# design 1

Fig. 1: design 1, port wiring
Drawn at 3 px/micron.
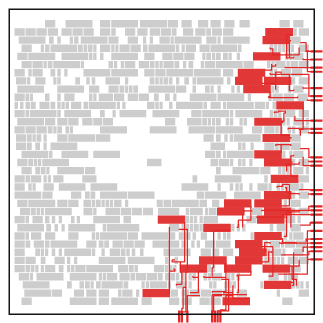

<file path="config.mk">
export PLATFORM = sky130hd
export DESIGN_NAME = fmul_ctrl
export DESIGN_NICKNAME = d
export VERILOG_FILES = /design/src/rtl/fmul_ctrl.sv
export SDC_FILE = /design/constraint.sdc
export NUM_CORES = 1
export LEC_CHECK = 0
export ABC_AREA = 1
export CAP_MARGIN = 20
export CORE_UTILIZATION = 44
export CTS_CLUSTER_SIZE = 28
export DETAILED_ROUTE_END_ITERATION = 16
export PLACE_DENSITY = 0.92
export SYNTH_ARGS = -nofsm -noshare
export SYNTH_HDL_FRONTEND = slang
export SYNTH_SLANG_ARGS = --single-unit
</file>
<file path="constraint.sdc">
create_clock -name clk -period 2.3 [get_ports clk]
set_clock_uncertainty 0.2 [all_clocks]
set_input_delay 0.46 -clock clk [delete_from_list [all_inputs] [get_ports clk]]
set_output_delay 0.46 -clock clk [all_outputs]
set_load 0.05 [all_outputs]
</file>
<file path="src/rtl/fmul_ctrl.sv">
// Issue/capture controller for the handshake-free FP multiplier fmul: holds operands LAT cycles, then presents y.
// Optional zero-operand bypass is enabled by defining FMUL_ZERO_BYPASS_EN.
module fmul_ctrl #(
    parameter int LAT   = 3,
    parameter int TAG_W = 5
) (
    input  logic             clk,
    input  logic             rstn,
    input  logic             in_valid,
    output logic             in_ready,
    input  logic [31:0]      in_a,
    input  logic [31:0]      in_b,
    input  logic [TAG_W-1:0] in_tag,
    output logic [31:0]      mul_x1,
    output logic [31:0]      mul_x2,
    input  logic [31:0]      mul_y,
    output logic             out_valid,
    input  logic             out_ready,
    output logic [31:0]      out_data,
    output logic [TAG_W-1:0] out_tag,
    output logic             busy
);

    localparam int CW = $clog2(LAT + 1);

    typedef enum logic [1:0] {
        IDLE = 2'd0,
        WAIT = 2'd1,
        RESP = 2'd2
    } state_t;

    state_t           state;
    logic [CW-1:0]    cnt;
    logic [TAG_W-1:0] tag;
    logic             accept;
    logic             zero_op;

    // Handshakes: a transfer happens on a clock edge where valid && ready are both high;
    // once valid is raised the payload is held until that edge. A result leaving RESP frees
    // the controller on the same edge, so a waiting request is taken with no bubble.
    assign in_ready = (state == IDLE) || (state == RESP && out_ready);
    assign accept   = in_valid && in_ready;
    assign busy     = (state != IDLE);

`ifdef FMUL_ZERO_BYPASS_EN
    assign zero_op = (in_a[30:0] == 31'd0) || (in_b[30:0] == 31'd0);
`else
    assign zero_op = 1'b0;
`endif

    always_ff @(posedge clk or negedge rstn) begin
        if (!rstn) begin
            state     <= IDLE;
            cnt       <= '0;
            tag       <= '0;
            mul_x1    <= '0;
            mul_x2    <= '0;
            out_data  <= '0;
            out_tag   <= '0;
            out_valid <= 1'b0;
        end else if (state == WAIT) begin
            // Operands stay frozen here; fmul takes some result fields straight from its inputs.
            if (cnt != '0) begin
                cnt <= cnt - CW'(1);
            end else begin
                out_data  <= mul_y;
                out_tag   <= tag;
                out_valid <= 1'b1;
                state     <= RESP;
            end
        end else if (accept) begin
            mul_x1 <= in_a;
            mul_x2 <= in_b;
            tag    <= in_tag;
            cnt    <= CW'(LAT);
            if (zero_op) begin
                out_data  <= {in_a[31] ^ in_b[31], 31'd0};
                out_tag   <= in_tag;
                out_valid <= 1'b1;
                state     <= RESP;
            end else begin
                out_valid <= 1'b0;
                state     <= WAIT;
            end
        end else if (state == RESP && out_ready) begin
            out_valid <= 1'b0;
            state     <= IDLE;
        end
    end

endmodule

</file>
# design 2

File: config.mk
export PLATFORM = sky130hd
export DESIGN_NAME = mux8_rr_arbiter_flat
export DESIGN_NICKNAME = d
export VERILOG_FILES = /design/src/rtl/mux8_rr_arbiter_pkg.sv /design/src/rtl/mux8_rr_arbiter_if.sv /design/src/rtl/mux8_rr_arbiter_pick.sv /design/src/rtl/mux8_rr_arbiter.sv /design/src/flat_wrapper.sv
export SDC_FILE = /design/constraint.sdc
export NUM_CORES = 1
export LEC_CHECK = 0
export CAP_MARGIN = 40
export CORE_ASPECT_RATIO = 0.7
export CORE_MARGIN = 4
export CORE_UTILIZATION = 55
export CTS_BUF_LIST = sky130_fd_sc_hd__clkbuf_4 sky130_fd_sc_hd__clkbuf_8
export DETAILED_ROUTE_END_ITERATION = 12
export HOLD_SLACK_MARGIN = 0.02
export PLACE_DENSITY = 0.78
export SETUP_SLACK_MARGIN = 0.2
export SKIP_CTS_REPAIR_TIMING = 1
export SLEW_MARGIN = 5
export SYNTH_ARGS = -nofsm -noshare
export SYNTH_HDL_FRONTEND = slang
export SYNTH_SLANG_ARGS = --single-unit
File: constraint.sdc
create_clock -name clk -period 7.42 [get_ports clk]
set_input_delay 0.742 -clock clk [delete_from_list [all_inputs] [get_ports clk]]
set_output_delay 0.742 -clock clk [all_outputs]
set_load 0.02 [all_outputs]
File: src/rtl/mux8_rr_arbiter_pkg.sv
// Shared constants, FSM state encoding and the one-hot helper for the
// 8-way round-robin mux arbiter.
package mux8_rr_arbiter_pkg;

  localparam int N_REQ = 8;
  localparam int SEL_W = 3;

  typedef enum logic {
    ST_IDLE  = 1'b0,
    ST_GRANT = 1'b1
  } state_t;

  function automatic logic [N_REQ-1:0] onehot(input logic [SEL_W-1:0] idx);
    return N_REQ'(1) << idx;
  endfunction

endpackage

File: src/rtl/mux8_rr_arbiter_if.sv
// Request/grant/select bundle between the requesters and the arbiter.
interface mux8_rr_arbiter_if;
  import mux8_rr_arbiter_pkg::*;

  logic [N_REQ-1:0] req;
  logic [N_REQ-1:0] grant;
  logic             sel0;
  logic             sel1;
  logic             sel2;
  logic             valid;

  modport master (
    output req,
    input  grant, sel0, sel1, sel2, valid
  );

  modport slave (
    input  req,
    output grant, sel0, sel1, sel2, valid
  );
endinterface

File: src/rtl/mux8_rr_arbiter_pick.sv
// Combinational round-robin picker: the first set request at or after ptr,
// wrapping modulo 8.
module rr_pick_8
  import mux8_rr_arbiter_pkg::*;
(
  input  logic [N_REQ-1:0] req,
  input  logic [SEL_W-1:0] ptr,
  output logic [SEL_W-1:0] idx,
  output logic             any
);

  // NOTE: every output of a combinational block gets a default before any
  // conditional assignment, so no path through the block can infer a latch.
  always_comb begin
    idx = '0;
    any = 1'b0;
    // Scan from the farthest offset inward so the nearest hit is written last.
    for (int i = N_REQ - 1; i >= 0; i--) begin
      if (req[ptr + SEL_W'(i)]) begin
        idx = ptr + SEL_W'(i);
        any = 1'b1;
      end
    end
  end

endmodule

File: src/rtl/mux8_rr_arbiter.sv
// Round-robin arbiter driving the select pins of a shared 8:1 mux.
// The grant, select and valid outputs are all registered, and each owner keeps the grant for at most MAX_HOLD cycles.
module mux8_rr_arbiter
  import mux8_rr_arbiter_pkg::*;
#(
  parameter int MAX_HOLD = 4,
  parameter int HOLD_W   = 3
) (
  input  logic              clk,
  input  logic              rst,
  mux8_rr_arbiter_if.slave  bus
);

  state_t           state;
  logic [SEL_W-1:0] ptr;
  logic [SEL_W-1:0] sel_q;
  logic [N_REQ-1:0] grant_q;
  logic             valid_q;
  logic [HOLD_W-1:0] hold_cnt;

  logic [SEL_W-1:0] pick_ptr;
  logic [SEL_W-1:0] pick_idx;
  logic             pick_any;
  logic             release_now;

  // While granted, sel_q is the owner; a release re-picks starting just past it.
  assign pick_ptr    = (state == ST_GRANT) ? sel_q + SEL_W'(1) : ptr;
  assign release_now = !bus.req[sel_q] || (hold_cnt == HOLD_W'(MAX_HOLD - 1));

  rr_pick_8 u_pick (
    .req (bus.req),
    .ptr (pick_ptr),
    .idx (pick_idx),
    .any (pick_any)
  );

  // NOTE: sequential state uses non-blocking assignments only, so every
  // register samples pre-edge values regardless of statement order.
  always_ff @(posedge clk or posedge rst) begin
    if (rst) begin
      state    <= ST_IDLE;
      ptr      <= '0;
      sel_q    <= '0;
      grant_q  <= '0;
      valid_q  <= 1'b0;
      hold_cnt <= '0;
    end else begin
      case (state)
        ST_IDLE: begin
          if (pick_any) begin
            state    <= ST_GRANT;
            grant_q  <= onehot(pick_idx);
            sel_q    <= pick_idx;
            valid_q  <= 1'b1;
            hold_cnt <= '0;
          end
        end
        ST_GRANT: begin
          if (release_now) begin
            ptr <= pick_ptr;
            if (pick_any) begin
              // Hand over on the same edge; may re-grant the same owner.
              grant_q  <= onehot(pick_idx);
              sel_q    <= pick_idx;
              hold_cnt <= '0;
            end else begin
              state    <= ST_IDLE;
              grant_q  <= '0;
              valid_q  <= 1'b0;
              hold_cnt <= '0;
            end
          end else begin
            hold_cnt <= hold_cnt + HOLD_W'(1);
          end
        end
        default: state <= ST_IDLE;
      endcase
    end
  end

  assign bus.grant = grant_q;
  assign bus.valid = valid_q;
  assign bus.sel0  = sel_q[2];
  assign bus.sel1  = sel_q[1];
  assign bus.sel2  = sel_q[0];

endmodule

File: src/flat_wrapper.sv
// flat-port wrapper written by rule: the top's interface ports become plain ports
module mux8_rr_arbiter_flat import mux8_rr_arbiter_pkg::*;
#(
  parameter int MAX_HOLD = 4,
  parameter int HOLD_W   = 3
)
  (clk, rst, bus_req, bus_grant, bus_sel0, bus_sel1, bus_sel2, bus_valid);
  mux8_rr_arbiter_if bus_i ();
  input  logic clk;
  input  logic rst;
  input wire logic [$bits(bus_i.req)-1:0] bus_req;
  output wire logic [$bits(bus_i.grant)-1:0] bus_grant;
  output wire logic [$bits(bus_i.sel0)-1:0] bus_sel0;
  output wire logic [$bits(bus_i.sel1)-1:0] bus_sel1;
  output wire logic [$bits(bus_i.sel2)-1:0] bus_sel2;
  output wire logic [$bits(bus_i.valid)-1:0] bus_valid;
  assign bus_i.req = bus_req;
  assign bus_grant = bus_i.grant;
  assign bus_sel0 = bus_i.sel0;
  assign bus_sel1 = bus_i.sel1;
  assign bus_sel2 = bus_i.sel2;
  assign bus_valid = bus_i.valid;
  mux8_rr_arbiter #(.MAX_HOLD(MAX_HOLD), .HOLD_W(HOLD_W)) u_core (.clk(clk), .rst(rst), .bus(bus_i));
endmodule
# design 3

<file path="config.mk">
export PLATFORM = sky130hd
export DESIGN_NAME = x_mux_nto1_muonic
export DESIGN_NICKNAME = d
export VERILOG_FILES = /design/src/rtl/muonic_mux_pkg.sv /design/src/rtl/x_mux_frame_sync.sv /design/src/rtl/x_mux_nto1_muonic.sv
export SDC_FILE = /design/constraint.sdc
export NUM_CORES = 1
export LEC_CHECK = 0
export ABC_CLOCK_PERIOD_IN_PS = 4150
export CAP_MARGIN = 20
export CELL_PAD_IN_SITES_DETAIL_PLACEMENT = 2
export CELL_PAD_IN_SITES_GLOBAL_PLACEMENT = 2
export CORE_ASPECT_RATIO = 1.4
export CORE_MARGIN = 2
export CORE_UTILIZATION = 36
export CTS_BUF_LIST = sky130_fd_sc_hd__clkbuf_4
export CTS_CLUSTER_DIAMETER = 150
export DETAILED_ROUTE_END_ITERATION = 7
export PLACE_DENSITY_LB_ADDON = 0.1
export SYNTH_ARGS = -nofsm -noshare
export SYNTH_HDL_FRONTEND = slang
export SYNTH_SLANG_ARGS = --single-unit
export TNS_END_PERCENT = 100
</file>
<file path="constraint.sdc">
create_clock -name clock -period 4.15 [get_ports clock]
set_input_delay 1.245 -clock clock [delete_from_list [all_inputs] [get_ports clock]]
set_output_delay 1.245 -clock clock [all_outputs]
set_load 0.03 [all_outputs]
</file>
<file path="src/rtl/muonic_mux_pkg.sv">
// Shared types and constants for the N-to-1 muonic time-multiplexer.
package muonic_mux_pkg;

  localparam int unsigned ERR_CNT_W   = 8;
  localparam int unsigned ERR_CNT_MAX = 255;
  localparam int unsigned NSLOTS_MIN  = 2;
  localparam int unsigned NSLOTS_MAX  = 8;

  typedef enum logic {
    ST_UNLOCKED = 1'b0,
    ST_LOCKED   = 1'b1
  } sync_state_e;

  // True when the slot count is supported and the slot counters are wide enough to hold it.
  function automatic bit slot_w_ok(input int unsigned nslots, input int unsigned slot_w);
    int unsigned need;
    need = int'($clog2(nslots));
    return (nslots >= NSLOTS_MIN) && (nslots <= NSLOTS_MAX) && (slot_w >= need);
  endfunction

endpackage

</file>
<file path="src/rtl/x_mux_frame_sync.sv">
// Frame alignment tracker: phase counter, lock FSM, alignment-error pulse and saturating error count.
module x_mux_frame_sync
  import muonic_mux_pkg::*;
#(
  parameter int unsigned NSLOTS = 2,
  parameter int unsigned SLOT_W = 3
) (
  input  logic              clock,
  input  logic              clr_n,
  input  logic              sclr,
  input  logic              frame,
  output logic [SLOT_W-1:0] ph,
  output logic              locked,
  output logic              accept,
  output logic              frame_err,
  output logic [7:0]        err_cnt
);

  sync_state_e          state_q;
  sync_state_e          state_d;
  logic [SLOT_W-1:0]    ph_q;
  logic [SLOT_W-1:0]    ph_d;
  logic [SLOT_W-1:0]    ph_inc;
  logic                 frame_err_q;
  logic                 err_evt;
  logic [ERR_CNT_W-1:0] err_cnt_q;
  logic [ERR_CNT_W-1:0] err_cnt_d;

  // Every strobe (normal or misplaced) reloads the capture register unless a clear wins.
  assign accept = frame & ~sclr;

  // Phase successor, wrapping at the frame length.
  always_comb begin
    ph_inc = ph_q + SLOT_W'(1);
    if (ph_q == SLOT_W'(NSLOTS - 1)) begin
      ph_inc = '0;
    end
  end

  // Lock FSM next state, phase and error event.
  always_comb begin
    state_d = state_q;
    ph_d    = ph_q;
    err_evt = 1'b0;
    if (sclr) begin
      state_d = ST_UNLOCKED;
      ph_d    = '0;
    end else begin
      case (state_q)
        ST_UNLOCKED: begin
          if (frame) begin
            state_d = ST_LOCKED;
            ph_d    = SLOT_W'(1);
          end
        end
        ST_LOCKED: begin
          ph_d = ph_inc;
          if (frame) begin
            // A strobe off phase 0 realigns the phase to the new strobe.
            err_evt = (ph_q != '0);
            ph_d    = SLOT_W'(1);
          end else if (ph_q == '0) begin
            // Expected strobe is absent: drop lock and abandon the frame.
            err_evt = 1'b1;
            state_d = ST_UNLOCKED;
            ph_d    = '0;
          end
        end
        default: begin
          state_d = ST_UNLOCKED;
          ph_d    = '0;
        end
      endcase
    end
  end

  // Saturating error counter; only the asynchronous reset clears it.
  always_comb begin
    err_cnt_d = err_cnt_q;
    if (err_evt && (err_cnt_q != ERR_CNT_W'(ERR_CNT_MAX))) begin
      err_cnt_d = err_cnt_q + ERR_CNT_W'(1);
    end
  end

  // State, phase and error registers.
  always_ff @(posedge clock or negedge clr_n) begin
    if (!clr_n) begin
      state_q     <= ST_UNLOCKED;
      ph_q        <= '0;
      frame_err_q <= 1'b0;
      err_cnt_q   <= '0;
    end else begin
      state_q     <= state_d;
      ph_q        <= ph_d;
      frame_err_q <= err_evt;
      err_cnt_q   <= err_cnt_d;
    end
  end

  assign ph        = ph_q;
  assign locked    = (state_q == ST_LOCKED);
  assign frame_err = frame_err_q;
  assign err_cnt   = err_cnt_q;

endmodule

</file>
<file path="src/rtl/x_mux_nto1_muonic.sv">
// N-to-1 time-multiplexer: serialises a parallel frame onto one word per commutator clock,
// with programmable slot offset, order reversal, alignment checking and idle blanking.
module x_mux_nto1_muonic
  import muonic_mux_pkg::*;
#(
  parameter int unsigned      WIDTH    = 8,
  parameter int unsigned      NSLOTS   = 2,
  parameter int unsigned      SLOT_W   = 3,
  parameter logic [WIDTH-1:0] IDLE_PAT = '0
) (
  input  logic                    clock,
  input  logic                    clr_n,
  input  logic                    sclr,
  input  logic                    frame,
  input  logic [NSLOTS*WIDTH-1:0] din,
  input  logic [SLOT_W-1:0]       slot_offset,
  input  logic                    reverse,
  output logic [WIDTH-1:0]        dout,
  output logic                    dout_first,
  output logic                    locked,
  output logic                    frame_err,
  output logic [7:0]              err_cnt
);

  localparam int unsigned FW = NSLOTS * WIDTH;
  localparam int unsigned EW = SLOT_W + 1;

  if (!slot_w_ok(NSLOTS, SLOT_W)) begin : g_param_check
    $error("x_mux_nto1_muonic: NSLOTS must be 2..8 and SLOT_W >= clog2(NSLOTS)");
  end

  logic [SLOT_W-1:0] ph;
  logic              accept;
  logic              sync_locked;
  logic [FW-1:0]     a_q;
  logic [FW-1:0]     a_d;
  logic [FW-1:0]     b_q;
  logic [FW-1:0]     b_d;
  logic [SLOT_W-1:0] off_q;
  logic [SLOT_W-1:0] off_d;
  logic [SLOT_W-1:0] off_in;
  logic              rev_q;
  logic              rev_d;
  logic [WIDTH-1:0]  dout_q;
  logic [WIDTH-1:0]  dout_d;
  logic              first_q;
  logic              first_d;
  logic [EW-1:0]     e_raw;
  logic [SLOT_W-1:0] e;

  // Word k of a frame, counted from the far end when reversed.
  function automatic logic [WIDTH-1:0] pick_word(input logic [FW-1:0]     x,
                                                 input logic [SLOT_W-1:0] k,
                                                 input logic              rev);
    logic [SLOT_W-1:0] idx;
    logic [WIDTH-1:0]  w;
    idx = rev ? (SLOT_W'(NSLOTS - 1) - k) : k;
    w   = '0;
    for (int i = 0; i < int'(NSLOTS); i++) begin
      if (idx == SLOT_W'(i)) begin
        w = x[i*WIDTH +: WIDTH];
      end
    end
    return w;
  endfunction

  x_mux_frame_sync #(
    .NSLOTS (NSLOTS),
    .SLOT_W (SLOT_W)
  ) u_frame_sync (
    .clock     (clock),
    .clr_n     (clr_n),
    .sclr      (sclr),
    .frame     (frame),
    .ph        (ph),
    .locked    (sync_locked),
    .accept    (accept),
    .frame_err (frame_err),
    .err_cnt   (err_cnt)
  );

  // Out-of-range offsets saturate to the last slot.
  always_comb begin
    off_in = slot_offset;
    if (slot_offset > SLOT_W'(NSLOTS - 1)) begin
      off_in = SLOT_W'(NSLOTS - 1);
    end
  end

  // Emission index (ph - 1 - off) mod NSLOTS, biased positive in one extra bit.
  always_comb begin
    e_raw = EW'(ph) + EW'(NSLOTS - 1) - EW'(off_q);
    if (e_raw >= EW'(NSLOTS)) begin
      e_raw = e_raw - EW'(NSLOTS);
    end
    e = SLOT_W'(e_raw);
  end

  // Capture register A and the per-frame offset/reverse settings.
  always_comb begin
    a_d   = a_q;
    off_d = off_q;
    rev_d = rev_q;
    if (sclr) begin
      a_d   = '0;
      off_d = '0;
      rev_d = 1'b0;
    end else if (accept) begin
      a_d   = din;
      off_d = off_in;
      rev_d = reverse;
    end
  end

  // Output word select; slot 0 comes straight from A while A is handed to B.
  always_comb begin
    b_d     = b_q;
    dout_d  = IDLE_PAT;
    first_d = 1'b0;
    if (sclr) begin
      b_d = '0;
    end else if (sync_locked) begin
      if (e == '0) begin
        b_d     = a_q;
        dout_d  = pick_word(a_q, '0, rev_q);
        first_d = 1'b1;
      end else begin
        dout_d = pick_word(b_q, e, rev_q);
      end
    end
  end

  // Frame buffers, settings and output registers.
  always_ff @(posedge clock or negedge clr_n) begin
    if (!clr_n) begin
      a_q     <= '0;
      b_q     <= '0;
      off_q   <= '0;
      rev_q   <= 1'b0;
      dout_q  <= IDLE_PAT;
      first_q <= 1'b0;
    end else begin
      a_q     <= a_d;
      b_q     <= b_d;
      off_q   <= off_d;
      rev_q   <= rev_d;
      dout_q  <= dout_d;
      first_q <= first_d;
    end
  end

  assign dout       = dout_q;
  assign dout_first = first_q;
  assign locked     = sync_locked;

endmodule

</file>

## Gallery

Pin placement.
image #1
Drawn at 4 px/micron. Pins as bars across the die edge, other pins in grey.
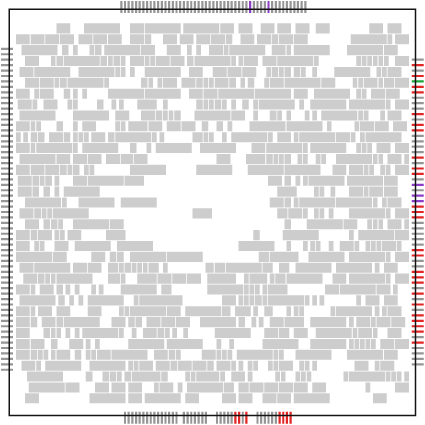
image #2
Drawn at 6 px/micron. Pins as bars across the die edge, other pins in grey.
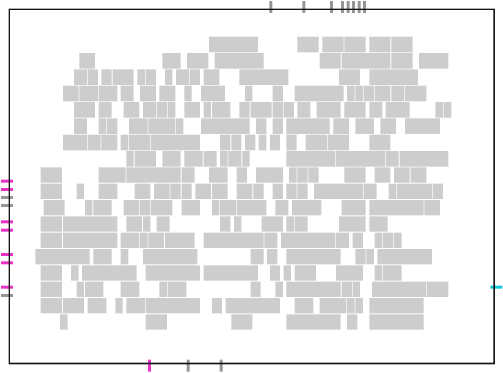
image #3
Drawn at 4 px/micron. Pins as bars across the die edge, other pins in grey.
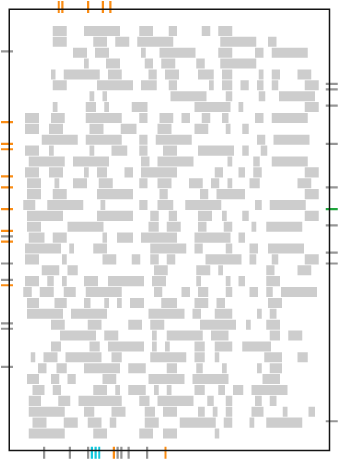
For design 3, see image #3.
For design 1, see image #1.
For design 2, see image #2.

Fig. 2: design 3, cells by drive strength
Drawn at 4 px/micron.
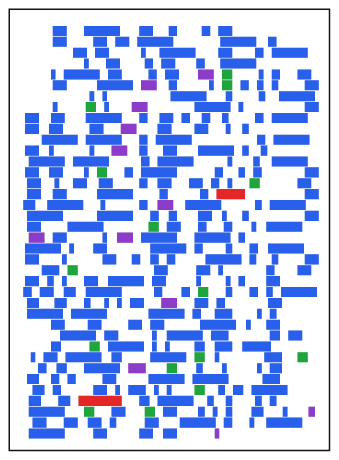
[blue] drive 1 or less | cells: 283 | share: 91% | most used: dfrtp_1
[purple] drive 2 | cells: 12 | share: 3.8% | most used: mux2_2
[red] drive 6 and up | cells: 2 | share: 0.64%
[green] drive 3 to 4 | cells: 15 | share: 4.8% | most used: clkbuf_4
Final Cell Area: 3505 sq um
count of plain and timing-repair buffers: 46
area delta synth->final: 21.41%
final worst setup slack: 732.9 ps

==> out/metrics.csv, design 3 <==
stage,metric,value,unit
floorplanning,boundaryPins,43,
yosys,synth.distinct_cells,37,
floorplanning,rows,38,
status,status,"finished, final reports clean",
finish,stdcell_count,412,
worst_setup_path,cp.arrival,3760,ps
clocking,htreeDepth,3,
yosys,yosysTopAreaCellShare,50.28,%
global_route,grt.total_usage,18.17,%
yosys,muxShareOfSynthArea,15.30,%
flow_run,warnings,26,
finish,comb_share,37.70,%
placed_design,postPlaceCellArea,3377,sq um
clocking,cts_num_sinks,58,
worst_setup_path,cp_slowest_stage_delay,500,ps
route,drt_iter0_markers,56,
yosys,syn_nets,296,
global_route,grt_pass1_wl,11760,microns
clocking,cts_hold_buf,0,
-- design 3: layout by cell type (no fill, tap or decap), types with 6 or more instances in the layout --
cell	synthesis	routed
clkdlybuf4s50_1	0	41
dfrtp_1	58	58
nor3_1	6	6
inv_1	8	8
mux2_2	9	9
nand2b_1	33	33
ha_1	7	7
mux2i_1	34	34
clkbuf_4	0	11
nor2_1	21	21
o21ai_0	8	8
o21ai_1	8	8
nand2_1	11	11
a31oi_1	8	8
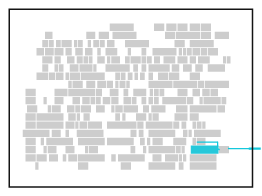
Fig. 3. Port wiring (design 2).
Drawn at 3 px/micron.
[cyan] bus_valid | bits: 1 | direction: output | edge: right | end cells: 1 | buffers: 1 | wire: 16.8 microns
io pins: 22
I/O Buffers: 21

==> out/metrics.csv, design 2 <==
stage,metric,value,unit
worst_setup_path,crit_path_top_delay_cell,o41ai_4,
floorplanning,die_w,80.56,microns
yosys,top_cell,nand2_1,
yosys,synth_warnings,0,
global_route,gr-usage-met3,8.410,%
finish,finish.instance_area,2278,sq um
flow_run,maxCapViolCount,0,
worst_setup_path,path_class,flop to flop,
status,status,"finished, final reports clean",
sta,finalWorstSetupSlack,3265,ps
sta,finalSetupTns,0,ps
worst_hold_path,min_path_cells,2,
route,via_count,1938,
route,routedWlPerCell,19.71,microns
worst_hold_path,hold_path.class,flop to flop,
clocking,root_buffer,clkbuf_8,
route,routed.top_layer,met3,
yosys,edf_count,0,
route,drt_iter0_markers,236,
placed_design,hpwl,4238,microns
clocking,cts_tree,built,
route,route.detailed.drc,0,
worst_setup_path,cp-start-kind,flop,
global_route,gr-max-usage-layer,met1,
worst_setup_path,crit_family,AND-OR/OR-AND gates,
worst_setup_path,crit_fanout,19,
route,routed_wl,5559,microns
yosys,synth.distinct_cells,58,
yosys,synthTopLogicFamily,AND-OR/OR-AND gates,
clocking,htreeDepth,1,
placed_design,place_congestion,1.036,
worst_setup_path,crit_cells,9,
floorplanning,rows,18,
sta,fmax,0.2407,GHz
finish,drive_gt1_share,14.22,%
sta,setup_viol,0,
worst_setup_path,end_kind,flop,
yosys,xor_area_share,1.667,%
worst_setup_path,regToRegSetupSlack,3270,ps
finish,nets,247,
yosys,yosys_cells,218,
## design 2: final cells by class
cell class / count / area, sq um
clock buffers: 4 / 48.80
fillers: 314 / 1257
inverters: 13 / 56.30
multi-input cells: 174 / 1418
flip-flops and latches: 19 / 475.5
well taps: 50 / 62.56
repair buffers: 22 / 217.7
## design 2: worst min-delay path: stages, from the launching register on
cell	delay, ps
dfrtp_1	350
nand2_1	50
o41ai_1	50
## design 2: flip-flops by register name (all words and copies together) (netlist names)
register / cells
u_core.hold_cnt: 3
u_core.bus.grant: 8
u_core.sel_q: 3
u_core.state: 1
u_core.bus.valid: 1
u_core.ptr: 3
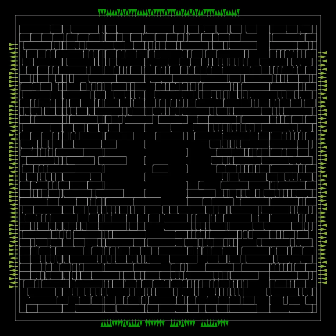
Fig. 4. Cell placement (design 1).
filler instances: 687
core area: 9371 sq um
Core Util, Final: 71.78%
Seq area share: 40.92%

Notes on Fig. 1 above:
[red] out_data | bits: 32 | direction: output | edge: 25 right, 7 bottom | end cells: 32 | buffers: 32 | wire: 685 microns

==> out/metrics.csv, design 1 <==
stage,metric,value,unit
flow_run,maxCapViolCount,0,
yosys,async_reset_ff_share,100.0,%
floorplanning,rows,35,
finish,syn_to_final_growth,55.47,%
worst_setup_path,regToRegSetupSlack,590,ps
sta,setup_viol,0,
route,routed_wl,11680,microns
worst_hold_path,min_path_cells,2,
yosys,syn_inst,483,
route,routed-wl-met2,5841,microns
route,route.detailed.drc,0,
yosys,syn_area_per_cell,8.958,sq um
worst_setup_path,crit_fanout,2,
route,post_drt_via_cell_ratio,4.805,
status,status,"finished, final reports clean",
yosys,synthTopLogicFamily,simple AND/OR/NAND/NOR gates,
global_route,grt.total_usage,23.29,%
placed_design,postPlaceCellArea,6509,sq um
yosys,xor_area_share,0,%
worst_setup_path,r2r.worst_path.cells,5,
worst_setup_path,cp.arrival,1580,ps
route,via_count,3926,
clocking,root_buffer,clkbuf_8,
finish,n_clock_buffer,10,
sta,hold_viol_final,0,
worst_setup_path,r2r-end,out_data[1],
placed_design,numPortBuffers,208,
finish,signal_buffers,219,
finish,buffer_area_share,32.55,%
floorplanning,initCoreUtil,46.17,%
yosys,top_cells_by_count,"nand2_1 (258), dfrtp_1 (110), nand3_1 (71), buf_2 (19), clkbuf_1 (7)",
finish,comb_share,20.70,%
finish,nets,789,
yosys,synth_warnings,0,
clocking,cts_buffers,9,
finish,largestClassByArea,flip-flops and latches,
placed_design,dp_slack,156.3,ps
sta,max-slew-margin-rel,59.23,%
yosys,edf_count,0,
design 1: registers in the layout, summed over array words and instances (netlist names):
name	flops
out_data	32
tag	5
cnt	2
out_valid	1
mul_x1	32
out_tag	5
state	1
mul_x2	32

# design 4

Fig. 5: design 4, cell placement
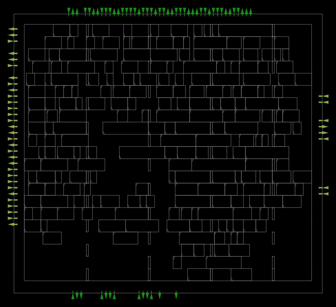

==> src/rtl/bram_arbiter.sv <==
// Two-master arbiter for one single-port BRAM with round-robin, burst-limited priority.
// Ports: clk/rst; m0_*/m1_* request side (req, we, addr, din, gnt, rvalid, rdata); BRAM side (addr, en, we, din, qout).
module bram_arbiter #(
    parameter int DATA_WIDTH = 8,
    parameter int MEM_SIZE   = 2**12-1,
    parameter int ADDR_WIDTH = $clog2(MEM_SIZE),
    parameter int MAX_BURST  = 4
) (
    input  logic                  clk,
    input  logic                  rst,
    input  logic                  m0_req,
    input  logic                  m0_we,
    input  logic [ADDR_WIDTH-1:0] m0_addr,
    input  logic [DATA_WIDTH-1:0] m0_din,
    output logic                  m0_gnt,
    output logic                  m0_rvalid,
    output logic [DATA_WIDTH-1:0] m0_rdata,
    input  logic                  m1_req,
    input  logic                  m1_we,
    input  logic [ADDR_WIDTH-1:0] m1_addr,
    input  logic [DATA_WIDTH-1:0] m1_din,
    output logic                  m1_gnt,
    output logic                  m1_rvalid,
    output logic [DATA_WIDTH-1:0] m1_rdata,
    output logic [ADDR_WIDTH-1:0] addr,
    output logic                  en,
    output logic                  we,
    output logic [DATA_WIDTH-1:0] din,
    input  logic [DATA_WIDTH-1:0] qout
);
    localparam int CW = $clog2(MAX_BURST+1);
    localparam logic [CW-1:0] MAX_B = CW'(MAX_BURST);

    typedef enum logic [1:0] {IDLE, OWN0, OWN1} state_t;

    state_t          state;
    logic            last_id;
    logic [CW-1:0]   beat_cnt;
    logic            rd_pend;
    logic            rd_id;

    logic            sel;
    logic            fire;
    logic            keep0;
    logic            keep1;
    logic            same_owner;
    logic            we_sel;

    // The current owner keeps the grant until it stops requesting or
    // has used up its burst while the other master is waiting.
    assign keep0 = (state == OWN0) && m0_req && (!m1_req || beat_cnt < MAX_B);
    assign keep1 = (state == OWN1) && m1_req && (!m0_req || beat_cnt < MAX_B);

    always_comb begin
        sel  = 1'b0;
        fire = 1'b0;
        if (keep0) begin
            fire = 1'b1;
        end else if (keep1) begin
            sel  = 1'b1;
            fire = 1'b1;
        end else if (m0_req && m1_req) begin
            sel  = ~last_id;
            fire = 1'b1;
        end else if (m0_req) begin
            fire = 1'b1;
        end else if (m1_req) begin
            sel  = 1'b1;
            fire = 1'b1;
        end
        if (rst) fire = 1'b0;
    end

    assign same_owner = (state == OWN0 && !sel) || (state == OWN1 && sel);
    assign we_sel     = sel ? m1_we : m0_we;

    assign m0_gnt = fire && !sel;
    assign m1_gnt = fire && sel;
    assign en     = fire;
    assign we     = fire && we_sel;
    assign addr   = fire ? (sel ? m1_addr : m0_addr) : '0;
    assign din    = fire ? (sel ? m1_din : m0_din) : '0;

    // Read data is shared; rvalid steers it. Reset hides a pending read.
    assign m0_rvalid = rd_pend && !rst && !rd_id;
    assign m1_rvalid = rd_pend && !rst && rd_id;
    assign m0_rdata  = qout;
    assign m1_rdata  = qout;

    always_ff @(posedge clk) begin
        if (rst) begin
            state    <= IDLE;
            last_id  <= 1'b1;
            beat_cnt <= '0;
            rd_pend  <= 1'b0;
            rd_id    <= 1'b0;
        end else if (fire) begin
            state   <= sel ? OWN1 : OWN0;
            last_id <= sel;
            if (!same_owner)
                beat_cnt <= CW'(1);
            else if (beat_cnt != MAX_B)
                beat_cnt <= beat_cnt + 1'b1;
            rd_pend <= !we_sel;
            rd_id   <= sel;
        end else begin
            state    <= IDLE;
            beat_cnt <= '0;
            rd_pend  <= 1'b0;
        end
    end
endmodule

==> config.mk <==
export PLATFORM = sky130hd
export DESIGN_NAME = bram_arbiter
export DESIGN_NICKNAME = d
export VERILOG_FILES = /design/src/rtl/bram_arbiter.sv
export SDC_FILE = /design/constraint.sdc
export NUM_CORES = 1
export LEC_CHECK = 0
export CAP_MARGIN = 20
export CORE_ASPECT_RATIO = 0.9
export CORE_MARGIN = 2
export CORE_UTILIZATION = 27
export DETAILED_ROUTE_END_ITERATION = 7
export PLACE_DENSITY = 0.76
export SETUP_SLACK_MARGIN = 0.4
export SLEW_MARGIN = 0
export SYNTH_ARGS = -nofsm -noshare
export SYNTH_HDL_FRONTEND = slang
export SYNTH_SLANG_ARGS = --single-unit
==> constraint.sdc <==
create_clock -name clk -period 1.4 [get_ports clk]
set_input_delay 0.28 -clock clk [delete_from_list [all_inputs] [get_ports clk]]
set_output_delay 0.28 -clock clk [all_outputs]
set_load 0.005 [all_outputs]
# design 5

## src/rtl/seq_shifter.sv

```systemverilog
// seq_shifter: iterative 16-bit shifter that moves the operand one bit per clock.
// It supports SLL, SRA, ROR and ROL, with a start/busy/done handshake.
//
//   state   | meaning
//   --------+----------------------------------------------------------
//   S_IDLE  | waiting for start; Shift_Out holds the last result
//   S_SHIFT | one single-bit step per cycle until the count reaches zero
//   S_DONE  | done pulse for one cycle; start is ignored here
module seq_shifter #(
    parameter int WIDTH = 16,
    parameter int CNT_W = 4
) (
    input  logic             clk,
    input  logic             rst_n,
    input  logic             start,
    input  logic [WIDTH-1:0] Shift_In,
    input  logic [CNT_W-1:0] Shift_Val,
    input  logic [1:0]       Mode,
    output logic             busy,
    output logic             done,
    output logic [WIDTH-1:0] Shift_Out
);

    typedef enum logic [1:0] {
        S_IDLE  = 2'd0,
        S_SHIFT = 2'd1,
        S_DONE  = 2'd2
    } state_t;

    localparam logic [1:0] MODE_SLL = 2'b00;
    localparam logic [1:0] MODE_SRA = 2'b01;
    localparam logic [1:0] MODE_ROR = 2'b10;

    state_t           r_state;
    state_t           w_next;
    logic [WIDTH-1:0] r_data;
    logic [WIDTH-1:0] r_shift_out;
    logic [CNT_W-1:0] r_cnt;
    logic [1:0]       r_mode;
    logic [WIDTH-1:0] w_step;
    logic             w_cnt_zero;

    assign w_cnt_zero = (r_cnt == '0);
    assign Shift_Out  = r_shift_out;

    // State register; a reset also aborts any operation in flight
    always_ff @(posedge clk) begin
        if (!rst_n) begin
            r_state <= S_IDLE;
        end else begin
            r_state <= w_next;
        end
    end

    // Next-state decode; DONE always returns to IDLE so start is never taken there
    always_comb begin
        w_next = r_state;
        case (r_state)
            S_IDLE:  if (start) w_next = S_SHIFT;
            S_SHIFT: if (w_cnt_zero) w_next = S_DONE;
            S_DONE:  w_next = S_IDLE;
            default: w_next = S_IDLE;
        endcase
    end

    // Handshake outputs decoded directly from state
    always_comb begin
        busy = (r_state != S_IDLE);
        done = (r_state == S_DONE);
    end

    // Single-bit step selected by the latched mode
    always_comb begin
        w_step = r_data;
        case (r_mode)
            MODE_SLL: w_step = {r_data[WIDTH-2:0], 1'b0};
            MODE_SRA: w_step = {r_data[WIDTH-1], r_data[WIDTH-1:1]};
            MODE_ROR: w_step = {r_data[0], r_data[WIDTH-1:1]};
            default:  w_step = {r_data[WIDTH-2:0], r_data[WIDTH-1]};
        endcase
    end

    // Datapath: latch operands on an accepted start, step with a down-count,
    // and publish the result only when the count runs out
    always_ff @(posedge clk) begin
        if (!rst_n) begin
            r_data      <= '0;
            r_cnt       <= '0;
            r_mode      <= '0;
            r_shift_out <= '0;
        end else begin
            case (r_state)
                S_IDLE: begin
                    if (start) begin
                        r_data <= Shift_In;
                        r_cnt  <= Shift_Val;
                        r_mode <= Mode;
                    end
                end
                S_SHIFT: begin
                    if (w_cnt_zero) begin
                        r_shift_out <= r_data;
                    end else begin
                        r_data <= w_step;
                        r_cnt  <= r_cnt - CNT_W'(1);
                    end
                end
                default: begin
                end
            endcase
        end
    end

endmodule

```

## config.mk

```make
export PLATFORM = sky130hd
export DESIGN_NAME = seq_shifter
export DESIGN_NICKNAME = d
export VERILOG_FILES = /design/src/rtl/seq_shifter.sv
export SDC_FILE = /design/constraint.sdc
export NUM_CORES = 1
export LEC_CHECK = 0
export CAP_MARGIN = 20
export CORE_UTILIZATION = 45
export CTS_CLUSTER_SIZE = 10
export DETAILED_ROUTE_END_ITERATION = 10
export PLACE_DENSITY = 0.75
export RECOVER_POWER = 50
export SLEW_MARGIN = 20
export SYNTH_ARGS = -nofsm -noshare
export SYNTH_HDL_FRONTEND = slang
export SYNTH_SLANG_ARGS = --single-unit
```

## constraint.sdc

```tcl
create_clock -name clk -period 1.7 [get_ports clk]
set_input_delay 0.255 -clock clk [delete_from_list [all_inputs] [get_ports clk]]
set_output_delay 0.255 -clock clk [all_outputs]
set_load 0.01 [all_outputs]
```

Fig. 6: design 5, port wiring
Drawn at 4 px/micron.
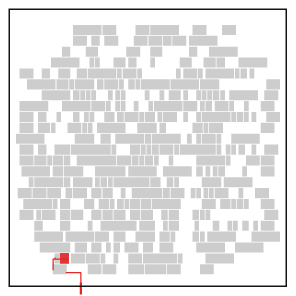
[red] busy | bits: 1 | direction: output | edge: bottom | end cells: 1 | buffers: 1 | wire: 13.3 microns
io pins: 43
I/O Buffers: 42

==> out/metrics.csv, design 5 <==
stage,metric,value,unit
clocking,root_buffer,clkbuf_8,
global_route,grt.total_usage,20.10,%
worst_setup_path,regToRegSetupSlack,40,ps
power_and_ir_drop,pg_seq,0.00119,W
placed_design,postPlaceCellArea,2487,sq um
power_and_ir_drop,maxPowerGroup,sequential cells,
placed_design,place_congestion,0.8278,
yosys,yosysChipArea,2014,sq um
global_route,grtUsageMet2,35.07,%
finish,layout_top_cells,"nand2_1 (70), dfxtp_1 (37), a21oi_1 (26), clkdlybuf4s50_1 (26), nor2_1 (23)",
sta,worst_slew_pin_slew,420.8,ps
route,drt_iter0_markers,148,
power_and_ir_drop,powerDensity,1042,nW/um^2
global_route,gr-max-usage-layer,met2,
flow_run,maxCapViolCount,0,
yosys,async_reset_ff_share,0,%
worst_setup_path,crit_fanout,10,
yosys,syn_nets,274,
yosys,synth_warnings,0,
status,status,"finished, final reports clean",
yosys,top_cell,nand2_1,
[design 5: metrics by stage]
| stage | TNS, ps | hold WS (ps) | std cells |
|---|---|---|---|
| floorplan | 0 | 402.2 | 248 |
| global placement | -330.9 | 441.3 | 337 |
| detailed placement | -594.2 | 450.9 | 337 |
| CTS | -31.03 | 461.2 | 344 |
| global route | -58.60 | 475.8 | 350 |
| finish | 0 | 451.9 | 350 |
[design 5: cell type report]
class                      instances  share of cell area, %
clock buffer                       7                  3.550
inverter                           4                 0.5533
multi-input combinational        185                  41.17
sequential                        40                  29.65
tap                               50                  2.305
timing repair buffer              64                  22.78
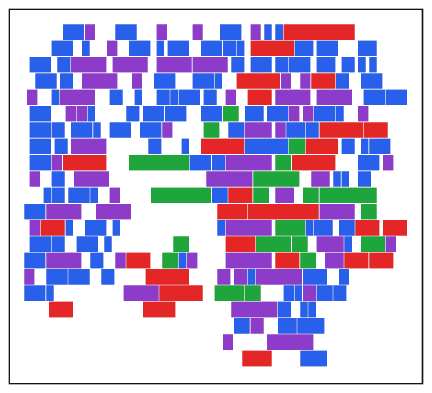
Fig. 7. Cells by drive strength (design 4).
Drawn at 6 px/micron.
[purple] drive 2 | cells: 58 | share: 26% | most used: buf_2
[green] drive 3 to 4 | cells: 20 | share: 9.0% | most used: buf_4
[blue] drive 1 or less | cells: 117 | share: 53% | most used: clkdlybuf4s50_1
[red] drive 6 and up | cells: 27 | share: 12% | most used: buf_6

Notes on Fig. 5 above:
core area: 3652 sq um
Rows: 21
Core Util, Final: 60.33%
tapcell count: 46
flip-flops: 8

==> out/metrics.csv, design 4 <==
stage,metric,value,unit
yosys,synth.distinct_cells,30,
finish,lay_top_count,clkdlybuf4s50_1,
yosys,ys_sh_aoi,28.61,%
route,route.detailed.drc,0,
flow_run,warnings,30,
power_and_ir_drop,vdd_drop_max,245.3,uV
finish,signal_buffers,105,
status,status,"complete, but fails checks",
sta,setup_viol,25,
power_and_ir_drop,power_switching,0.0003360,W
finish,n_clock_buffer,3,
status,violations,setup timing,
sta,finalWorstSetupSlack,-551.4,ps
finish,layout_top_cells,"clkdlybuf4s50_1 (42), buf_2 (27), inv_1 (25), nand2b_1 (23), o32ai_2 (15)",
yosys,syn_area_per_cell,7.248,sq um
global_route,grt_pass1_vias,1327,
design 4: final timing paths:
| path | from | end |
|---|---|---|
| min reg2reg | beat_cnt[0] | beat_cnt[0] |
| max | state[1] | din[0] |
| min | m1_req | last_id |
| max reg2reg | last_id | rd_pend |
design 4: worst max-delay path: stages (launching register included):
cell and delay [ps]:
dfxtp_2 320, o21ba_4 230, nor2b_4 140, o31ai_4 80, buf_12 150, buf_12 140
o32ai_4 230, buf_2 160
design 4: layer usage:
layer	GRT usage, %	wire length [microns]	share of wire (%)
met5	0	0	0
met4	6.750	68	1.8
met3	2.717	189	5.0
met2	29.81	1907	51
met1	22.90	1596	42

==> gallery <==
Metal layers overlaid.
Drawn at 6 px/micron. Only two layers are drawn.
shot_01.png
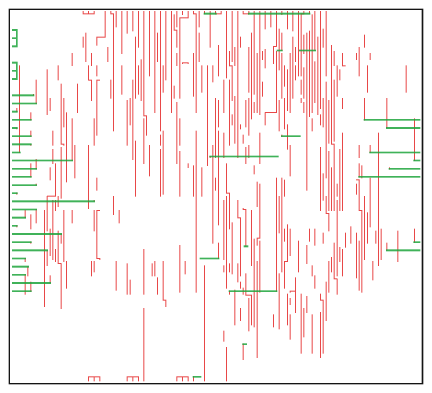
shot_02.png
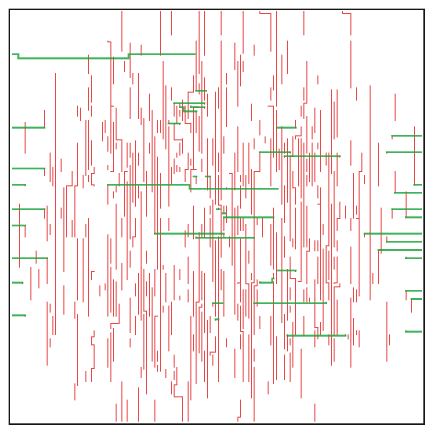
Design 4 is shot_01.png.
Design 5 is shot_02.png.


# design 6

Fig. 8: design 6, cell placement
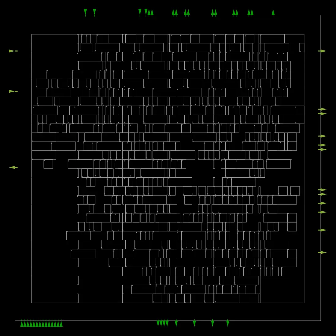

--- src/rtl/upg_boot_ctrl.sv ---
// Boot-mode controller: debounces start_pg, sequences CPU run/programming/hold and counts uploaded words.
// Optional idle-write watchdog (ERR state, err_o) is built only when UPG_TIMEOUT_EN is defined.
module upg_boot_ctrl #(
    parameter int unsigned DEBOUNCE_CYCLES = 20000,
    parameter int unsigned HOLD_CYCLES     = 16,
    parameter int unsigned TIMEOUT_CYCLES  = 100000000
) (
    input  logic        fpga_clk,
    input  logic        fpga_rst,
    input  logic        start_pg,
    input  logic        upg_wen_i,
    input  logic [14:0] upg_adr_i,
    input  logic        upg_done_i,
    output logic        upg_rst_o,
    output logic        cpu_rst_o,
    output logic        rom_wen_o,
    output logic        ram_wen_o,
    output logic        prog_busy_o,
    output logic [13:0] rom_words_o,
    output logic [13:0] ram_words_o,
    output logic        err_o
);
    localparam logic [2:0] ST_RUN  = 3'd0;
    localparam logic [2:0] ST_ARM  = 3'd1;
    localparam logic [2:0] ST_PROG = 3'd2;
    localparam logic [2:0] ST_HOLD = 3'd3;
    localparam logic [2:0] ST_ERR  = 3'd4;

    localparam int unsigned DB_W = $clog2(DEBOUNCE_CYCLES + 1);
    localparam int unsigned HD_W = $clog2(HOLD_CYCLES + 1);
    localparam logic [DB_W-1:0] DB_LAST = DB_W'(DEBOUNCE_CYCLES - 1);
    localparam logic [HD_W-1:0] HD_LAST = HD_W'(HOLD_CYCLES - 1);

    logic [2:0]      state, state_nx;
    logic            start_s1, start_s2;
    logic            wen_s1, wen_s2, wen_s3;
    logic            done_s1, done_s2;
    logic [DB_W-1:0] db_cnt;
    logic [HD_W-1:0] hold_cnt;
    logic            wr_rise;
    logic            idle_expired;
    logic            unused_ok;

    assign wr_rise   = wen_s2 & ~wen_s3;
    assign rom_wen_o = (state == ST_PROG) & upg_wen_i & ~upg_adr_i[14];
    assign ram_wen_o = (state == ST_PROG) & upg_wen_i &  upg_adr_i[14];
    assign unused_ok = (^upg_adr_i[13:0]) ^ (TIMEOUT_CYCLES == 0);

    always_comb begin
        state_nx = state;
        case (state)
            ST_RUN:  if (start_s2) state_nx = ST_ARM;
            ST_ARM: begin
                if (!start_s2)              state_nx = ST_RUN;
                else if (db_cnt == DB_LAST) state_nx = ST_PROG;
            end
            ST_PROG: begin
                if (done_s2)           state_nx = ST_HOLD;
                else if (idle_expired) state_nx = ST_ERR;
            end
            ST_HOLD: if (hold_cnt == HD_LAST) state_nx = ST_RUN;
            ST_ERR:  if (start_s2) state_nx = ST_ARM;
            default: state_nx = ST_RUN;
        endcase
    end

    // Outputs are registered from the next state so they change on the same edge as the state.
    always_ff @(posedge fpga_clk) begin
        if (fpga_rst) begin
            state       <= ST_RUN;
            {start_s1, start_s2}    <= '0;
            {wen_s1, wen_s2, wen_s3} <= '0;
            {done_s1, done_s2}      <= '0;
            db_cnt      <= '0;
            hold_cnt    <= '0;
            cpu_rst_o   <= 1'b1;
            upg_rst_o   <= 1'b1;
            prog_busy_o <= 1'b0;
            rom_words_o <= '0;
            ram_words_o <= '0;
        end else begin
            start_s1    <= start_pg;
            start_s2    <= start_s1;
            wen_s1      <= upg_wen_i;
            wen_s2      <= wen_s1;
            wen_s3      <= wen_s2;
            done_s1     <= upg_done_i;
            done_s2     <= done_s1;
            state       <= state_nx;
            cpu_rst_o   <= (state_nx != ST_RUN);
            upg_rst_o   <= (state_nx != ST_PROG);
            prog_busy_o <= (state_nx == ST_ARM) || (state_nx == ST_PROG) || (state_nx == ST_HOLD);
            db_cnt      <= (state == ST_ARM  && state_nx == ST_ARM)  ? db_cnt + 1'b1   : '0;
            hold_cnt    <= (state == ST_HOLD && state_nx == ST_HOLD) ? hold_cnt + 1'b1 : '0;

            if (state == ST_ARM && state_nx == ST_PROG) begin
                rom_words_o <= '0;
                ram_words_o <= '0;
            end else if (state == ST_PROG && wr_rise) begin
                if (upg_adr_i[14]) begin
                    if (ram_words_o != '1) ram_words_o <= ram_words_o + 1'b1;
                end else begin
                    if (rom_words_o != '1) rom_words_o <= rom_words_o + 1'b1;
                end
            end
        end
    end

`ifdef UPG_TIMEOUT_EN
    localparam logic [26:0] IDLE_LAST = 27'(TIMEOUT_CYCLES - 1);
    logic [26:0] idle_cnt;

    assign idle_expired = (idle_cnt == IDLE_LAST) && !wr_rise;

    always_ff @(posedge fpga_clk) begin
        if (fpga_rst) begin
            idle_cnt <= '0;
            err_o    <= 1'b0;
        end else begin
            idle_cnt <= (state == ST_PROG && state_nx == ST_PROG && !wr_rise) ? idle_cnt + 1'b1 : '0;
            err_o    <= (state_nx == ST_ERR);
        end
    end
`else
    assign idle_expired = 1'b0;
    assign err_o        = 1'b0;
`endif

endmodule

--- config.mk ---
export PLATFORM = sky130hd
export DESIGN_NAME = upg_boot_ctrl
export DESIGN_NICKNAME = d
export VERILOG_FILES = /design/src/rtl/upg_boot_ctrl.sv
export SDC_FILE = /design/constraint.sdc
export NUM_CORES = 1
export LEC_CHECK = 0
export ABC_AREA = 1
export CAP_MARGIN = 20
export CORE_MARGIN = 5
export CORE_UTILIZATION = 46
export CTS_BUF_LIST = sky130_fd_sc_hd__clkbuf_4 sky130_fd_sc_hd__clkbuf_8
export CTS_CLUSTER_SIZE = 12
export DETAILED_ROUTE_END_ITERATION = 16
export PLACE_DENSITY = 0.75
export SLEW_MARGIN = 30
export SYNTH_ARGS = -nofsm -noshare
export SYNTH_HDL_FRONTEND = slang
export SYNTH_SLANG_ARGS = --single-unit
--- constraint.sdc ---
create_clock -name fpga_clk -period 2.7 [get_ports fpga_clk]
set_clock_uncertainty 0.15 [all_clocks]
set_input_delay 0.81 -clock fpga_clk [delete_from_list [all_inputs] [get_ports fpga_clk]]
set_output_delay 0.81 -clock fpga_clk [all_outputs]
set_load 0.1 [all_outputs]
# design 7

**config.mk**
```make
export PLATFORM = sky130hd
export DESIGN_NAME = mem_access_unit
export DESIGN_NICKNAME = d
export VERILOG_FILES = /design/src/rtl/mem_pkg.sv /design/src/rtl/lsu_lane_logic.sv /design/src/rtl/mem_access_unit.sv
export SDC_FILE = /design/constraint.sdc
export NUM_CORES = 1
export LEC_CHECK = 0
export ABC_AREA = 1
export CAP_MARGIN = 20
export CORE_MARGIN = 2
export CORE_UTILIZATION = 40
export CTS_CLUSTER_DIAMETER = 40
export DETAILED_ROUTE_END_ITERATION = 10
export HOLD_SLACK_MARGIN = 0.02
export PLACE_DENSITY_LB_ADDON = 0.3
export SETUP_SLACK_MARGIN = 0.3
export SYNTH_ARGS = -nofsm -noshare
export SYNTH_HDL_FRONTEND = slang
export SYNTH_SLANG_ARGS = --single-unit
```
**constraint.sdc**
```tcl
create_clock -name clk -period 3.9 [get_ports clk]
set_input_delay 0.975 -clock clk [delete_from_list [all_inputs] [get_ports clk]]
set_output_delay 0.975 -clock clk [all_outputs]
set_load 0.05 [all_outputs]
```
**src/rtl/mem_pkg.sv**
```systemverilog
// Shared encodings and lane helpers for the MEM-stage load/store unit.
package mem_pkg;

    localparam logic [1:0] SZ_B = 2'b00;
    localparam logic [1:0] SZ_H = 2'b01;
    localparam logic [1:0] SZ_W = 2'b10;

    typedef enum logic [1:0] {S_IDLE, S_ACCESS, S_MERGE, S_RESP} state_e;

    // One bit per byte lane touched by an access of the given size/offset.
    function automatic logic [3:0] lane_sel(input logic [1:0] size, input logic [1:0] off);
        logic [3:0] s;
        case (size)
            SZ_B:    s = 4'b0001 << off;
            SZ_H:    s = off[1] ? 4'b1100 : 4'b0011;
            default: s = 4'b1111;
        endcase
        return s;
    endfunction

    function automatic logic [31:0] load_extend(input logic [31:0] w, input logic [1:0] size,
                                                input logic [1:0] off, input logic uns);
        logic [7:0]  b;
        logic [15:0] h;
        logic [31:0] r;
        case (off)
            2'd0:    b = w[7:0];
            2'd1:    b = w[15:8];
            2'd2:    b = w[23:16];
            default: b = w[31:24];
        endcase
        h = off[1] ? w[31:16] : w[15:0];
        case (size)
            SZ_B:    r = {{24{b[7] & ~uns}}, b};
            SZ_H:    r = {{16{h[15] & ~uns}}, h};
            default: r = w;
        endcase
        return r;
    endfunction

endpackage

```
**src/rtl/lsu_lane_logic.sv**
```systemverilog
// Combinational lane datapath: load extract/extend, sub-word store merge, misalign detect.
module lsu_lane_logic
    import mem_pkg::*;
(
    input  logic [1:0]  req_size_i,
    input  logic [1:0]  req_off_i,
    input  logic [1:0]  cap_size_i,
    input  logic [1:0]  cap_off_i,
    input  logic        cap_uns_i,
    input  logic [31:0] rd_word_i,
    input  logic [31:0] old_word_i,
    input  logic [31:0] wdata_i,
    output logic [31:0] load_data_o,
    output logic [31:0] merge_data_o,
    output logic        misalign_o
);

    logic [3:0]  sel;
    logic [31:0] wrep;

    assign sel = lane_sel(cap_size_i, cap_off_i);

    // Replicate the store lane so every candidate byte position already holds the right data.
    assign wrep = (cap_size_i == SZ_B) ? {4{wdata_i[7:0]}} :
                  (cap_size_i == SZ_H) ? {2{wdata_i[15:0]}} : wdata_i;

    assign load_data_o = load_extend(rd_word_i, cap_size_i, cap_off_i, cap_uns_i);

    for (genvar i = 0; i < 4; i++) begin : g_lane
        assign merge_data_o[8*i +: 8] = sel[i] ? wrep[8*i +: 8] : old_word_i[8*i +: 8];
    end

    always_comb begin
        case (req_size_i)
            SZ_B:    misalign_o = 1'b0;
            SZ_H:    misalign_o = req_off_i[0];
            SZ_W:    misalign_o = |req_off_i;
            default: misalign_o = 1'b1;
        endcase
    end

endmodule

```
**src/rtl/mem_access_unit.sv**
```systemverilog
// MEM-stage load/store initiator for a 64x32 async-read, sync-write DataRAM.
module mem_access_unit
    import mem_pkg::*;
#(
    parameter int ADDR_W = 6,
    parameter int DATA_W = 32
) (
    input  logic              clk,
    input  logic              rst_n,
    input  logic              req_valid,
    output logic              req_ready,
    input  logic              req_we,
    input  logic [1:0]        req_size,
    input  logic              req_unsigned,
    input  logic [31:0]       req_addr,
    input  logic [DATA_W-1:0] req_wdata,
    output logic              resp_valid,
    output logic [DATA_W-1:0] resp_rdata,
    output logic              resp_err,
    output logic [ADDR_W-1:0] ram_addr,
    output logic              ram_wea,
    output logic [DATA_W-1:0] ram_wr_data,
    input  logic [DATA_W-1:0] ram_rd_data
);

    state_e              state_q, state_d;
    logic                we_q, uns_q, err_q;
    logic [1:0]          size_q, off_q;
    logic [ADDR_W-1:0]   idx_q;
    logic [DATA_W-1:0]   wdata_q;
    logic [DATA_W-1:0]   data_q;   // load result, or old word for a sub-word store
    logic [DATA_W-1:0]   load_data, merge_data;
    logic                misalign, accept;
    logic                unused_addr_hi;

    assign unused_addr_hi = ^req_addr[31:ADDR_W+2];
    assign accept         = (state_q == S_IDLE) && req_valid;
    assign ram_addr       = idx_q;

    lsu_lane_logic u_lane (
        .req_size_i   (req_size),
        .req_off_i    (req_addr[1:0]),
        .cap_size_i   (size_q),
        .cap_off_i    (off_q),
        .cap_uns_i    (uns_q),
        .rd_word_i    (ram_rd_data),
        .old_word_i   (data_q),
        .wdata_i      (wdata_q),
        .load_data_o  (load_data),
        .merge_data_o (merge_data),
        .misalign_o   (misalign)
    );

    always_ff @(posedge clk or negedge rst_n) begin
        if (!rst_n) state_q <= S_IDLE;
        else        state_q <= state_d;
    end

    // Outputs are decoded from the state so an async reset kills ram_wea immediately.
    always_comb begin
        state_d     = state_q;
        req_ready   = 1'b0;
        resp_valid  = 1'b0;
        resp_rdata  = '0;
        resp_err    = 1'b0;
        ram_wea     = 1'b0;
        ram_wr_data = '0;
        case (state_q)
            S_IDLE: begin
                req_ready = 1'b1;
                if (req_valid) state_d = misalign ? S_RESP : S_ACCESS;
            end
            S_ACCESS: begin
                if (we_q && size_q != SZ_W) begin
                    state_d = S_MERGE;
                end else begin
                    state_d = S_RESP;
                    if (we_q) begin
                        ram_wea     = 1'b1;
                        ram_wr_data = wdata_q;
                    end
                end
            end
            S_MERGE: begin
                ram_wea     = 1'b1;
                ram_wr_data = merge_data;
                state_d     = S_RESP;
            end
            S_RESP: begin
                resp_valid = 1'b1;
                resp_err   = err_q;
                resp_rdata = (!we_q && !err_q) ? data_q : '0;
                state_d    = S_IDLE;
            end
            default: state_d = S_IDLE;
        endcase
    end

    always_ff @(posedge clk or negedge rst_n) begin
        if (!rst_n) begin
            we_q    <= 1'b0;
            uns_q   <= 1'b0;
            err_q   <= 1'b0;
            size_q  <= SZ_B;
            off_q   <= 2'b00;
            idx_q   <= '0;
            wdata_q <= '0;
            data_q  <= '0;
        end else begin
            if (accept) begin
                we_q    <= req_we;
                uns_q   <= req_unsigned;
                err_q   <= misalign;
                size_q  <= req_size;
                off_q   <= req_addr[1:0];
                idx_q   <= req_addr[ADDR_W+1:2];
                wdata_q <= req_wdata;
            end
            if (state_q == S_ACCESS) data_q <= we_q ? ram_rd_data : load_data;
        end
    end

endmodule

```
# design 8

`src/rtl/inst_encoder_pkg.sv`:
```
// Shared INST_* codes, MIPS opcode/funct constants and field packing helpers
// for the instruction encoder.
package inst_encoder_pkg;

    localparam logic [5:0] INST_NOP   = 6'd0;
    localparam logic [5:0] INST_ADDU  = 6'd1;
    localparam logic [5:0] INST_SUBU  = 6'd2;
    localparam logic [5:0] INST_SLT   = 6'd3;
    localparam logic [5:0] INST_JR    = 6'd4;
    localparam logic [5:0] INST_ORI   = 6'd5;
    localparam logic [5:0] INST_LW    = 6'd6;
    localparam logic [5:0] INST_SW    = 6'd7;
    localparam logic [5:0] INST_BEQ   = 6'd8;
    localparam logic [5:0] INST_LUI   = 6'd9;
    localparam logic [5:0] INST_ADDI  = 6'd10;
    localparam logic [5:0] INST_ADDIU = 6'd11;
    localparam logic [5:0] INST_J     = 6'd12;
    localparam logic [5:0] INST_JAL   = 6'd13;
    localparam logic [5:0] INST_HLT   = 6'd14;

    localparam logic [5:0] OPCODE_SPECIAL = 6'h00;
    localparam logic [5:0] OPCODE_ORI     = 6'h0D;
    localparam logic [5:0] OPCODE_LW      = 6'h23;
    localparam logic [5:0] OPCODE_SW      = 6'h2B;
    localparam logic [5:0] OPCODE_BEQ     = 6'h04;
    localparam logic [5:0] OPCODE_LUI     = 6'h0F;
    localparam logic [5:0] OPCODE_ADDI    = 6'h08;
    localparam logic [5:0] OPCODE_ADDIU   = 6'h09;
    localparam logic [5:0] OPCODE_J       = 6'h02;
    localparam logic [5:0] OPCODE_JAL     = 6'h03;
    localparam logic [5:0] OPCODE_HLT     = 6'h3F;

    localparam logic [5:0] FUNCT_ADDU = 6'h21;
    localparam logic [5:0] FUNCT_SUBU = 6'h23;
    localparam logic [5:0] FUNCT_SLT  = 6'h2A;
    localparam logic [5:0] FUNCT_JR   = 6'h08;

    localparam int TARGET_W = 26;

    typedef enum logic [1:0] {
        ST_IDLE = 2'd0,
        ST_LOAD = 2'd1,
        ST_DONE = 2'd2
    } enc_state_t;

    // shamt is always packed as zero: none of the supported R-type ops use it
    function automatic logic [31:0] pack_r(input logic [4:0] rs, input logic [4:0] rt,
                                           input logic [4:0] rd, input logic [5:0] funct);
        return {OPCODE_SPECIAL, rs, rt, rd, 5'd0, funct};
    endfunction

    function automatic logic [31:0] pack_i(input logic [5:0] op, input logic [4:0] rs,
                                           input logic [4:0] rt, input logic [15:0] imm);
        return {op, rs, rt, imm};
    endfunction

endpackage

```
`src/rtl/inst_field_pack.sv`:
```
// Combinational tuple -> {32-bit MIPS word, legal} packer.
// ENC_FIELD_CHECK_EN: reject tuples with nonzero reserved fields instead of zeroing them.
module inst_field_pack
    import inst_encoder_pkg::*;
(
    input  logic [5:0]          i_inst,
    input  logic [4:0]          i_rs,
    input  logic [4:0]          i_rt,
    input  logic [4:0]          i_rd,
    input  logic [4:0]          i_shamt,
    input  logic [15:0]         i_imm,
    input  logic [TARGET_W-1:0] i_target,
    output logic [31:0]         o_word,
    output logic                o_legal
);

`ifdef ENC_FIELD_CHECK_EN
    localparam bit FIELD_CHECK = 1'b1;
`else
    localparam bit FIELD_CHECK = 1'b0;
`endif

    logic w_known;
    logic w_rsv_bad;

    always_comb begin
        o_word    = '0;
        w_known   = 1'b1;
        w_rsv_bad = 1'b0;
        case (i_inst)
            INST_NOP:   o_word = '0;
            INST_ADDU: begin
                o_word    = pack_r(i_rs, i_rt, i_rd, FUNCT_ADDU);
                w_rsv_bad = (i_shamt != 5'd0);
            end
            INST_SUBU: begin
                o_word    = pack_r(i_rs, i_rt, i_rd, FUNCT_SUBU);
                w_rsv_bad = (i_shamt != 5'd0);
            end
            INST_SLT: begin
                o_word    = pack_r(i_rs, i_rt, i_rd, FUNCT_SLT);
                w_rsv_bad = (i_shamt != 5'd0);
            end
            INST_JR: begin
                o_word    = pack_r(i_rs, 5'd0, 5'd0, FUNCT_JR);
                w_rsv_bad = (i_rt != 5'd0) || (i_rd != 5'd0);
            end
            INST_ORI:   o_word = pack_i(OPCODE_ORI,   i_rs, i_rt, i_imm);
            INST_LW:    o_word = pack_i(OPCODE_LW,    i_rs, i_rt, i_imm);
            INST_SW:    o_word = pack_i(OPCODE_SW,    i_rs, i_rt, i_imm);
            INST_BEQ:   o_word = pack_i(OPCODE_BEQ,   i_rs, i_rt, i_imm);
            INST_ADDI:  o_word = pack_i(OPCODE_ADDI,  i_rs, i_rt, i_imm);
            INST_ADDIU: o_word = pack_i(OPCODE_ADDIU, i_rs, i_rt, i_imm);
            INST_LUI: begin
                o_word    = pack_i(OPCODE_LUI, 5'd0, i_rt, i_imm);
                w_rsv_bad = (i_rs != 5'd0);
            end
            INST_J:     o_word = {OPCODE_J,   i_target};
            INST_JAL:   o_word = {OPCODE_JAL, i_target};
            INST_HLT:   o_word = {OPCODE_HLT, 26'd0};
            default:    w_known = 1'b0;
        endcase
    end

    assign o_legal = w_known && !(FIELD_CHECK && w_rsv_bad);

endmodule

```
`src/rtl/inst_encoder.sv`:
```
// Packs decoded instruction tuples into MIPS words and loads them into instruction memory.
// Build option ENC_FIELD_CHECK_EN (see inst_field_pack) turns reserved-field violations into errors.
//
// state   | meaning
// IDLE    | after reset, waiting for start
// LOAD    | accepting tuples, one memory write per accepted legal tuple
// DONE    | HLT written or memory full; only start is honoured
module inst_encoder
    import inst_encoder_pkg::*;
#(
    parameter int ADDR_W    = 10,
    parameter int BASE_ADDR = 0
) (
    input  logic                clk,
    input  logic                rst_n,
    input  logic                start,
    input  logic                in_valid,
    output logic                in_ready,
    input  logic [5:0]          in_inst,
    input  logic [4:0]          in_rs,
    input  logic [4:0]          in_rt,
    input  logic [4:0]          in_rd,
    input  logic [4:0]          in_shamt,
    input  logic [15:0]         in_imm,
    input  logic [TARGET_W-1:0] in_target,
    output logic                mem_we,
    output logic [ADDR_W-1:0]   mem_addr,
    output logic [31:0]         mem_wdata,
    output logic                done,
    output logic                err,
    output logic [ADDR_W:0]     count
);

    localparam logic [ADDR_W-1:0] BASE      = ADDR_W'(BASE_ADDR);
    localparam logic [ADDR_W-1:0] LAST_ADDR = '1;
    localparam logic [ADDR_W-1:0] ADDR_ONE  = ADDR_W'(1);
    localparam logic [ADDR_W:0]   CNT_ONE   = (ADDR_W+1)'(1);

    enc_state_t        r_state;
    logic [ADDR_W-1:0] r_wr_ptr;
    logic [ADDR_W-1:0] r_mem_addr;
    logic [31:0]       r_mem_wdata;
    logic              r_mem_we;
    logic              r_ready;
    logic              r_done;
    logic              r_err;
    logic [ADDR_W:0]   r_count;

    logic [31:0]       w_word;
    logic              w_legal;
    logic              w_fire;
    logic              w_is_hlt;
    logic              w_last;

    inst_field_pack u_pack (
        .i_inst   (in_inst),
        .i_rs     (in_rs),
        .i_rt     (in_rt),
        .i_rd     (in_rd),
        .i_shamt  (in_shamt),
        .i_imm    (in_imm),
        .i_target (in_target),
        .o_word   (w_word),
        .o_legal  (w_legal)
    );

    assign w_fire   = in_valid && r_ready;
    assign w_is_hlt = (in_inst == INST_HLT);
    assign w_last   = (r_wr_ptr == LAST_ADDR);

    always_ff @(posedge clk) begin
        if (!rst_n) begin
            r_state     <= ST_IDLE;
            r_wr_ptr    <= BASE;
            r_mem_addr  <= BASE;
            r_mem_wdata <= '0;
            r_mem_we    <= 1'b0;
            r_ready     <= 1'b0;
            r_done      <= 1'b0;
            r_err       <= 1'b0;
            r_count     <= '0;
        end else begin
            r_mem_we <= 1'b0;
            case (r_state)
                ST_IDLE, ST_DONE: begin
                    if (start) begin
                        r_state    <= ST_LOAD;
                        r_wr_ptr   <= BASE;
                        r_mem_addr <= BASE;
                        r_count    <= '0;
                        r_err      <= 1'b0;
                        r_ready    <= 1'b1;
                        r_done     <= 1'b0;
                    end
                end
                ST_LOAD: begin
                    if (w_fire) begin
                        if (!w_legal) begin
                            r_err <= 1'b1;
                        end else begin
                            r_mem_we    <= 1'b1;
                            r_mem_addr  <= r_wr_ptr;
                            r_mem_wdata <= w_word;
                            r_count     <= r_count + CNT_ONE;
                            // pointer parks on the last address instead of wrapping
                            if (w_is_hlt || w_last) begin
                                r_state <= ST_DONE;
                                r_ready <= 1'b0;
                                r_done  <= 1'b1;
                                if (!w_is_hlt)
                                    r_err <= 1'b1;
                            end else begin
                                r_wr_ptr <= r_wr_ptr + ADDR_ONE;
                            end
                        end
                    end
                end
                default: begin
                    r_state <= ST_IDLE;
                    r_ready <= 1'b0;
                    r_done  <= 1'b0;
                end
            endcase
        end
    end

    // a write registered just before reset must not reach memory during the reset cycle
    assign mem_we    = r_mem_we && rst_n;
    assign mem_addr  = r_mem_addr;
    assign mem_wdata = r_mem_wdata;
    assign in_ready  = r_ready;
    assign done      = r_done;
    assign err       = r_err;
    assign count     = r_count;

endmodule

```
`config.mk`:
```
export PLATFORM = sky130hd
export DESIGN_NAME = inst_encoder
export DESIGN_NICKNAME = d
export VERILOG_FILES = /design/src/rtl/inst_encoder_pkg.sv /design/src/rtl/inst_field_pack.sv /design/src/rtl/inst_encoder.sv
export SDC_FILE = /design/constraint.sdc
export NUM_CORES = 1
export LEC_CHECK = 0
export CAP_MARGIN = 20
export CORE_ASPECT_RATIO = 0.7
export CORE_MARGIN = 5
export CORE_UTILIZATION = 49
export DETAILED_ROUTE_END_ITERATION = 16
export PLACE_DENSITY = 0.87
export SYNTH_ARGS = -nofsm -noshare
export SYNTH_HDL_FRONTEND = slang
export SYNTH_HIERARCHICAL = 1
export SYNTH_SLANG_ARGS = --single-unit
export TNS_END_PERCENT = 5
```
`constraint.sdc`:
```
create_clock -name clk -period 5.9 [get_ports clk]
set_clock_uncertainty 0.15 [all_clocks]
set_input_delay 0.59 -clock clk [delete_from_list [all_inputs] [get_ports clk]]
set_output_delay 0.59 -clock clk [all_outputs]
set_load 0.01 [all_outputs]
```
Fig. 9: design 8, cell placement
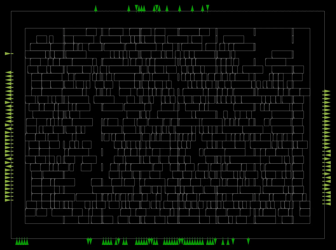
flip-flops: 68
tapcell count: 98

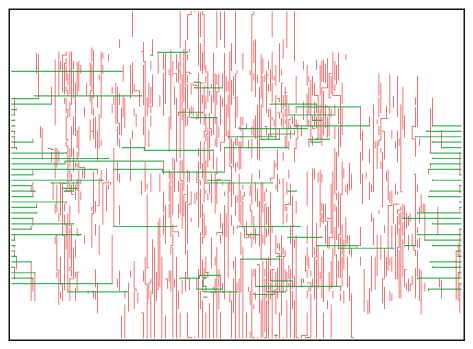
Fig. 10. Metal layers overlaid (design 8).
Drawn at 4 px/micron. Only two layers are drawn.
[red] met2 | wire length: 4,810 microns
[green] met3 | wire length: 928 microns
wire per inst: 15.71 microns
total number of vias: 3,753

==> out/metrics.csv, design 8 <==
stage,metric,value,unit
worst_setup_path,r2r_start,r_state[0],
yosys,top_cells_by_count,"nand2_1 (92), dfxtp_1 (68), a21oi_1 (51), nand3_1 (44), nor2_1 (22)",
yosys,ys.flops,68,
clocking,root_buffer,clkbuf_8,
worst_hold_path,hp-start,mem_wdata[14],
global_route,grtUsageMet2,36.23,%
power_and_ir_drop,p_leak,1.683,nW
worst_setup_path,startpoint,in_inst[3],
finish,utilization,69.30,%
placed_design,place_congestion,0.8789,
floorplanning,coreArea,7287,sq um
global_route,grt_max_degree,48,
clocking,insertion_delay,340,ps
flow_run,warnings,31,
yosys,simple_gate_share,29.68,%
status,status,"finished, final reports clean",
route,dr.pass1.iters,5,
clocking,cts.reportedPaths.clkPinSlew,80,ps
finish,nets,637,
power_and_ir_drop,cell_internal_pwr,0.0007627,W
yosys,synth_warnings,6,
worst_setup_path,path_class,primary input to flop,
clocking,cts-resized-gates,0,
sta,fin_crit_sh,64.59,%
power_and_ir_drop,power_switching,0.0002599,W
worst_setup_path,end_kind,flop,
global_route,met1_usage,28.18,%
worst_setup_path,crit_fanout,45,
worst_setup_path,r2r-end,count[3],
yosys,ys_sh_aoi,22.17,%
yosys,xor_area_share,2.630,%
global_route,gr-usage-met3,7.210,%
power_and_ir_drop,p_comb,0.000127,W
clocking,cts_hold_buf,0,
power_and_ir_drop,total_power,0.001023,W
placed_design,dp_slack,1754,ps
clocking,htreeDepth,3,
power_and_ir_drop,p_comb_share,12.4,%
## design 8: area by class of cell
class                           count  area [sq um]  share of cell area, %
Sequential cell                    68          1361                  26.96
Inverter                           19         71.32                  1.412
Clock inverter                      7         98.84                  1.957
Tap cell                           98         122.6                  2.428
Clock buffer                        9         123.9                  2.453
Multi-Input combinational cell    340          2026                  40.11
Timing Repair Buffer              125          1246                  24.68
## design 8: worst max-delay path, delay by kind of cell
kind            cells  cell delay (ps)
simple gates        5             2040
xor+xnor            1              180
buf+inv             1              730
compound gates      1              350
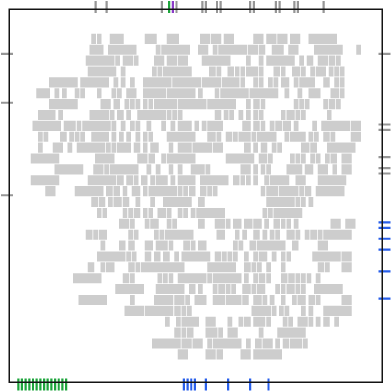
Fig. 11. Pin placement (design 6).
Drawn at 4 px/micron. Pins as bars across the die edge, other pins in grey.
[purple] rom_wen_o | pins: 1 | direction: output | edge: top
[green] upg_adr_i | pins: 15 | direction: input | edge: 14 bottom, 1 top
[blue] ram_words_o | pins: 14 | direction: output | edge: 8 bottom, 6 right
I/O Buffers: 38
Die Y: 92.89 microns
Die Span X: 92.89 microns

Notes on Fig. 8 above:
Core Util, Final: 55.89%
flip-flops: 61

==> out/metrics.csv, design 6 <==
stage,metric,value,unit
finish,logic_gates,345,
finish,signal_buffers,45,
power_and_ir_drop,p_comb_share,3.1,%
worst_hold_path,hold_path.class,flop to flop,
sta,fin_crit_sh,95.27,%
yosys,top_cells_by_count,"nand2_1 (152), dfxtp_1 (61), nor2_1 (57), inv_1 (51), a21oi_1 (36)",
finish,n_clock_buffer,12,
route,route.detailed.drc,0,
route,drt-met1-wl,2984,microns
sta,period_minus_slack,2572,ps
yosys,fa_ha_area_share,1.979,%
power_and_ir_drop,p_clk,0.000821,W
route,drt_iter0_markers,75,
finish,flop_area,1221,sq um
worst_setup_path,critPathRequiredTime,1740,ps
worst_setup_path,endpoint,ram_wen_o,
worst_setup_path,cp.arrival,1610,ps
floorplanning,dieArea,8629,sq um
placed_design,dp_cells,585,
flow_run,warnings,41,
placed_design,place_congestion,0.8630,
yosys,edf_count,0,
worst_hold_path,whs_endpoint,start_s2,
worst_setup_path,r2r-end,ram_words_o[1],
finish,seq_share,32.34,%
yosys,synth_warnings,0,
power_and_ir_drop,pg_seq,0.000908,W
power_and_ir_drop,p_comb,0.0000546,W
global_route,gr-usage-met3,4.387,%
sta,worst_slew_pin_slew,596.3,ps
route,dr.pass1.iters,5,
yosys,simple_gate_share,40.70,%
status,status,"finished, final reports clean",
route,routed-wl-met2,3249,microns
placed_design,hpwl,4708,microns
finish,logic_area,1679,sq um
sta,max-slew-margin-rel,60.11,%
sta,hold_slack,253.2,ps
yosys,syn_nets,495,
finish,lay_top_count,nand2_1,
yosys,ys_seq_share,38.64,%
yosys,ys.flops,61,
yosys,synthTopLogicFamily,simple AND/OR/NAND/NOR gates,
-- design 6: metrics by stage --
step | area (sq um) | worst slack, ps | total power, W
finish | 3776 | 127.6 | 0.001784
global route | 3776 | 74.29 | 0.001854
CTS | 3776 | 120.8 | 0.001804
detailed placement | 3566 | -151.5 | 0.0009834
global placement | 3566 | -107.5 | 0.0009822
floorplan | 3171 | -340.1 | 0.0009658
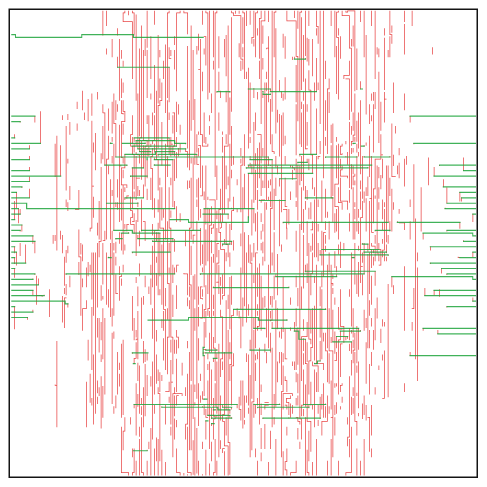
Fig. 12. Metal layers overlaid (design 7).
Drawn at 4 px/micron. Only two layers are drawn.
[red] met2 | wire length: 8,070 microns
[green] met3 | wire length: 1,320 microns

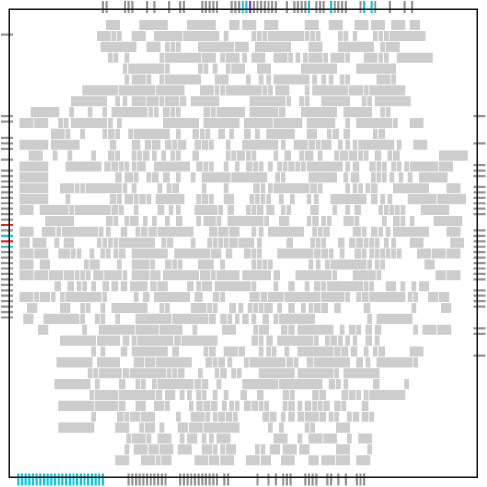
Fig. 13. Pin placement (design 7).
Drawn at 4 px/micron. Pins as bars across the die edge, other pins in grey.
[cyan] req_addr | pins: 32 | direction: input | edge: 24 bottom, 6 top, 2 left
[red] req_size | pins: 2 | direction: input | edge: left
[purple] ram_wea | pins: 1 | direction: output | edge: top
all pins by edge: 65 bottom, 49 top, 35 left, 28 right
I/O Buffers: 152
Die Y: 116.7 microns
Die Span X: 116.7 microns

==> out/metrics.csv, design 7 <==
stage,metric,value,unit
status,status,"finished, final reports clean",
worst_setup_path,critPathRequiredTime,2920,ps
yosys,simple_gate_share,31.99,%
yosys,ys_sh_aoi,18.12,%
placed_design,dp_slack,782.2,ps
yosys,yosysChipArea,5076,sq um
sta,finalSetupTns,0,ps
worst_setup_path,r2r-end,data_q[27],
worst_setup_path,path_cells,"buf_4, nand4_1, buf_4, a21oi_2, nand2_1, a21oi_1, buf_12",
yosys,area_leaders,"dfrtp_1 (39%), nand2_1 (19%), a21oi_1 (8.1%), nor2_1 (7.8%), inv_1 (5.1%)",
yosys,top_cell,nand2_1,
finish,flop_area,1977,sq um
sta,hold_slack,458.3,ps
global_route,grtUsageMet2,41.09,%
floorplanning,boundaryPins,177,
floorplanning,initCoreUtil,40.55,%
power_and_ir_drop,pg_seq,0.00158,W
finish,num_antenna_cells,0,
clocking,clock_path_buffers,2,
power_and_ir_drop,cell_internal_pwr,0.003252,W
[design 7: area by class of cell]
type                            count  area share [%]
Clock buffer                       10           3.160
Clock inverter                      6          0.8460
Inverter                           74           3.885
Multi-Input combinational cell    559           35.83
Sequential cell                    79           27.28
Tap cell                          172           2.970
Timing Repair Buffer              165           26.04
[design 7: critical path, delay by kind of cell, from the launching register on]
kind	cells	cell delay, ps
buf+inv	3	680
compound gates	2	650
flops	1	570
simple gates	2	190
[design 7: metal layers]
layer	routed length, microns	vias to the layer above
met5	0	-
met4	216	0
met3	1319	22
met2	8070	249
met1	7002	2490
li1	-	2646

==> layout pictures side by side <==
Port wiring.
panel A
Drawn at 2 px/micron.
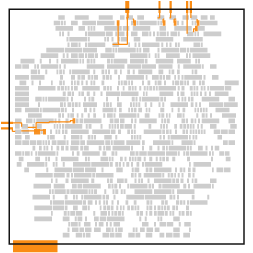
panel B
Drawn at 2 px/micron.
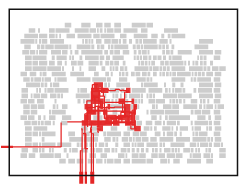
panel C
Drawn at 3 px/micron.
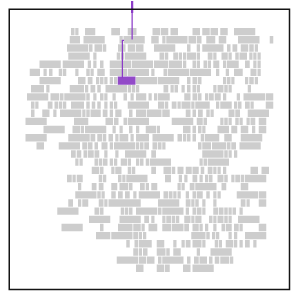
The one with the most cells is panel A.
panel A -> design 7
panel C -> design 6
panel B -> design 8


# design 9

Fig. 14: design 9, metal layers overlaid
Drawn at 10 px/micron. Only two layers are drawn.
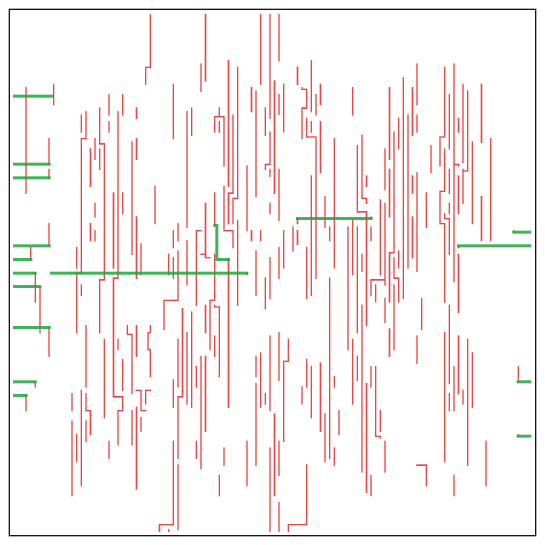

File: config.mk
export PLATFORM = sky130hd
export DESIGN_NAME = shiftreg_out_ctl_flat
export DESIGN_NICKNAME = d
export VERILOG_FILES = /design/src/rtl/shiftreg_pkg.sv /design/src/rtl/shiftreg_out_ctl_if.sv /design/src/rtl/shiftreg_tick_gen.sv /design/src/rtl/shiftreg_out_ctl.sv /design/src/flat_wrapper.sv
export SDC_FILE = /design/constraint.sdc
export NUM_CORES = 1
export LEC_CHECK = 0
export CORE_UTILIZATION = 51
export CTS_CLUSTER_DIAMETER = 80
export DETAILED_ROUTE_END_ITERATION = 7
export PLACE_DENSITY = 0.75
export SETUP_SLACK_MARGIN = 0.2
export SYNTH_ARGS = -nofsm -noshare
export SYNTH_HDL_FRONTEND = slang
export SYNTH_SLANG_ARGS = --single-unit
File: constraint.sdc
create_clock -name clk -period 2.1 [get_ports clk]
set_input_delay 0.21 -clock clk [delete_from_list [all_inputs] [get_ports clk]]
set_output_delay 0.21 -clock clk [all_outputs]
set_load 0.01 [all_outputs]
File: src/rtl/shiftreg_pkg.sv
// Shared definitions for the serial shift-register controllers (read and write side).
// Contents:
//   shiftreg_state_t  - controller state encoding (IDLE, SHIFT_LO, SHIFT_HI, LATCH)
//   SHIFTREG_WIDTH    - default bits per chain transfer
//   SHIFTREG_CLK_DIV  - default system cycles per serial-clock half-period
//   cnt_width()       - width of a counter that must hold 0..n-1, at least 1 bit
package shiftreg_pkg;

  localparam int SHIFTREG_WIDTH   = 16;
  localparam int SHIFTREG_CLK_DIV = 2;

  typedef enum logic [1:0] {
    IDLE     = 2'd0,
    SHIFT_LO = 2'd1,
    SHIFT_HI = 2'd2,
    LATCH    = 2'd3
  } shiftreg_state_t;

  function automatic int cnt_width(input int n);
    return (n <= 1) ? 1 : $clog2(n);
  endfunction

endpackage

File: src/rtl/shiftreg_out_ctl_if.sv
// Parallel-word handshake into the serial-out shift-register driver.
// Signals:
//   data_in    - word to transmit, bit WIDTH-1 leaves first
//   data_valid - producer requests a transfer
//   ready      - driver is idle and accepts a word this cycle
// Modports: master (producer side), slave (driver side).
interface shiftreg_out_ctl_if
  import shiftreg_pkg::*;
#(
  parameter int WIDTH = SHIFTREG_WIDTH
);
  logic [WIDTH-1:0] data_in;
  logic             data_valid;
  logic             ready;

  modport master (output data_in, output data_valid, input ready);
  modport slave  (input data_in, input data_valid, output ready);
endinterface

File: src/rtl/shiftreg_tick_gen.sv
// Phase timer for the serial clock: counts CLK_DIV system cycles per phase and
// strobes on the last cycle of each phase.
// Ports:
//   clk   - system clock
//   reset - synchronous active-high reset
//   clear - holds the counter at 0 (used while the controller is idle)
//   tick  - single-cycle phase-end strobe
module shiftreg_tick_gen
  import shiftreg_pkg::*;
#(
  parameter int CLK_DIV = SHIFTREG_CLK_DIV
) (
  input  logic clk,
  input  logic reset,
  input  logic clear,
  output logic tick
);
  localparam int CW = cnt_width(CLK_DIV);
  localparam logic [CW-1:0] LAST = CW'(CLK_DIV - 1);

  logic [CW-1:0] r_cnt;

  always_ff @(posedge clk) begin
    if (reset || clear) begin
      r_cnt <= '0;
    end else if (r_cnt == LAST) begin
      r_cnt <= '0;
    end else begin
      r_cnt <= r_cnt + 1'b1;
    end
  end

  // With CLK_DIV=1 the counter sits at 0 and every busy cycle ends a phase.
  assign tick = (r_cnt == LAST) && !clear;

endmodule

File: src/rtl/shiftreg_out_ctl.sv
// Serial-out driver for a 74HC595-style SIPO chain. Accepts a word over a
// valid/ready handshake, shifts it MSB-first on a divided serial clock, then
// pulses the storage latch. All chain-facing outputs are registered.
// Ports:
//   clk            - system clock, rising edge
//   reset          - synchronous active-high reset
//   bus            - slave handshake (data_in, data_valid, ready)
//   shiftreg_clk   - SRCLK to the chain
//   shiftreg_data  - SER to the chain
//   shiftreg_latch - RCLK pulse, active high
//   shiftreg_oe_n  - chain output enable, active low; stays high until the first latch
module shiftreg_out_ctl
  import shiftreg_pkg::*;
#(
  parameter int WIDTH   = SHIFTREG_WIDTH,
  parameter int CLK_DIV = SHIFTREG_CLK_DIV
) (
  input  logic               clk,
  input  logic               reset,
  shiftreg_out_ctl_if.slave  bus,
  output logic               shiftreg_clk,
  output logic               shiftreg_data,
  output logic               shiftreg_latch,
  output logic               shiftreg_oe_n
);
  localparam int IW = cnt_width(WIDTH);
  localparam logic [IW-1:0] IDX_TOP = IW'(WIDTH - 1);

  shiftreg_state_t r_state, w_state_next;
  logic [WIDTH-1:0] r_word, w_word_next;
  logic [IW-1:0]    r_idx, w_idx_next, w_idx_dec;
  logic r_ready, w_ready_next;
  logic r_sclk, w_sclk_next;
  logic r_sdata, w_sdata_next;
  logic r_latch, w_latch_next;
  logic r_oe_n, w_oe_n_next;
  logic w_tick;

  shiftreg_tick_gen #(.CLK_DIV(CLK_DIV)) u_tick_gen (
    .clk   (clk),
    .reset (reset),
    .clear (r_state == IDLE),
    .tick  (w_tick)
  );

  assign w_idx_dec = r_idx - 1'b1;

  // Next-state logic also produces the next value of every output, so the
  // pins come straight from flops and cannot glitch on state decode.
  always_comb begin
    w_state_next = r_state;
    w_word_next  = r_word;
    w_idx_next   = r_idx;
    w_ready_next = r_ready;
    w_sclk_next  = r_sclk;
    w_sdata_next = r_sdata;
    w_latch_next = r_latch;
    w_oe_n_next  = r_oe_n;
    unique case (r_state)
      IDLE: begin
        if (bus.data_valid) begin
          w_state_next = SHIFT_LO;
          w_word_next  = bus.data_in;
          w_idx_next   = IDX_TOP;
          w_sdata_next = bus.data_in[WIDTH-1];
          w_ready_next = 1'b0;
          w_sclk_next  = 1'b0;
        end
      end
      SHIFT_LO: begin
        if (w_tick) begin
          w_state_next = SHIFT_HI;
          w_sclk_next  = 1'b1;
        end
      end
      SHIFT_HI: begin
        if (w_tick) begin
          w_sclk_next = 1'b0;
          if (r_idx == '0) begin
            w_state_next = LATCH;
            w_latch_next = 1'b1;
          end else begin
            // Data only changes at SHIFT_LO entry, giving a full phase of setup.
            w_state_next = SHIFT_LO;
            w_idx_next   = w_idx_dec;
            w_sdata_next = r_word[w_idx_dec];
          end
        end
      end
      LATCH: begin
        if (w_tick) begin
          w_state_next = IDLE;
          w_latch_next = 1'b0;
          w_ready_next = 1'b1;
          w_oe_n_next  = 1'b0;
        end
      end
      default: w_state_next = IDLE;
    endcase
  end

  always_ff @(posedge clk) begin
    if (reset) begin
      r_state <= IDLE;
      r_word  <= '0;
      r_idx   <= '0;
      r_ready <= 1'b1;
      r_sclk  <= 1'b0;
      r_sdata <= 1'b0;
      r_latch <= 1'b0;
      r_oe_n  <= 1'b1;
    end else begin
      r_state <= w_state_next;
      r_word  <= w_word_next;
      r_idx   <= w_idx_next;
      r_ready <= w_ready_next;
      r_sclk  <= w_sclk_next;
      r_sdata <= w_sdata_next;
      r_latch <= w_latch_next;
      r_oe_n  <= w_oe_n_next;
    end
  end

  assign bus.ready      = r_ready;
  assign shiftreg_clk   = r_sclk;
  assign shiftreg_data  = r_sdata;
  assign shiftreg_latch = r_latch;
  assign shiftreg_oe_n  = r_oe_n;

endmodule

File: src/flat_wrapper.sv
// flat-port wrapper written by rule: the top's interface ports become plain ports
module shiftreg_out_ctl_flat import shiftreg_pkg::*;
#(
  parameter int WIDTH   = SHIFTREG_WIDTH,
  parameter int CLK_DIV = SHIFTREG_CLK_DIV
)
  (clk, reset, shiftreg_clk, shiftreg_data, shiftreg_latch, shiftreg_oe_n, bus_data_in, bus_data_valid, bus_ready);
  shiftreg_out_ctl_if #(.WIDTH(WIDTH)) bus_i ();
  input  logic clk;
  input  logic reset;
  output logic shiftreg_clk;
  output logic shiftreg_data;
  output logic shiftreg_latch;
  output logic shiftreg_oe_n;
  input wire logic [$bits(bus_i.data_in)-1:0] bus_data_in;
  input wire logic [$bits(bus_i.data_valid)-1:0] bus_data_valid;
  output wire logic [$bits(bus_i.ready)-1:0] bus_ready;
  assign bus_i.data_in = bus_data_in;
  assign bus_i.data_valid = bus_data_valid;
  assign bus_ready = bus_i.ready;
  shiftreg_out_ctl #(.WIDTH(WIDTH), .CLK_DIV(CLK_DIV)) u_core (.clk(clk), .reset(reset), .bus(bus_i), .shiftreg_clk(shiftreg_clk), .shiftreg_data(shiftreg_data), .shiftreg_latch(shiftreg_latch), .shiftreg_oe_n(shiftreg_oe_n));
endmodule
# design 10

`config.mk`:
```
export PLATFORM = sky130hd
export DESIGN_NAME = ls_unit
export DESIGN_NICKNAME = d
export VERILOG_FILES = /design/src/rtl/ls_pkg.sv /design/src/rtl/ls_lane_extract.sv /design/src/rtl/ls_unit.sv
export SDC_FILE = /design/constraint.sdc
export NUM_CORES = 1
export LEC_CHECK = 0
export CAP_MARGIN = 20
export CORE_MARGIN = 2
export CORE_UTILIZATION = 39
export DETAILED_ROUTE_END_ITERATION = 10
export PLACE_DENSITY = 0.77
export SETUP_SLACK_MARGIN = 0.1
export SYNTH_ARGS = -nofsm -noshare
export SYNTH_HDL_FRONTEND = slang
export SYNTH_SLANG_ARGS = --single-unit
```
`constraint.sdc`:
```
create_clock -name clk -period 5.2 [get_ports clk]
set_input_delay 1.04 -clock clk [delete_from_list [all_inputs] [get_ports clk]]
set_output_delay 1.04 -clock clk [all_outputs]
set_load 0.01 [all_outputs]
```
`src/rtl/ls_pkg.sv`:
```
// Shared types and helpers for the load/store unit: operation codes, FSM states,
// access-size decode and lane-count helpers.
package ls_pkg;

    typedef enum logic [2:0] {
        OP_LW  = 3'b000,
        OP_LH  = 3'b001,
        OP_LHU = 3'b010,
        OP_LB  = 3'b011,
        OP_LBU = 3'b100,
        OP_SW  = 3'b101,
        OP_SH  = 3'b110,
        OP_SB  = 3'b111
    } ls_op_t;

    typedef enum logic [2:0] {
        ST_IDLE,
        ST_RD,
        ST_WAIT,
        ST_MERGE,
        ST_WR,
        ST_RESP
    } ls_state_t;

    typedef enum logic [1:0] {
        SZ_WORD,
        SZ_HALF,
        SZ_BYTE
    } ls_size_t;

    localparam int LANES = 4;
    localparam int OFF_W = 2;

    function automatic int lanes_of(input int data_w);
        return data_w / 8;
    endfunction

    function automatic int off_w_of(input int data_w);
        return $clog2(data_w / 8);
    endfunction

    function automatic ls_size_t op_size(input ls_op_t op);
        case (op)
            OP_LH, OP_LHU, OP_SH: return SZ_HALF;
            OP_LB, OP_LBU, OP_SB: return SZ_BYTE;
            default:              return SZ_WORD;
        endcase
    endfunction

    function automatic logic is_store(input ls_op_t op);
        return (op == OP_SW) || (op == OP_SH) || (op == OP_SB);
    endfunction

endpackage

```
`src/rtl/ls_lane_extract.sv`:
```
// Combinational lane selector: picks the byte/half addressed by offset and extends it,
// and reports the bit mask of that lane so stores can merge into the same position.
module ls_lane_extract
    import ls_pkg::*;
#(
    parameter int DATA_W = 32,
    parameter int OFF_W_P = off_w_of(DATA_W)
) (
    input  logic [DATA_W-1:0]  word,
    input  logic [OFF_W_P-1:0] offset,
    input  ls_op_t             op,
    output logic [DATA_W-1:0]  result,
    output logic [DATA_W-1:0]  lane_mask
);

    int unsigned byte_sh;
    int unsigned half_sh;
    logic [7:0]  byte_v;
    logic [15:0] half_v;

    // Half accesses drop offset bit 0, so a misaligned half reads its enclosing half.
    always_comb begin
        byte_sh   = 8 * int'(offset);
        half_sh   = 16 * int'(offset >> 1);
        byte_v    = 8'(word >> byte_sh);
        half_v    = 16'(word >> half_sh);
        result    = word;
        lane_mask = '1;
        case (op)
            OP_LH:   result = {{(DATA_W-16){half_v[15]}}, half_v};
            OP_LHU:  result = {{(DATA_W-16){1'b0}}, half_v};
            OP_LB:   result = {{(DATA_W-8){byte_v[7]}}, byte_v};
            OP_LBU:  result = {{(DATA_W-8){1'b0}}, byte_v};
            default: result = word;
        endcase
        case (op_size(op))
            SZ_HALF: lane_mask = DATA_W'(16'hFFFF) << half_sh;
            SZ_BYTE: lane_mask = DATA_W'(8'hFF) << byte_sh;
            default: lane_mask = '1;
        endcase
    end

endmodule

```
`src/rtl/ls_unit.sv`:
```
// Multicycle load/store unit with read-modify-write for sub-word stores.
// Define LS_MISALIGN_EXC_EN to trap misaligned word/half accesses instead of truncating them.
module ls_unit
    import ls_pkg::*;
#(
    parameter int DATA_W  = 32,
    parameter int ADDR_W  = 32,
    parameter int MEM_LAT = 1
) (
    input  logic              clk,
    input  logic              reset,
    input  logic              req_valid,
    output logic              req_ready,
    input  logic [2:0]        req_op,
    input  logic [ADDR_W-1:0] req_addr,
    input  logic [DATA_W-1:0] req_wdata,
    output logic [ADDR_W-1:0] mem_addr,
    output logic              mem_rd,
    output logic              mem_wr,
    output logic [DATA_W-1:0] mem_wdata,
    input  logic [DATA_W-1:0] mem_rdata,
    output logic              rsp_valid,
    output logic [DATA_W-1:0] rsp_data,
    output logic              exc_misaligned
);

    localparam int LANES_L = lanes_of(DATA_W);
    localparam int OFF_L   = off_w_of(DATA_W);
    localparam int CNT_W   = (MEM_LAT > 1) ? $clog2(MEM_LAT) : 1;
    localparam logic [CNT_W-1:0] CNT_LAST = CNT_W'(MEM_LAT - 1);

    ls_state_t         state_q, state_d;
    ls_op_t            op_q, op_d, req_op_t;
    logic [OFF_L-1:0]  off_q, off_d;
    logic [DATA_W-1:0] wdata_q, wdata_d;
    logic [DATA_W-1:0] word_q, word_d;
    logic [CNT_W-1:0]  cnt_q, cnt_d;
    logic [ADDR_W-1:0] mem_addr_q, mem_addr_d;
    logic [DATA_W-1:0] mem_wdata_q, mem_wdata_d;
    logic [DATA_W-1:0] rsp_data_q, rsp_data_d;
    logic              req_ready_q, req_ready_d;
    logic              mem_rd_q, mem_rd_d;
    logic              mem_wr_q, mem_wr_d;
    logic              rsp_valid_q, rsp_valid_d;
    logic              exc_q, exc_d;
    logic              misaligned;
    logic [DATA_W-1:0] ext_result;
    logic [DATA_W-1:0] lane_mask;
    logic [DATA_W-1:0] repl_data;

    assign req_op_t = ls_op_t'(req_op);

    ls_lane_extract #(
        .DATA_W  (DATA_W),
        .OFF_W_P (OFF_L)
    ) u_extract (
        .word      (mem_rdata),
        .offset    (off_q),
        .op        (op_q),
        .result    (ext_result),
        .lane_mask (lane_mask)
    );

    always_comb begin
`ifdef LS_MISALIGN_EXC_EN
        misaligned = ((op_size(req_op_t) == SZ_WORD) && (req_addr[OFF_L-1:0] != '0)) ||
                     ((op_size(req_op_t) == SZ_HALF) && req_addr[0]);
`else
        misaligned = 1'b0;
`endif
        repl_data = (op_q == OP_SH) ? {(LANES_L/2){wdata_q[15:0]}} : {LANES_L{wdata_q[7:0]}};
    end

    // Strobes and ready are registered decodes of the next state.
    always_comb begin
        state_d     = state_q;
        op_d        = op_q;
        off_d       = off_q;
        wdata_d     = wdata_q;
        word_d      = word_q;
        cnt_d       = cnt_q;
        mem_addr_d  = mem_addr_q;
        mem_wdata_d = mem_wdata_q;
        rsp_data_d  = '0;
        exc_d       = 1'b0;
        case (state_q)
            ST_IDLE: begin
                if (req_valid) begin
                    op_d       = req_op_t;
                    off_d      = req_addr[OFF_L-1:0];
                    wdata_d    = req_wdata;
                    mem_addr_d = {req_addr[ADDR_W-1:OFF_L], {OFF_L{1'b0}}};
                    if (misaligned) begin
                        state_d = ST_RESP;
                        exc_d   = 1'b1;
                    end else if (req_op_t == OP_SW) begin
                        state_d     = ST_WR;
                        mem_wdata_d = req_wdata;
                    end else begin
                        state_d = ST_RD;
                    end
                end
            end
            ST_RD: begin
                state_d = ST_WAIT;
                cnt_d   = '0;
            end
            ST_WAIT: begin
                if (cnt_q == CNT_LAST) begin
                    word_d = mem_rdata;
                    if (is_store(op_q)) begin
                        state_d = ST_MERGE;
                    end else begin
                        state_d    = ST_RESP;
                        rsp_data_d = ext_result;
                    end
                end else begin
                    cnt_d = cnt_q + 1'b1;
                end
            end
            ST_MERGE: begin
                mem_wdata_d = (word_q & ~lane_mask) | (repl_data & lane_mask);
                state_d     = ST_WR;
            end
            ST_WR:   state_d = ST_RESP;
            ST_RESP: state_d = ST_IDLE;
            default: state_d = ST_IDLE;
        endcase
        req_ready_d = (state_d == ST_IDLE);
        mem_rd_d    = (state_d == ST_RD);
        mem_wr_d    = (state_d == ST_WR);
        rsp_valid_d = (state_d == ST_RESP);
    end

    always_ff @(posedge clk) begin
        if (reset) begin
            state_q     <= ST_IDLE;
            op_q        <= OP_LW;
            off_q       <= '0;
            wdata_q     <= '0;
            word_q      <= '0;
            cnt_q       <= '0;
            mem_addr_q  <= '0;
            mem_wdata_q <= '0;
            rsp_data_q  <= '0;
            req_ready_q <= 1'b1;
            mem_rd_q    <= 1'b0;
            mem_wr_q    <= 1'b0;
            rsp_valid_q <= 1'b0;
            exc_q       <= 1'b0;
        end else begin
            state_q     <= state_d;
            op_q        <= op_d;
            off_q       <= off_d;
            wdata_q     <= wdata_d;
            word_q      <= word_d;
            cnt_q       <= cnt_d;
            mem_addr_q  <= mem_addr_d;
            mem_wdata_q <= mem_wdata_d;
            rsp_data_q  <= rsp_data_d;
            req_ready_q <= req_ready_d;
            mem_rd_q    <= mem_rd_d;
            mem_wr_q    <= mem_wr_d;
            rsp_valid_q <= rsp_valid_d;
            exc_q       <= exc_d;
        end
    end

    assign req_ready      = req_ready_q;
    assign mem_addr       = mem_addr_q;
    assign mem_rd         = mem_rd_q;
    assign mem_wr         = mem_wr_q;
    assign mem_wdata      = mem_wdata_q;
    assign rsp_valid      = rsp_valid_q;
    assign rsp_data       = rsp_data_q;
    assign exc_misaligned = exc_q;

endmodule

```
# design 11

<file path="config.mk">
export PLATFORM = sky130hd
export DESIGN_NAME = pwm_duty_meter
export DESIGN_NICKNAME = d
export VERILOG_FILES = /design/src/rtl/pwm_duty_meter_pkg.sv /design/src/rtl/pwm_duty_div.sv /design/src/rtl/pwm_duty_meter.sv
export SDC_FILE = /design/constraint.sdc
export NUM_CORES = 1
export LEC_CHECK = 0
export ABC_AREA = 1
export CORE_ASPECT_RATIO = 1.1
export CORE_MARGIN = 1
export CORE_UTILIZATION = 45
export DETAILED_ROUTE_END_ITERATION = 10
export PLACE_DENSITY_LB_ADDON = 0.05
export SLEW_MARGIN = 20
export SYNTH_ARGS = -nofsm -noshare
export SYNTH_HDL_FRONTEND = slang
export SYNTH_SLANG_ARGS = --single-unit
</file>
<file path="constraint.sdc">
create_clock -name clk -period 5.7 [get_ports clk]
set_clock_uncertainty 0.15 [all_clocks]
set_input_delay 1.14 -clock clk [delete_from_list [all_inputs] [get_ports clk]]
set_output_delay 1.14 -clock clk [all_outputs]
set_load 0.005 [all_outputs]
</file>
<file path="src/rtl/pwm_duty_meter_pkg.sv">
// rtl/pwm_duty_meter_pkg.sv - shared duty constants and measurement FSM state type
package pwm_duty_meter_pkg;

    localparam int                DUTY_W    = 8;
    localparam logic [DUTY_W-1:0] DUTY_FULL = {DUTY_W{1'b1}};

    typedef enum logic [1:0] {
        ST_IDLE      = 2'd0,
        ST_MEAS_HIGH = 2'd1,
        ST_MEAS_LOW  = 2'd2
    } meas_state_e;

endpackage

</file>
<file path="src/rtl/pwm_duty_div.sv">
// rtl/pwm_duty_div.sv - 8-iteration restoring divider producing floor(num*256/den)
// Ports: start loads num/den (requires num < den); cancel aborts and suppresses done;
// busy is high during the iterations; done pulses with quot during the last iteration.
module pwm_duty_div
    import pwm_duty_meter_pkg::*;
#(
    parameter int CNT_W = 32
) (
    input  logic              clk,
    input  logic              rst_n,
    input  logic              start,
    input  logic              cancel,
    input  logic [CNT_W-1:0]  num,
    input  logic [CNT_W-1:0]  den,
    output logic              busy,
    output logic              done,
    output logic [DUTY_W-1:0] quot
);

    localparam int ITER_W = $clog2(DUTY_W);

    logic [CNT_W:0]      rem_q, rem_d;
    logic [CNT_W-1:0]    den_q, den_d;
    logic [DUTY_W-1:0]   quot_q, quot_d;
    logic [ITER_W-1:0]   iter_q, iter_d;
    logic                busy_q, busy_d;

    logic [CNT_W:0]      rem_sh;
    logic [CNT_W:0]      den_ext;
    logic                ge;
    logic                last_iter;
    logic [DUTY_W-1:0]   quot_nx;

    always_comb begin
        // rem < den always, so the shifted remainder fits in CNT_W+1 bits
        rem_sh    = rem_q << 1;
        den_ext   = {1'b0, den_q};
        ge        = (rem_sh >= den_ext);
        quot_nx   = (quot_q << 1) | {{(DUTY_W-1){1'b0}}, ge};
        last_iter = (iter_q == ITER_W'(DUTY_W - 1));

        rem_d  = rem_q;
        den_d  = den_q;
        quot_d = quot_q;
        iter_d = iter_q;
        busy_d = busy_q;

        if (cancel) begin
            busy_d = 1'b0;
        end else if (start) begin
            rem_d  = {1'b0, num};
            den_d  = den;
            quot_d = '0;
            iter_d = '0;
            busy_d = 1'b1;
        end else if (busy_q) begin
            rem_d  = ge ? (rem_sh - den_ext) : rem_sh;
            quot_d = quot_nx;
            iter_d = iter_q + ITER_W'(1);
            if (last_iter) begin
                busy_d = 1'b0;
            end
        end
    end

    always_ff @(posedge clk or negedge rst_n) begin
        if (!rst_n) begin
            rem_q  <= '0;
            den_q  <= '0;
            quot_q <= '0;
            iter_q <= '0;
            busy_q <= 1'b0;
        end else begin
            rem_q  <= rem_d;
            den_q  <= den_d;
            quot_q <= quot_d;
            iter_q <= iter_d;
            busy_q <= busy_d;
        end
    end

    assign busy = busy_q;
    assign done = busy_q & last_iter & ~cancel;
    assign quot = quot_nx;

endmodule

</file>
<file path="src/rtl/pwm_duty_meter.sv">
// rtl/pwm_duty_meter.sv - measures period, high time and 8-bit duty of a PWM input
// Ports: pwm_in asynchronous input; duty_out/period_out/high_out hold the last result;
// valid pulses per result; stuck marks a timeout result; overrun pulses per dropped period.
module pwm_duty_meter
    import pwm_duty_meter_pkg::*;
#(
    parameter int          CNT_W   = 32,
    parameter int unsigned TIMEOUT = 20000000
) (
    input  logic              clk,
    input  logic              rst_n,
    input  logic              pwm_in,
    output logic [DUTY_W-1:0] duty_out,
    output logic [CNT_W-1:0]  period_out,
    output logic [CNT_W-1:0]  high_out,
    output logic              valid,
    output logic              stuck,
    output logic              overrun
);

    localparam logic [CNT_W-1:0] CNT_MAX   = {CNT_W{1'b1}};
    localparam logic [CNT_W-1:0] TIMEOUT_C = CNT_W'(TIMEOUT);

    logic              s1_q, s1_d, s2_q, s2_d, prev_q, prev_d;
    logic [CNT_W-1:0]  cnt_q, cnt_d;
    meas_state_e       state_q, state_d;
    logic              fired_q, fired_d;
    logic [CNT_W-1:0]  high_lat_q, high_lat_d;
    logic [CNT_W-1:0]  res_period_q, res_period_d;
    logic [CNT_W-1:0]  res_high_q, res_high_d;
    logic [DUTY_W-1:0] duty_q, duty_d;
    logic [CNT_W-1:0]  period_q, period_d;
    logic [CNT_W-1:0]  high_q, high_d;
    logic              valid_q, valid_d;
    logic              stuck_q, stuck_d;
    logic              overrun_q, overrun_d;

    logic              rise, fall, at_limit, timeout, launch;
    logic              div_start, div_busy, div_done;
    logic [DUTY_W-1:0] div_quot;

    pwm_duty_div #(
        .CNT_W (CNT_W)
    ) u_div (
        .clk    (clk),
        .rst_n  (rst_n),
        .start  (div_start),
        .cancel (timeout),
        .num    (high_lat_q),
        .den    (cnt_q),
        .busy   (div_busy),
        .done   (div_done),
        .quot   (div_quot)
    );

    always_comb begin
        s1_d   = pwm_in;
        s2_d   = s1_q;
        prev_d = s2_q;
        rise   = s2_q & ~prev_q;
        fall   = ~s2_q & prev_q;

        // >= rather than == so a fall landing exactly on the limit cannot
        // let the counter run past the timeout without ever firing
        at_limit = (cnt_q >= TIMEOUT_C);
        timeout  = at_limit & ~rise & ~fall & ~fired_q;

        if (rise) begin
            cnt_d = CNT_W'(1);
        end else if (fall && state_q == ST_IDLE) begin
            cnt_d = '0;
        end else if (at_limit && !fall) begin
            cnt_d = cnt_q;
        end else if (cnt_q != CNT_MAX) begin
            cnt_d = cnt_q + CNT_W'(1);
        end else begin
            cnt_d = cnt_q;
        end

        // timeout reports once per quiet stretch; any edge re-arms it
        if (rise || fall) begin
            fired_d = 1'b0;
        end else if (timeout) begin
            fired_d = 1'b1;
        end else begin
            fired_d = fired_q;
        end

        state_d    = state_q;
        high_lat_d = high_lat_q;
        launch     = 1'b0;
        if (timeout) begin
            state_d = ST_IDLE;
        end else begin
            case (state_q)
                ST_IDLE: begin
                    if (rise) state_d = ST_MEAS_HIGH;
                end
                ST_MEAS_HIGH: begin
                    if (fall) begin
                        high_lat_d = cnt_q;
                        state_d    = ST_MEAS_LOW;
                    end
                end
                ST_MEAS_LOW: begin
                    if (rise) begin
                        launch  = 1'b1;
                        state_d = ST_MEAS_HIGH;
                    end
                end
                default: state_d = ST_IDLE;
            endcase
        end

        div_start = launch & ~div_busy;
        overrun_d = launch & div_busy;

        // period/high travel alongside the divide so a later fall cannot
        // corrupt the result being computed
        res_period_d = res_period_q;
        res_high_d   = res_high_q;
        if (div_start) begin
            res_period_d = cnt_q;
            res_high_d   = high_lat_q;
        end

        duty_d   = duty_q;
        period_d = period_q;
        high_d   = high_q;
        stuck_d  = stuck_q;
        valid_d  = 1'b0;
        if (timeout) begin
            valid_d  = 1'b1;
            stuck_d  = 1'b1;
            period_d = '0;
            high_d   = '0;
            duty_d   = s2_q ? DUTY_FULL : '0;
        end else if (div_done) begin
            valid_d  = 1'b1;
            stuck_d  = 1'b0;
            period_d = res_period_q;
            high_d   = res_high_q;
            duty_d   = div_quot;
        end
    end

    always_ff @(posedge clk or negedge rst_n) begin
        if (!rst_n) begin
            s1_q         <= 1'b0;
            s2_q         <= 1'b0;
            prev_q       <= 1'b0;
            cnt_q        <= '0;
            state_q      <= ST_IDLE;
            fired_q      <= 1'b0;
            high_lat_q   <= '0;
            res_period_q <= '0;
            res_high_q   <= '0;
            duty_q       <= '0;
            period_q     <= '0;
            high_q       <= '0;
            valid_q      <= 1'b0;
            stuck_q      <= 1'b0;
            overrun_q    <= 1'b0;
        end else begin
            s1_q         <= s1_d;
            s2_q         <= s2_d;
            prev_q       <= prev_d;
            cnt_q        <= cnt_d;
            state_q      <= state_d;
            fired_q      <= fired_d;
            high_lat_q   <= high_lat_d;
            res_period_q <= res_period_d;
            res_high_q   <= res_high_d;
            duty_q       <= duty_d;
            period_q     <= period_d;
            high_q       <= high_d;
            valid_q      <= valid_d;
            stuck_q      <= stuck_d;
            overrun_q    <= overrun_d;
        end
    end

    assign duty_out   = duty_q;
    assign period_out = period_q;
    assign high_out   = high_q;
    assign valid      = valid_q;
    assign stuck      = stuck_q;
    assign overrun    = overrun_q;

endmodule

</file>
# design 12

[src/rtl/wb_regfile_pkg.sv]
// Shared constants and types for the RV32I writeback stage and register file.
//   XLEN       : data width of registers and writeback paths
//   REG_IDX_W  : register index width
//   NREGS      : architectural register count
//   ZERO_REG   : index of the hard-wired zero register
//   wb_sel_e   : writeback source select encoding
package wb_regfile_pkg;

  localparam int XLEN      = 32;
  localparam int REG_IDX_W = 5;
  localparam int NREGS     = 32;

  localparam logic [REG_IDX_W-1:0] ZERO_REG = '0;

  // Kept as an enum so PC+4 can be added as a third source later
  typedef enum logic [0:0] {
    WB_SEL_ALU = 1'b0,
    WB_SEL_MEM = 1'b1
  } wb_sel_e;

endpackage

[src/rtl/wb_mux.sv]
// Writeback source selector.
//   sel : source select (WB_SEL_ALU / WB_SEL_MEM)
//   alu : ALU result
//   mem : load data
//   y   : selected writeback value (combinational)
module wb_mux
  import wb_regfile_pkg::*;
#(
  parameter int W = 32
) (
  input  wb_sel_e        sel,
  input  logic [W-1:0]   alu,
  input  logic [W-1:0]   mem,
  output logic [W-1:0]   y
);

  always_comb begin
    y = alu;
    case (sel)
      WB_SEL_ALU: y = alu;
      WB_SEL_MEM: y = mem;
      default:    y = alu;
    endcase
  end

endmodule

[src/rtl/wb_regfile.sv]
// Writeback stage and architectural register file for the RV32I core.
//   clk, rst   : core clock, asynchronous active-high reset
//   regWriteIn : writeback enable from EX/WB
//   MemToRegIn : 1 = commit memIn, 0 = commit aluIn
//   rdIn       : destination register index
//   aluIn      : ALU result
//   memIn      : load data
//   retireIn   : one instruction retires this cycle
//   rs1, rs2   : read port addresses
//   rd1, rd2   : read port data (combinational, optional write bypass)
//   wbData     : selected writeback value (combinational)
//   instret    : retired-instruction counter
module wb_regfile
  import wb_regfile_pkg::*;
#(
  parameter int XLEN   = 32,
  parameter int NREGS  = 32,
  parameter bit BYPASS = 1'b1,
  parameter int CNT_W  = 64
) (
  input  logic                 clk,
  input  logic                 rst,
  input  logic                 regWriteIn,
  input  logic                 MemToRegIn,
  input  logic [REG_IDX_W-1:0] rdIn,
  input  logic [XLEN-1:0]      aluIn,
  input  logic [XLEN-1:0]      memIn,
  input  logic                 retireIn,
  input  logic [REG_IDX_W-1:0] rs1,
  input  logic [REG_IDX_W-1:0] rs2,
  output logic [XLEN-1:0]      rd1,
  output logic [XLEN-1:0]      rd2,
  output logic [XLEN-1:0]      wbData,
  output logic [CNT_W-1:0]     instret
);

  localparam int NSLOTS = 2 ** REG_IDX_W;

  // Full index space is declared; slots at or above NREGS and slot 0 are
  // never written, so they stay at their reset value of zero.
  logic [XLEN-1:0] regs [NSLOTS];
  logic            commit;
  wb_sel_e         wb_sel;

  function automatic logic live_idx(input logic [REG_IDX_W-1:0] idx);
    return (idx != ZERO_REG) && (int'(idx) < NREGS);
  endfunction

  function automatic logic [XLEN-1:0] read_port(
    input logic [REG_IDX_W-1:0] rs,
    input logic                 in_reset,
    input logic                 wr_en,
    input logic [REG_IDX_W-1:0] wr_idx,
    input logic [XLEN-1:0]      wr_data,
    input logic [XLEN-1:0]      stored
  );
    if (in_reset || !live_idx(rs))
      return '0;
    else if (BYPASS && wr_en && (wr_idx == rs))
      return wr_data;
    else
      return stored;
  endfunction

  assign wb_sel = MemToRegIn ? WB_SEL_MEM : WB_SEL_ALU;

  wb_mux #(.W(XLEN)) u_wb_mux (
    .sel (wb_sel),
    .alu (aluIn),
    .mem (memIn),
    .y   (wbData)
  );

  assign commit = regWriteIn && live_idx(rdIn);

  always_ff @(posedge clk or posedge rst) begin
    if (rst) begin
      for (int i = 0; i < NSLOTS; i++) regs[i] <= '0;
    end else if (commit) begin
      regs[rdIn] <= wbData;
    end
  end

  always_ff @(posedge clk or posedge rst) begin
    if (rst)
      instret <= '0;
    else if (retireIn)
      instret <= instret + CNT_W'(1);
  end

  // Explicit rst gating keeps the bypass from leaking wbData during reset
  assign rd1 = read_port(rs1, rst, regWriteIn, rdIn, wbData, regs[rs1]);
  assign rd2 = read_port(rs2, rst, regWriteIn, rdIn, wbData, regs[rs2]);

endmodule
[config.mk]
export PLATFORM = sky130hd
export DESIGN_NAME = wb_regfile
export DESIGN_NICKNAME = d
export VERILOG_FILES = /design/src/rtl/wb_regfile_pkg.sv /design/src/rtl/wb_mux.sv /design/src/rtl/wb_regfile.sv
export SDC_FILE = /design/constraint.sdc
export NUM_CORES = 2
export LEC_CHECK = 0
export CAP_MARGIN = 0
export CORE_UTILIZATION = 55
export CTS_CLUSTER_DIAMETER = 40
export DETAILED_ROUTE_END_ITERATION = 10
export PLACE_DENSITY = 0.73
export SYNTH_ARGS = -nofsm -noshare
export SYNTH_HDL_FRONTEND = slang
export SYNTH_SLANG_ARGS = --single-unit
[constraint.sdc]
create_clock -name clk -period 94.3 [get_ports clk]
set_clock_uncertainty 0.05 [all_clocks]
set_input_delay 28.29 -clock clk [delete_from_list [all_inputs] [get_ports clk]]
set_output_delay 28.29 -clock clk [all_outputs]
set_load 0.01 [all_outputs]

==> screenshots <==
Cells by drive strength.
Plate I
Drawn at 4 px/micron.
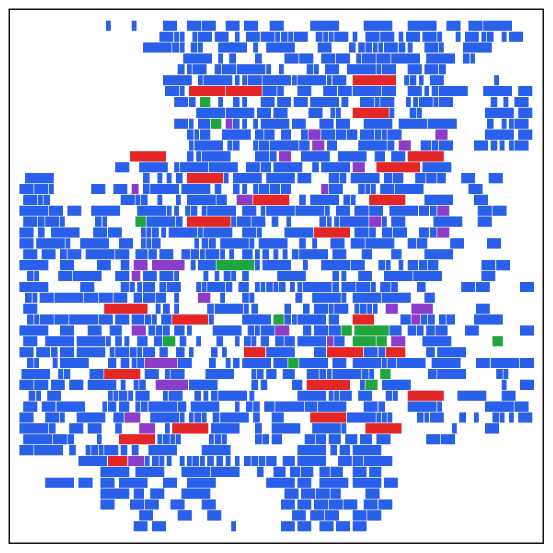
Plate II
Drawn at 2 px/micron.
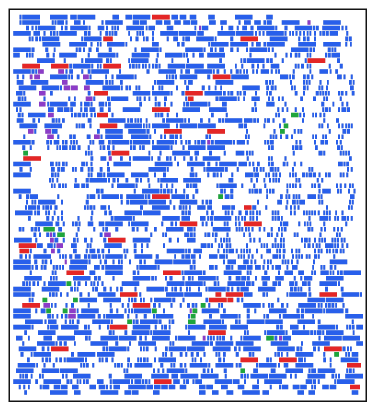
Plate III
Drawn at 10 px/micron.
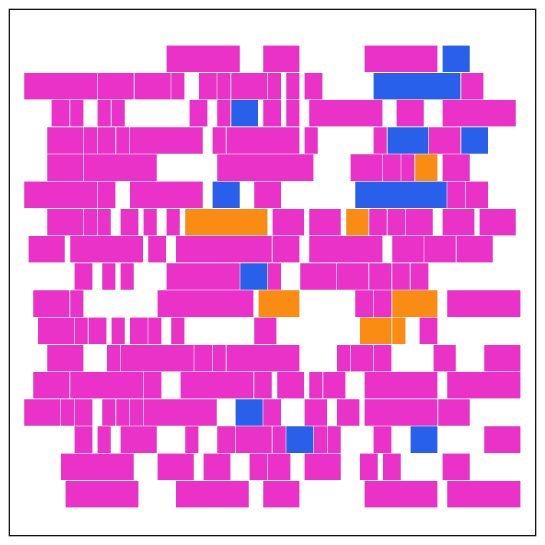
Plate IV
Drawn at 1.5 px/micron.
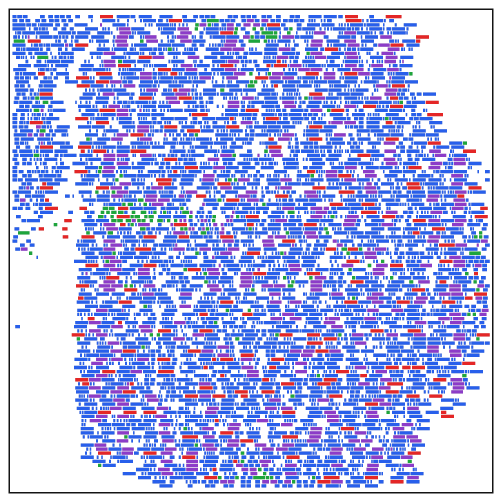
Plate IV -> design 12
Plate III -> design 9
Plate II -> design 11
Plate I -> design 10

Fig. 15: design 12, pin placement
Drawn at 1.5 px/micron. Pins as bars across the die edge, other pins in grey.
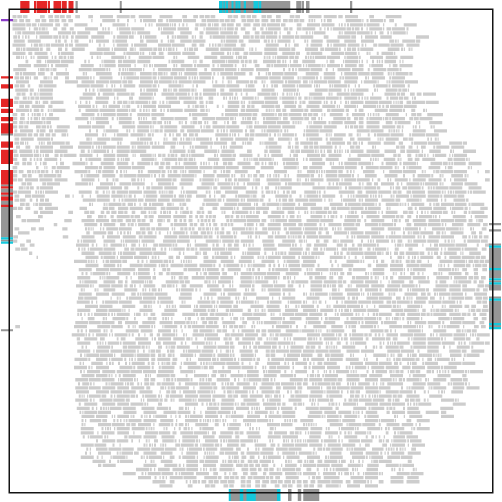
[purple] clk | pins: 1 | direction: input | edge: left
[cyan] aluIn | pins: 32 | direction: input | edge: 12 top, 11 bottom, 7 right, 2 left
[red] instret | pins: 64 | direction: output | edge: 38 left, 26 top
Die Span X: 321.3 microns
I/O Buffers: 243
Die Y: 321.3 microns

==> out/metrics.csv, design 12 <==
stage,metric,value,unit
status,status,"finished, final reports clean",
worst_setup_path,path_class,primary input to output port,
global_route,gr-usage-met3,10.28,%
worst_setup_path,critPathMostFrequentCell,buf_4,
global_route,grt_pass1_vias,44420,
power_and_ir_drop,powerDensity,23.62,nW/um^2
yosys,muxShareOfSynthArea,21.65,%
power_and_ir_drop,pg_seq,0.000639,W
worst_setup_path,path_cells,"buf_8, buf_4, buf_12, buf_4, mux4_2, o21ai_0, nor2_1, a221oi_1, o221ai_1, clkdlybuf4s50_1",
finish,drive_gt1_share,16.33,%
power_and_ir_drop,vdd_drop_max,15.41,uV
route,drt-met1-wl,69820,microns
power_and_ir_drop,power_switching,0.0004517,W
route,post_drt_via_cell_ratio,6.750,
power_and_ir_drop,switching_share,29.62,%
clocking,insertion_delay,760,ps
worst_setup_path,startpoint,rs2[1],
worst_setup_path,endpoint,rd2[2],
worst_setup_path,r2r-end,instret[63],
global_route,gr-max-usage-layer,met2,
finish,syn_to_final_growth,15.12,%
worst_setup_path,regToRegSetupSlack,91810,ps
yosys,synthesis.area,56070,sq um
global_route,grtUsageMet2,53.12,%
route,routed.top_layer,met5,
[design 12: per-stage QoR]
| step | area [sq um] | worst slack, ps | std cells |
|---|---|---|---|
| 2_1_floorplan | 56070 | 9946 | 5257 |
| 3_3_place_gp | 59340 | 33010 | 6429 |
| 3_5_place_dp | 59340 | 33080 | 6429 |
| 4_1_cts | 64550 | 33090 | 6702 |
| 5_1_grt | 64550 | 32850 | 6702 |
| 6_report | 64550 | 33000 | 6703 |
[design 12: state kept, by name, indices dropped and copies added (netlist names)]
signal / flops
instret: 64
regs: 1024
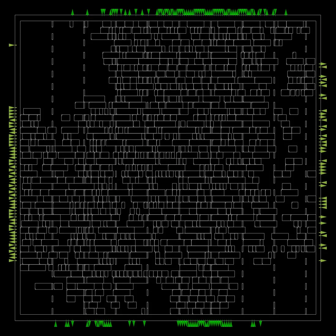
Fig. 16. Cell placement (design 10).
Rows: 47
Seq area share: 33.46%

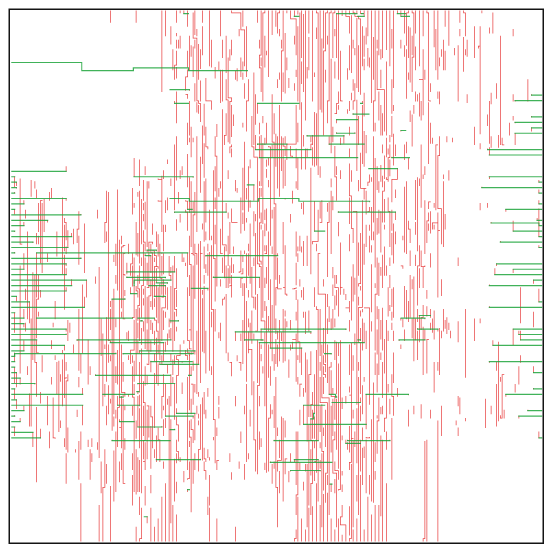
Fig. 17. Metal layers overlaid (design 10).
Drawn at 4 px/micron. Only two layers are drawn.
[red] met2 | wire length: 9,420 microns
[green] met3 | wire length: 1,430 microns
wire per inst: 17.58 microns
total number of vias: 6,238
WL final: 20,350 microns
overall global routing resource usage: 22.89%

==> out/metrics.csv, design 10 <==
stage,metric,value,unit
worst_setup_path,cp_slowest_stage_delay,660,ps
sta,clock_skew,6.048,ps
placed_design,hpwl,14150,microns
route,drt-met1-wl,8978,microns
sta,finalMaxSlewViolations,0,
finish,drive_gt1_share,7.356,%
finish,logic_area,3103,sq um
clocking,insertion_delay,430,ps
worst_setup_path,path_class,flop to flop,
worst_setup_path,crit_family,simple AND/OR/NAND/NOR gates,
yosys,ys_seq_share,47.39,%
yosys,synthesis.area,6505,sq um
placed_design,numPortBuffers,199,
worst_setup_path,endpoint,mem_wdata[19],
yosys,yosysChipArea,6505,sq um
finish,nets,1029,
clocking,cts.reportedPaths.clkPinSlew,60,ps
worst_setup_path,cp-start-kind,flop,
floorplanning,boundaryPins,203,
finish,utilization,55.96,%
status,status,"finished, final reports clean",
yosys,xor_area_share,0.2693,%
yosys,simple_gate_share,17.33,%
finish,fill_cells,1470,
sta,setup_viol,0,
yosys,syn_inst,763,
global_route,gr-usage-met3,6.126,%
worst_setup_path,critPathRequiredTime,5460,ps
finish,finish.instance_area,9215,sq um
worst_setup_path,startpoint,op_q[2],
floorplanning,initCoreUtil,39.51,%
route,drt_iter0_markers,553,
worst_setup_path,r2r_start,op_q[2],
route,route.detailed.drc,0,
sta,period_minus_slack,2949,ps
clocking,cts_num_sinks,154,
yosys,ys.flop_type,dfxtp_1,
worst_setup_path,r2r-end,mem_wdata[19],
sta,finalSetupTns,0,ps
finish,flops,154,
clocking,root_buffer,clkbuf_16,
floorplanning,coreArea,16470,sq um
sta,fin_crit_sh,56.71,%
power_and_ir_drop,total_power,0.003328,W
worst_setup_path,crit_path_top_delay_cell,dfxtp_1,
finish,logic_gates,536,
sta,hold_slack,452.3,ps
placed_design,dp_cells,1123,
worst_setup_path,r2r.worst_path.cells,8,
global_route,grtUsageMet2,35.64,%
sta,worst_slew_pin_slew,998.9,ps
yosys,area_leaders,"dfxtp_1 (47%), nand2_1 (11%), a21oi_1 (9.5%), mux2i_1 (4.8%), a211oi_1 (4.0%)",
power_and_ir_drop,vdd_drop_max,260.7,uV
finish,comb_share,33.67,%
power_and_ir_drop,p_leak,3.336,nW
placed_design,postPlaceCellArea,8526,sq um
[design 10: state kept, by name, summed over array words and instances, names as in the netlist]
signal,count
word_q,32
mem_addr,30
wdata_q,16
op_q,3
rsp_data,32
mem_wr,1
off_q,2
state_q,3
req_ready,1
mem_rd,1
mem_wdata,32
rsp_valid,1
[design 10: report_power, final]
part | total (W) | internal [W] | switching [W]
Clock | 0.00136 | 0.000875 | 0.000490
Sequential | 0.00134 | 0.00126 | 0.0000752
Combinational | 0.000625 | 0.000295 | 0.000330
Total | 0.00333 | 0.00243 | 0.000895
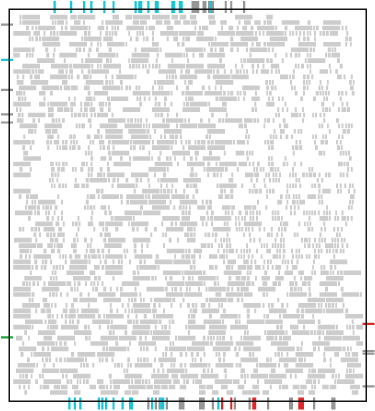
Fig. 18. Pin placement (design 11).
Drawn at 2 px/micron. Pins as bars across the die edge, other pins in grey.
[cyan] high_out | pins: 32 | direction: output | edge: 17 top, 14 bottom, 1 left
[green] pwm_in | pins: 1 | direction: input | edge: left
[red] duty_out | pins: 8 | direction: output | edge: 7 bottom, 1 right
all pins by edge: 40 bottom, 28 top, 6 left, 4 right

==> out/metrics.csv, design 11 <==
stage,metric,value,unit
status,status,"finished, final reports clean",
global_route,overflow,0,
floorplanning,fp.dieH,195.3,microns
yosys,synth.distinct_cells,37,
power_and_ir_drop,p_clk,0.00201,W
sta,rsz0062_at_grt,false,
sta,fin_crit_sh,61.73,%
finish,drive_gt1_share,4.601,%
sta,finalMaxSlewViolations,0,
finish,seq_share,40.78,%
sta,finalSetupTns,0,ps
worst_setup_path,r2r-end,u_div.rem_q[0],
floorplanning,rows,70,
sta,period_minus_slack,3519,ps
worst_setup_path,cp_slowest_stage_delay,670,ps
power_and_ir_drop,total_power,0.006996,W
yosys,top_cells_by_count,"nand2_1 (595), inv_1 (353), dfrtp_1 (284), o21ai_0 (188), nor2_1 (158)",
floorplanning,die_w,177.7,microns
route,dr.pass1.iters,6,
yosys,area_leaders,"dfrtp_1 (46%), nand2_1 (15%), inv_1 (8.7%), o21ai_0 (6.2%), nor2_1 (3.9%)",
finish,signal_buffers,91,
finish,nets,2149,
yosys,yosys_cells,2056,
yosys,edf_count,0,
clocking,cts_hold_buf,0,
finish,comb_share,37.32,%
yosys,ys.flop_type,dfrtp_1,
floorplanning,coreArea,33370,sq um
global_route,grtUsageMet2,42.88,%
finish,flop_area,7107,sq um
route,route.detailed.drc,0,
worst_setup_path,endpoint,u_div.rem_q[0],
floorplanning,dieArea,34710,sq um
design 11: cell families after synthesis:
| family | after synthesis | synth area share, % |
|---|---|---|
| simple gates | 964 | 26.53 |
| buf+inv | 435 | 11.12 |
| compound gates | 293 | 10.24 |
| flops | 284 | 46.49 |
| xor+xnor | 40 | 2.292 |
| fa+ha+maj | 40 | 3.323 |
design 11: registers in the layout, indices dropped and copies added (netlist names), 2 cells and up:
signal        count
u_div.quot_q      7
high_out         32
high_lat_q       32
state_q           2
res_high_q       32
u_div.rem_q      32
duty_out          8
period_out       32
res_period_q     32
u_div.den_q      32
u_div.iter_q      3
cnt_q            32
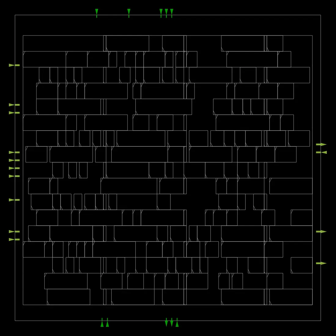
Fig. 19. Cell placement (design 9).
Rows: 17
Core Util, Final: 69.34%
Non-Filler Instances: 199
core area: 2297 sq um
flip-flops: 28

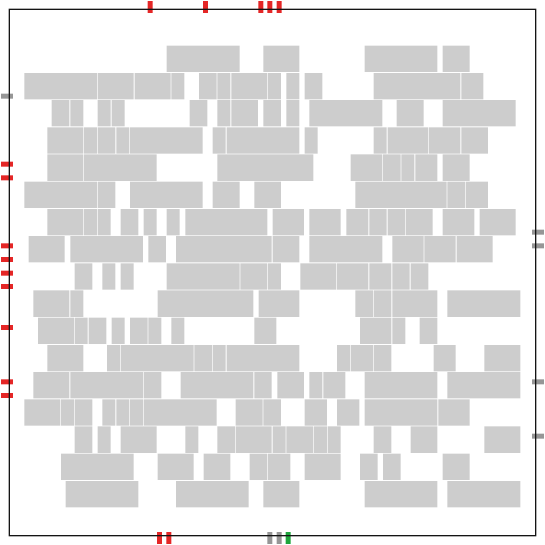
Fig. 20. Pin placement (design 9).
Drawn at 10 px/micron. Pins as bars across the die edge, other pins in grey.
[red] bus_data_in | pins: 16 | direction: input | edge: 9 left, 5 top, 2 bottom
[green] bus_data_valid | pins: 1 | direction: input | edge: bottom
Die Y: 52.49 microns
I/O Buffers: 23
Die Span X: 52.49 microns

Notes on Fig. 14 above:
[green] met3 | wire length: 69.6 microns
[red] met2 | wire length: 1,250 microns

==> out/metrics.csv, design 9 <==
stage,metric,value,unit
clocking,htreeDepth,1,
sta,hold_viol_final,0,
finish,logic_gates,109,
placed_design,postPlaceCellArea,1554,sq um
route,dr.pass1.iters,4,
placed_design,place_congestion,0.7785,
yosys,ys_sh_aoi,18.96,%
status,status,"finished, final reports clean",
yosys,yosysChipArea,1300,sq um
finish,drive_gt1_share,10.53,%
power_and_ir_drop,maxPowerGroup,sequential cells,
route,drt_iter0_markers,14,
global_route,met1_usage,28.18,%
finish,nets,193,
power_and_ir_drop,pg_seq,0.000604,W
clocking,cts_buffers,3,
yosys,top_area_cell,dfxtp_1,
finish,num_antenna_cells,0,
sta,rsz0062_at_grt,false,
worst_setup_path,cp.arrival,1980,ps
yosys,yosys_cells,150,
route,ant_nets,0,
sta,period_minus_slack,1762,ps
clocking,cts_hold_buf,0,
clocking,clock_path_buffers,2,
finish,largest_register,u_core.r_word,
finish,logic_area,691.9,sq um
finish,signal_buffers,28,
yosys,synth.distinct_cells,35,
clocking,cts.reportedPaths.clkPinSlew,140,ps
finish,syn_to_final_growth,22.52,%
yosys,syn_inst,150,
power_and_ir_drop,vdd_drop_max,436.1,uV
clocking,cts_tree,built,
yosys,top_cells_by_count,"nand2_1 (36), dfxtp_1 (28), a21oi_1 (25), nor3_1 (6)",
yosys,xor_area_share,1.347,%
global_route,gr-max-usage-layer,met2,
yosys,ys_seq_share,43.12,%
global_route,gr-usage-met3,2.609,%
route,routed_wl,2629,microns
finish,flop_area,564.3,sq um
route,dr_wl_met3,69,microns
[design 9: worst max-delay path: stages (launching register included)]
cell and delay [ps]:
dfxtp_4 400, inv_1 70, ha_4 290, mux4_2 500, a221oi_1 280, a311oi_1 120
[design 9: cell usage in the layout, fill, tap and decap left out, types with 2 or more instances in the layout]
master            n
nand2_1          36
a21oi_1          25
o21bai_1          2
nor3_1            6
xor2_1            2
buf_4             5
inv_1             2
nand2b_1          5
clkbuf_4          3
dfxtp_1          27
a21o_1            2
nor2b_1           2
or2_2             2
a311oi_1          3
clkdlybuf4s50_1  23
nand3b_1          2
nor2_1            2
mux4_1            3
a31oi_1           3


## Gallery

Pin placement.
(a)
Drawn at 6 px/micron. Pins as bars across the die edge, other pins in grey.
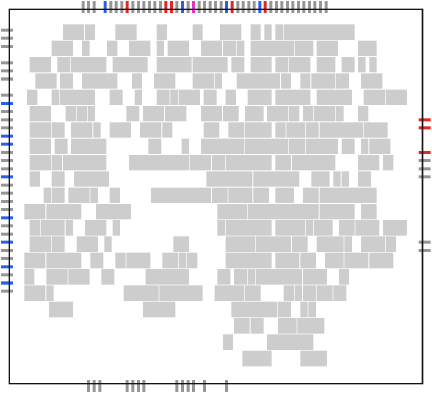
(b)
Drawn at 4 px/micron. Pins as bars across the die edge, other pins in grey.
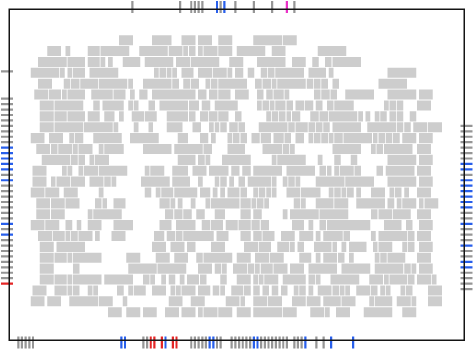
(c)
Drawn at 4 px/micron. Pins as bars across the die edge, other pins in grey.
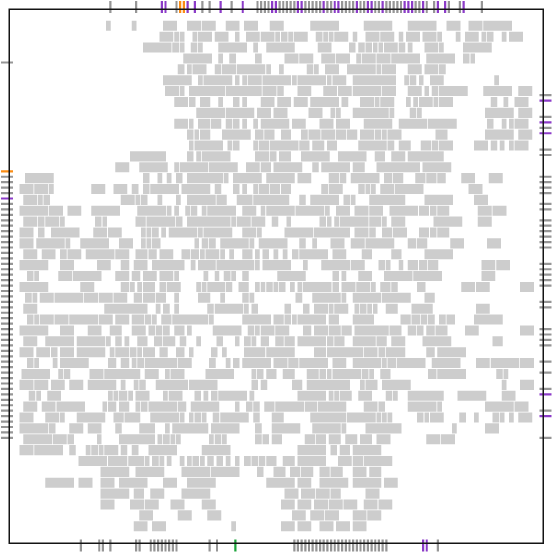
(d)
Drawn at 6 px/micron. Pins as bars across the die edge, other pins in grey.
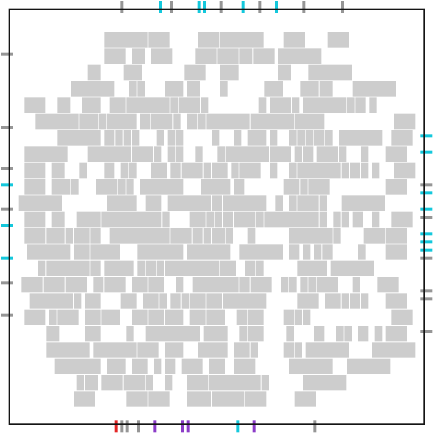
Of these, fewest pins: (d)
Of these, largest die: (c)
- design 4 = (a)
- design 5 = (d)
- design 8 = (b)
- design 10 = (c)

Key to (b):
[blue] mem_wdata | pins: 32 | direction: output | edge: 12 right, 10 bottom, 8 left, 2 top
[red] in_inst | pins: 6 | direction: input | edge: 5 bottom, 1 left
[magenta] mem_we | pins: 1 | direction: output | edge: top
all pins by edge: 48 bottom, 36 left, 31 right, 14 top


==> gallery <==
Cell placement.
picture 1
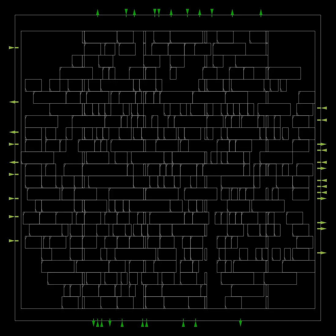
picture 2
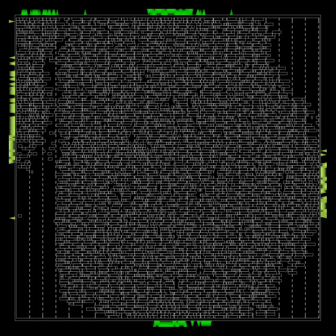
picture 3
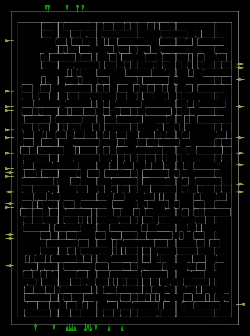
picture 4
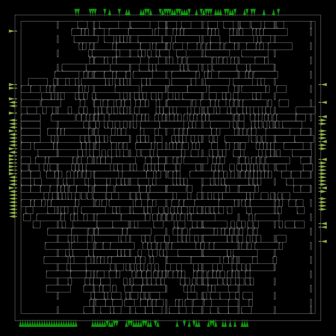
picture 5
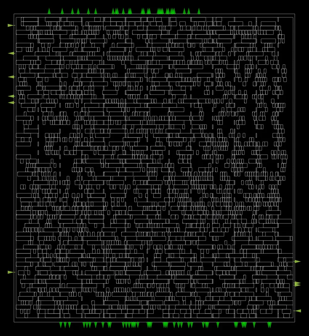
picture 6
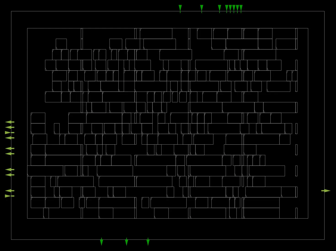
picture 5 -> design 11
picture 6 -> design 2
picture 4 -> design 7
picture 1 -> design 5
picture 2 -> design 12
picture 3 -> design 3

Power and IR drop assume default switching activity.
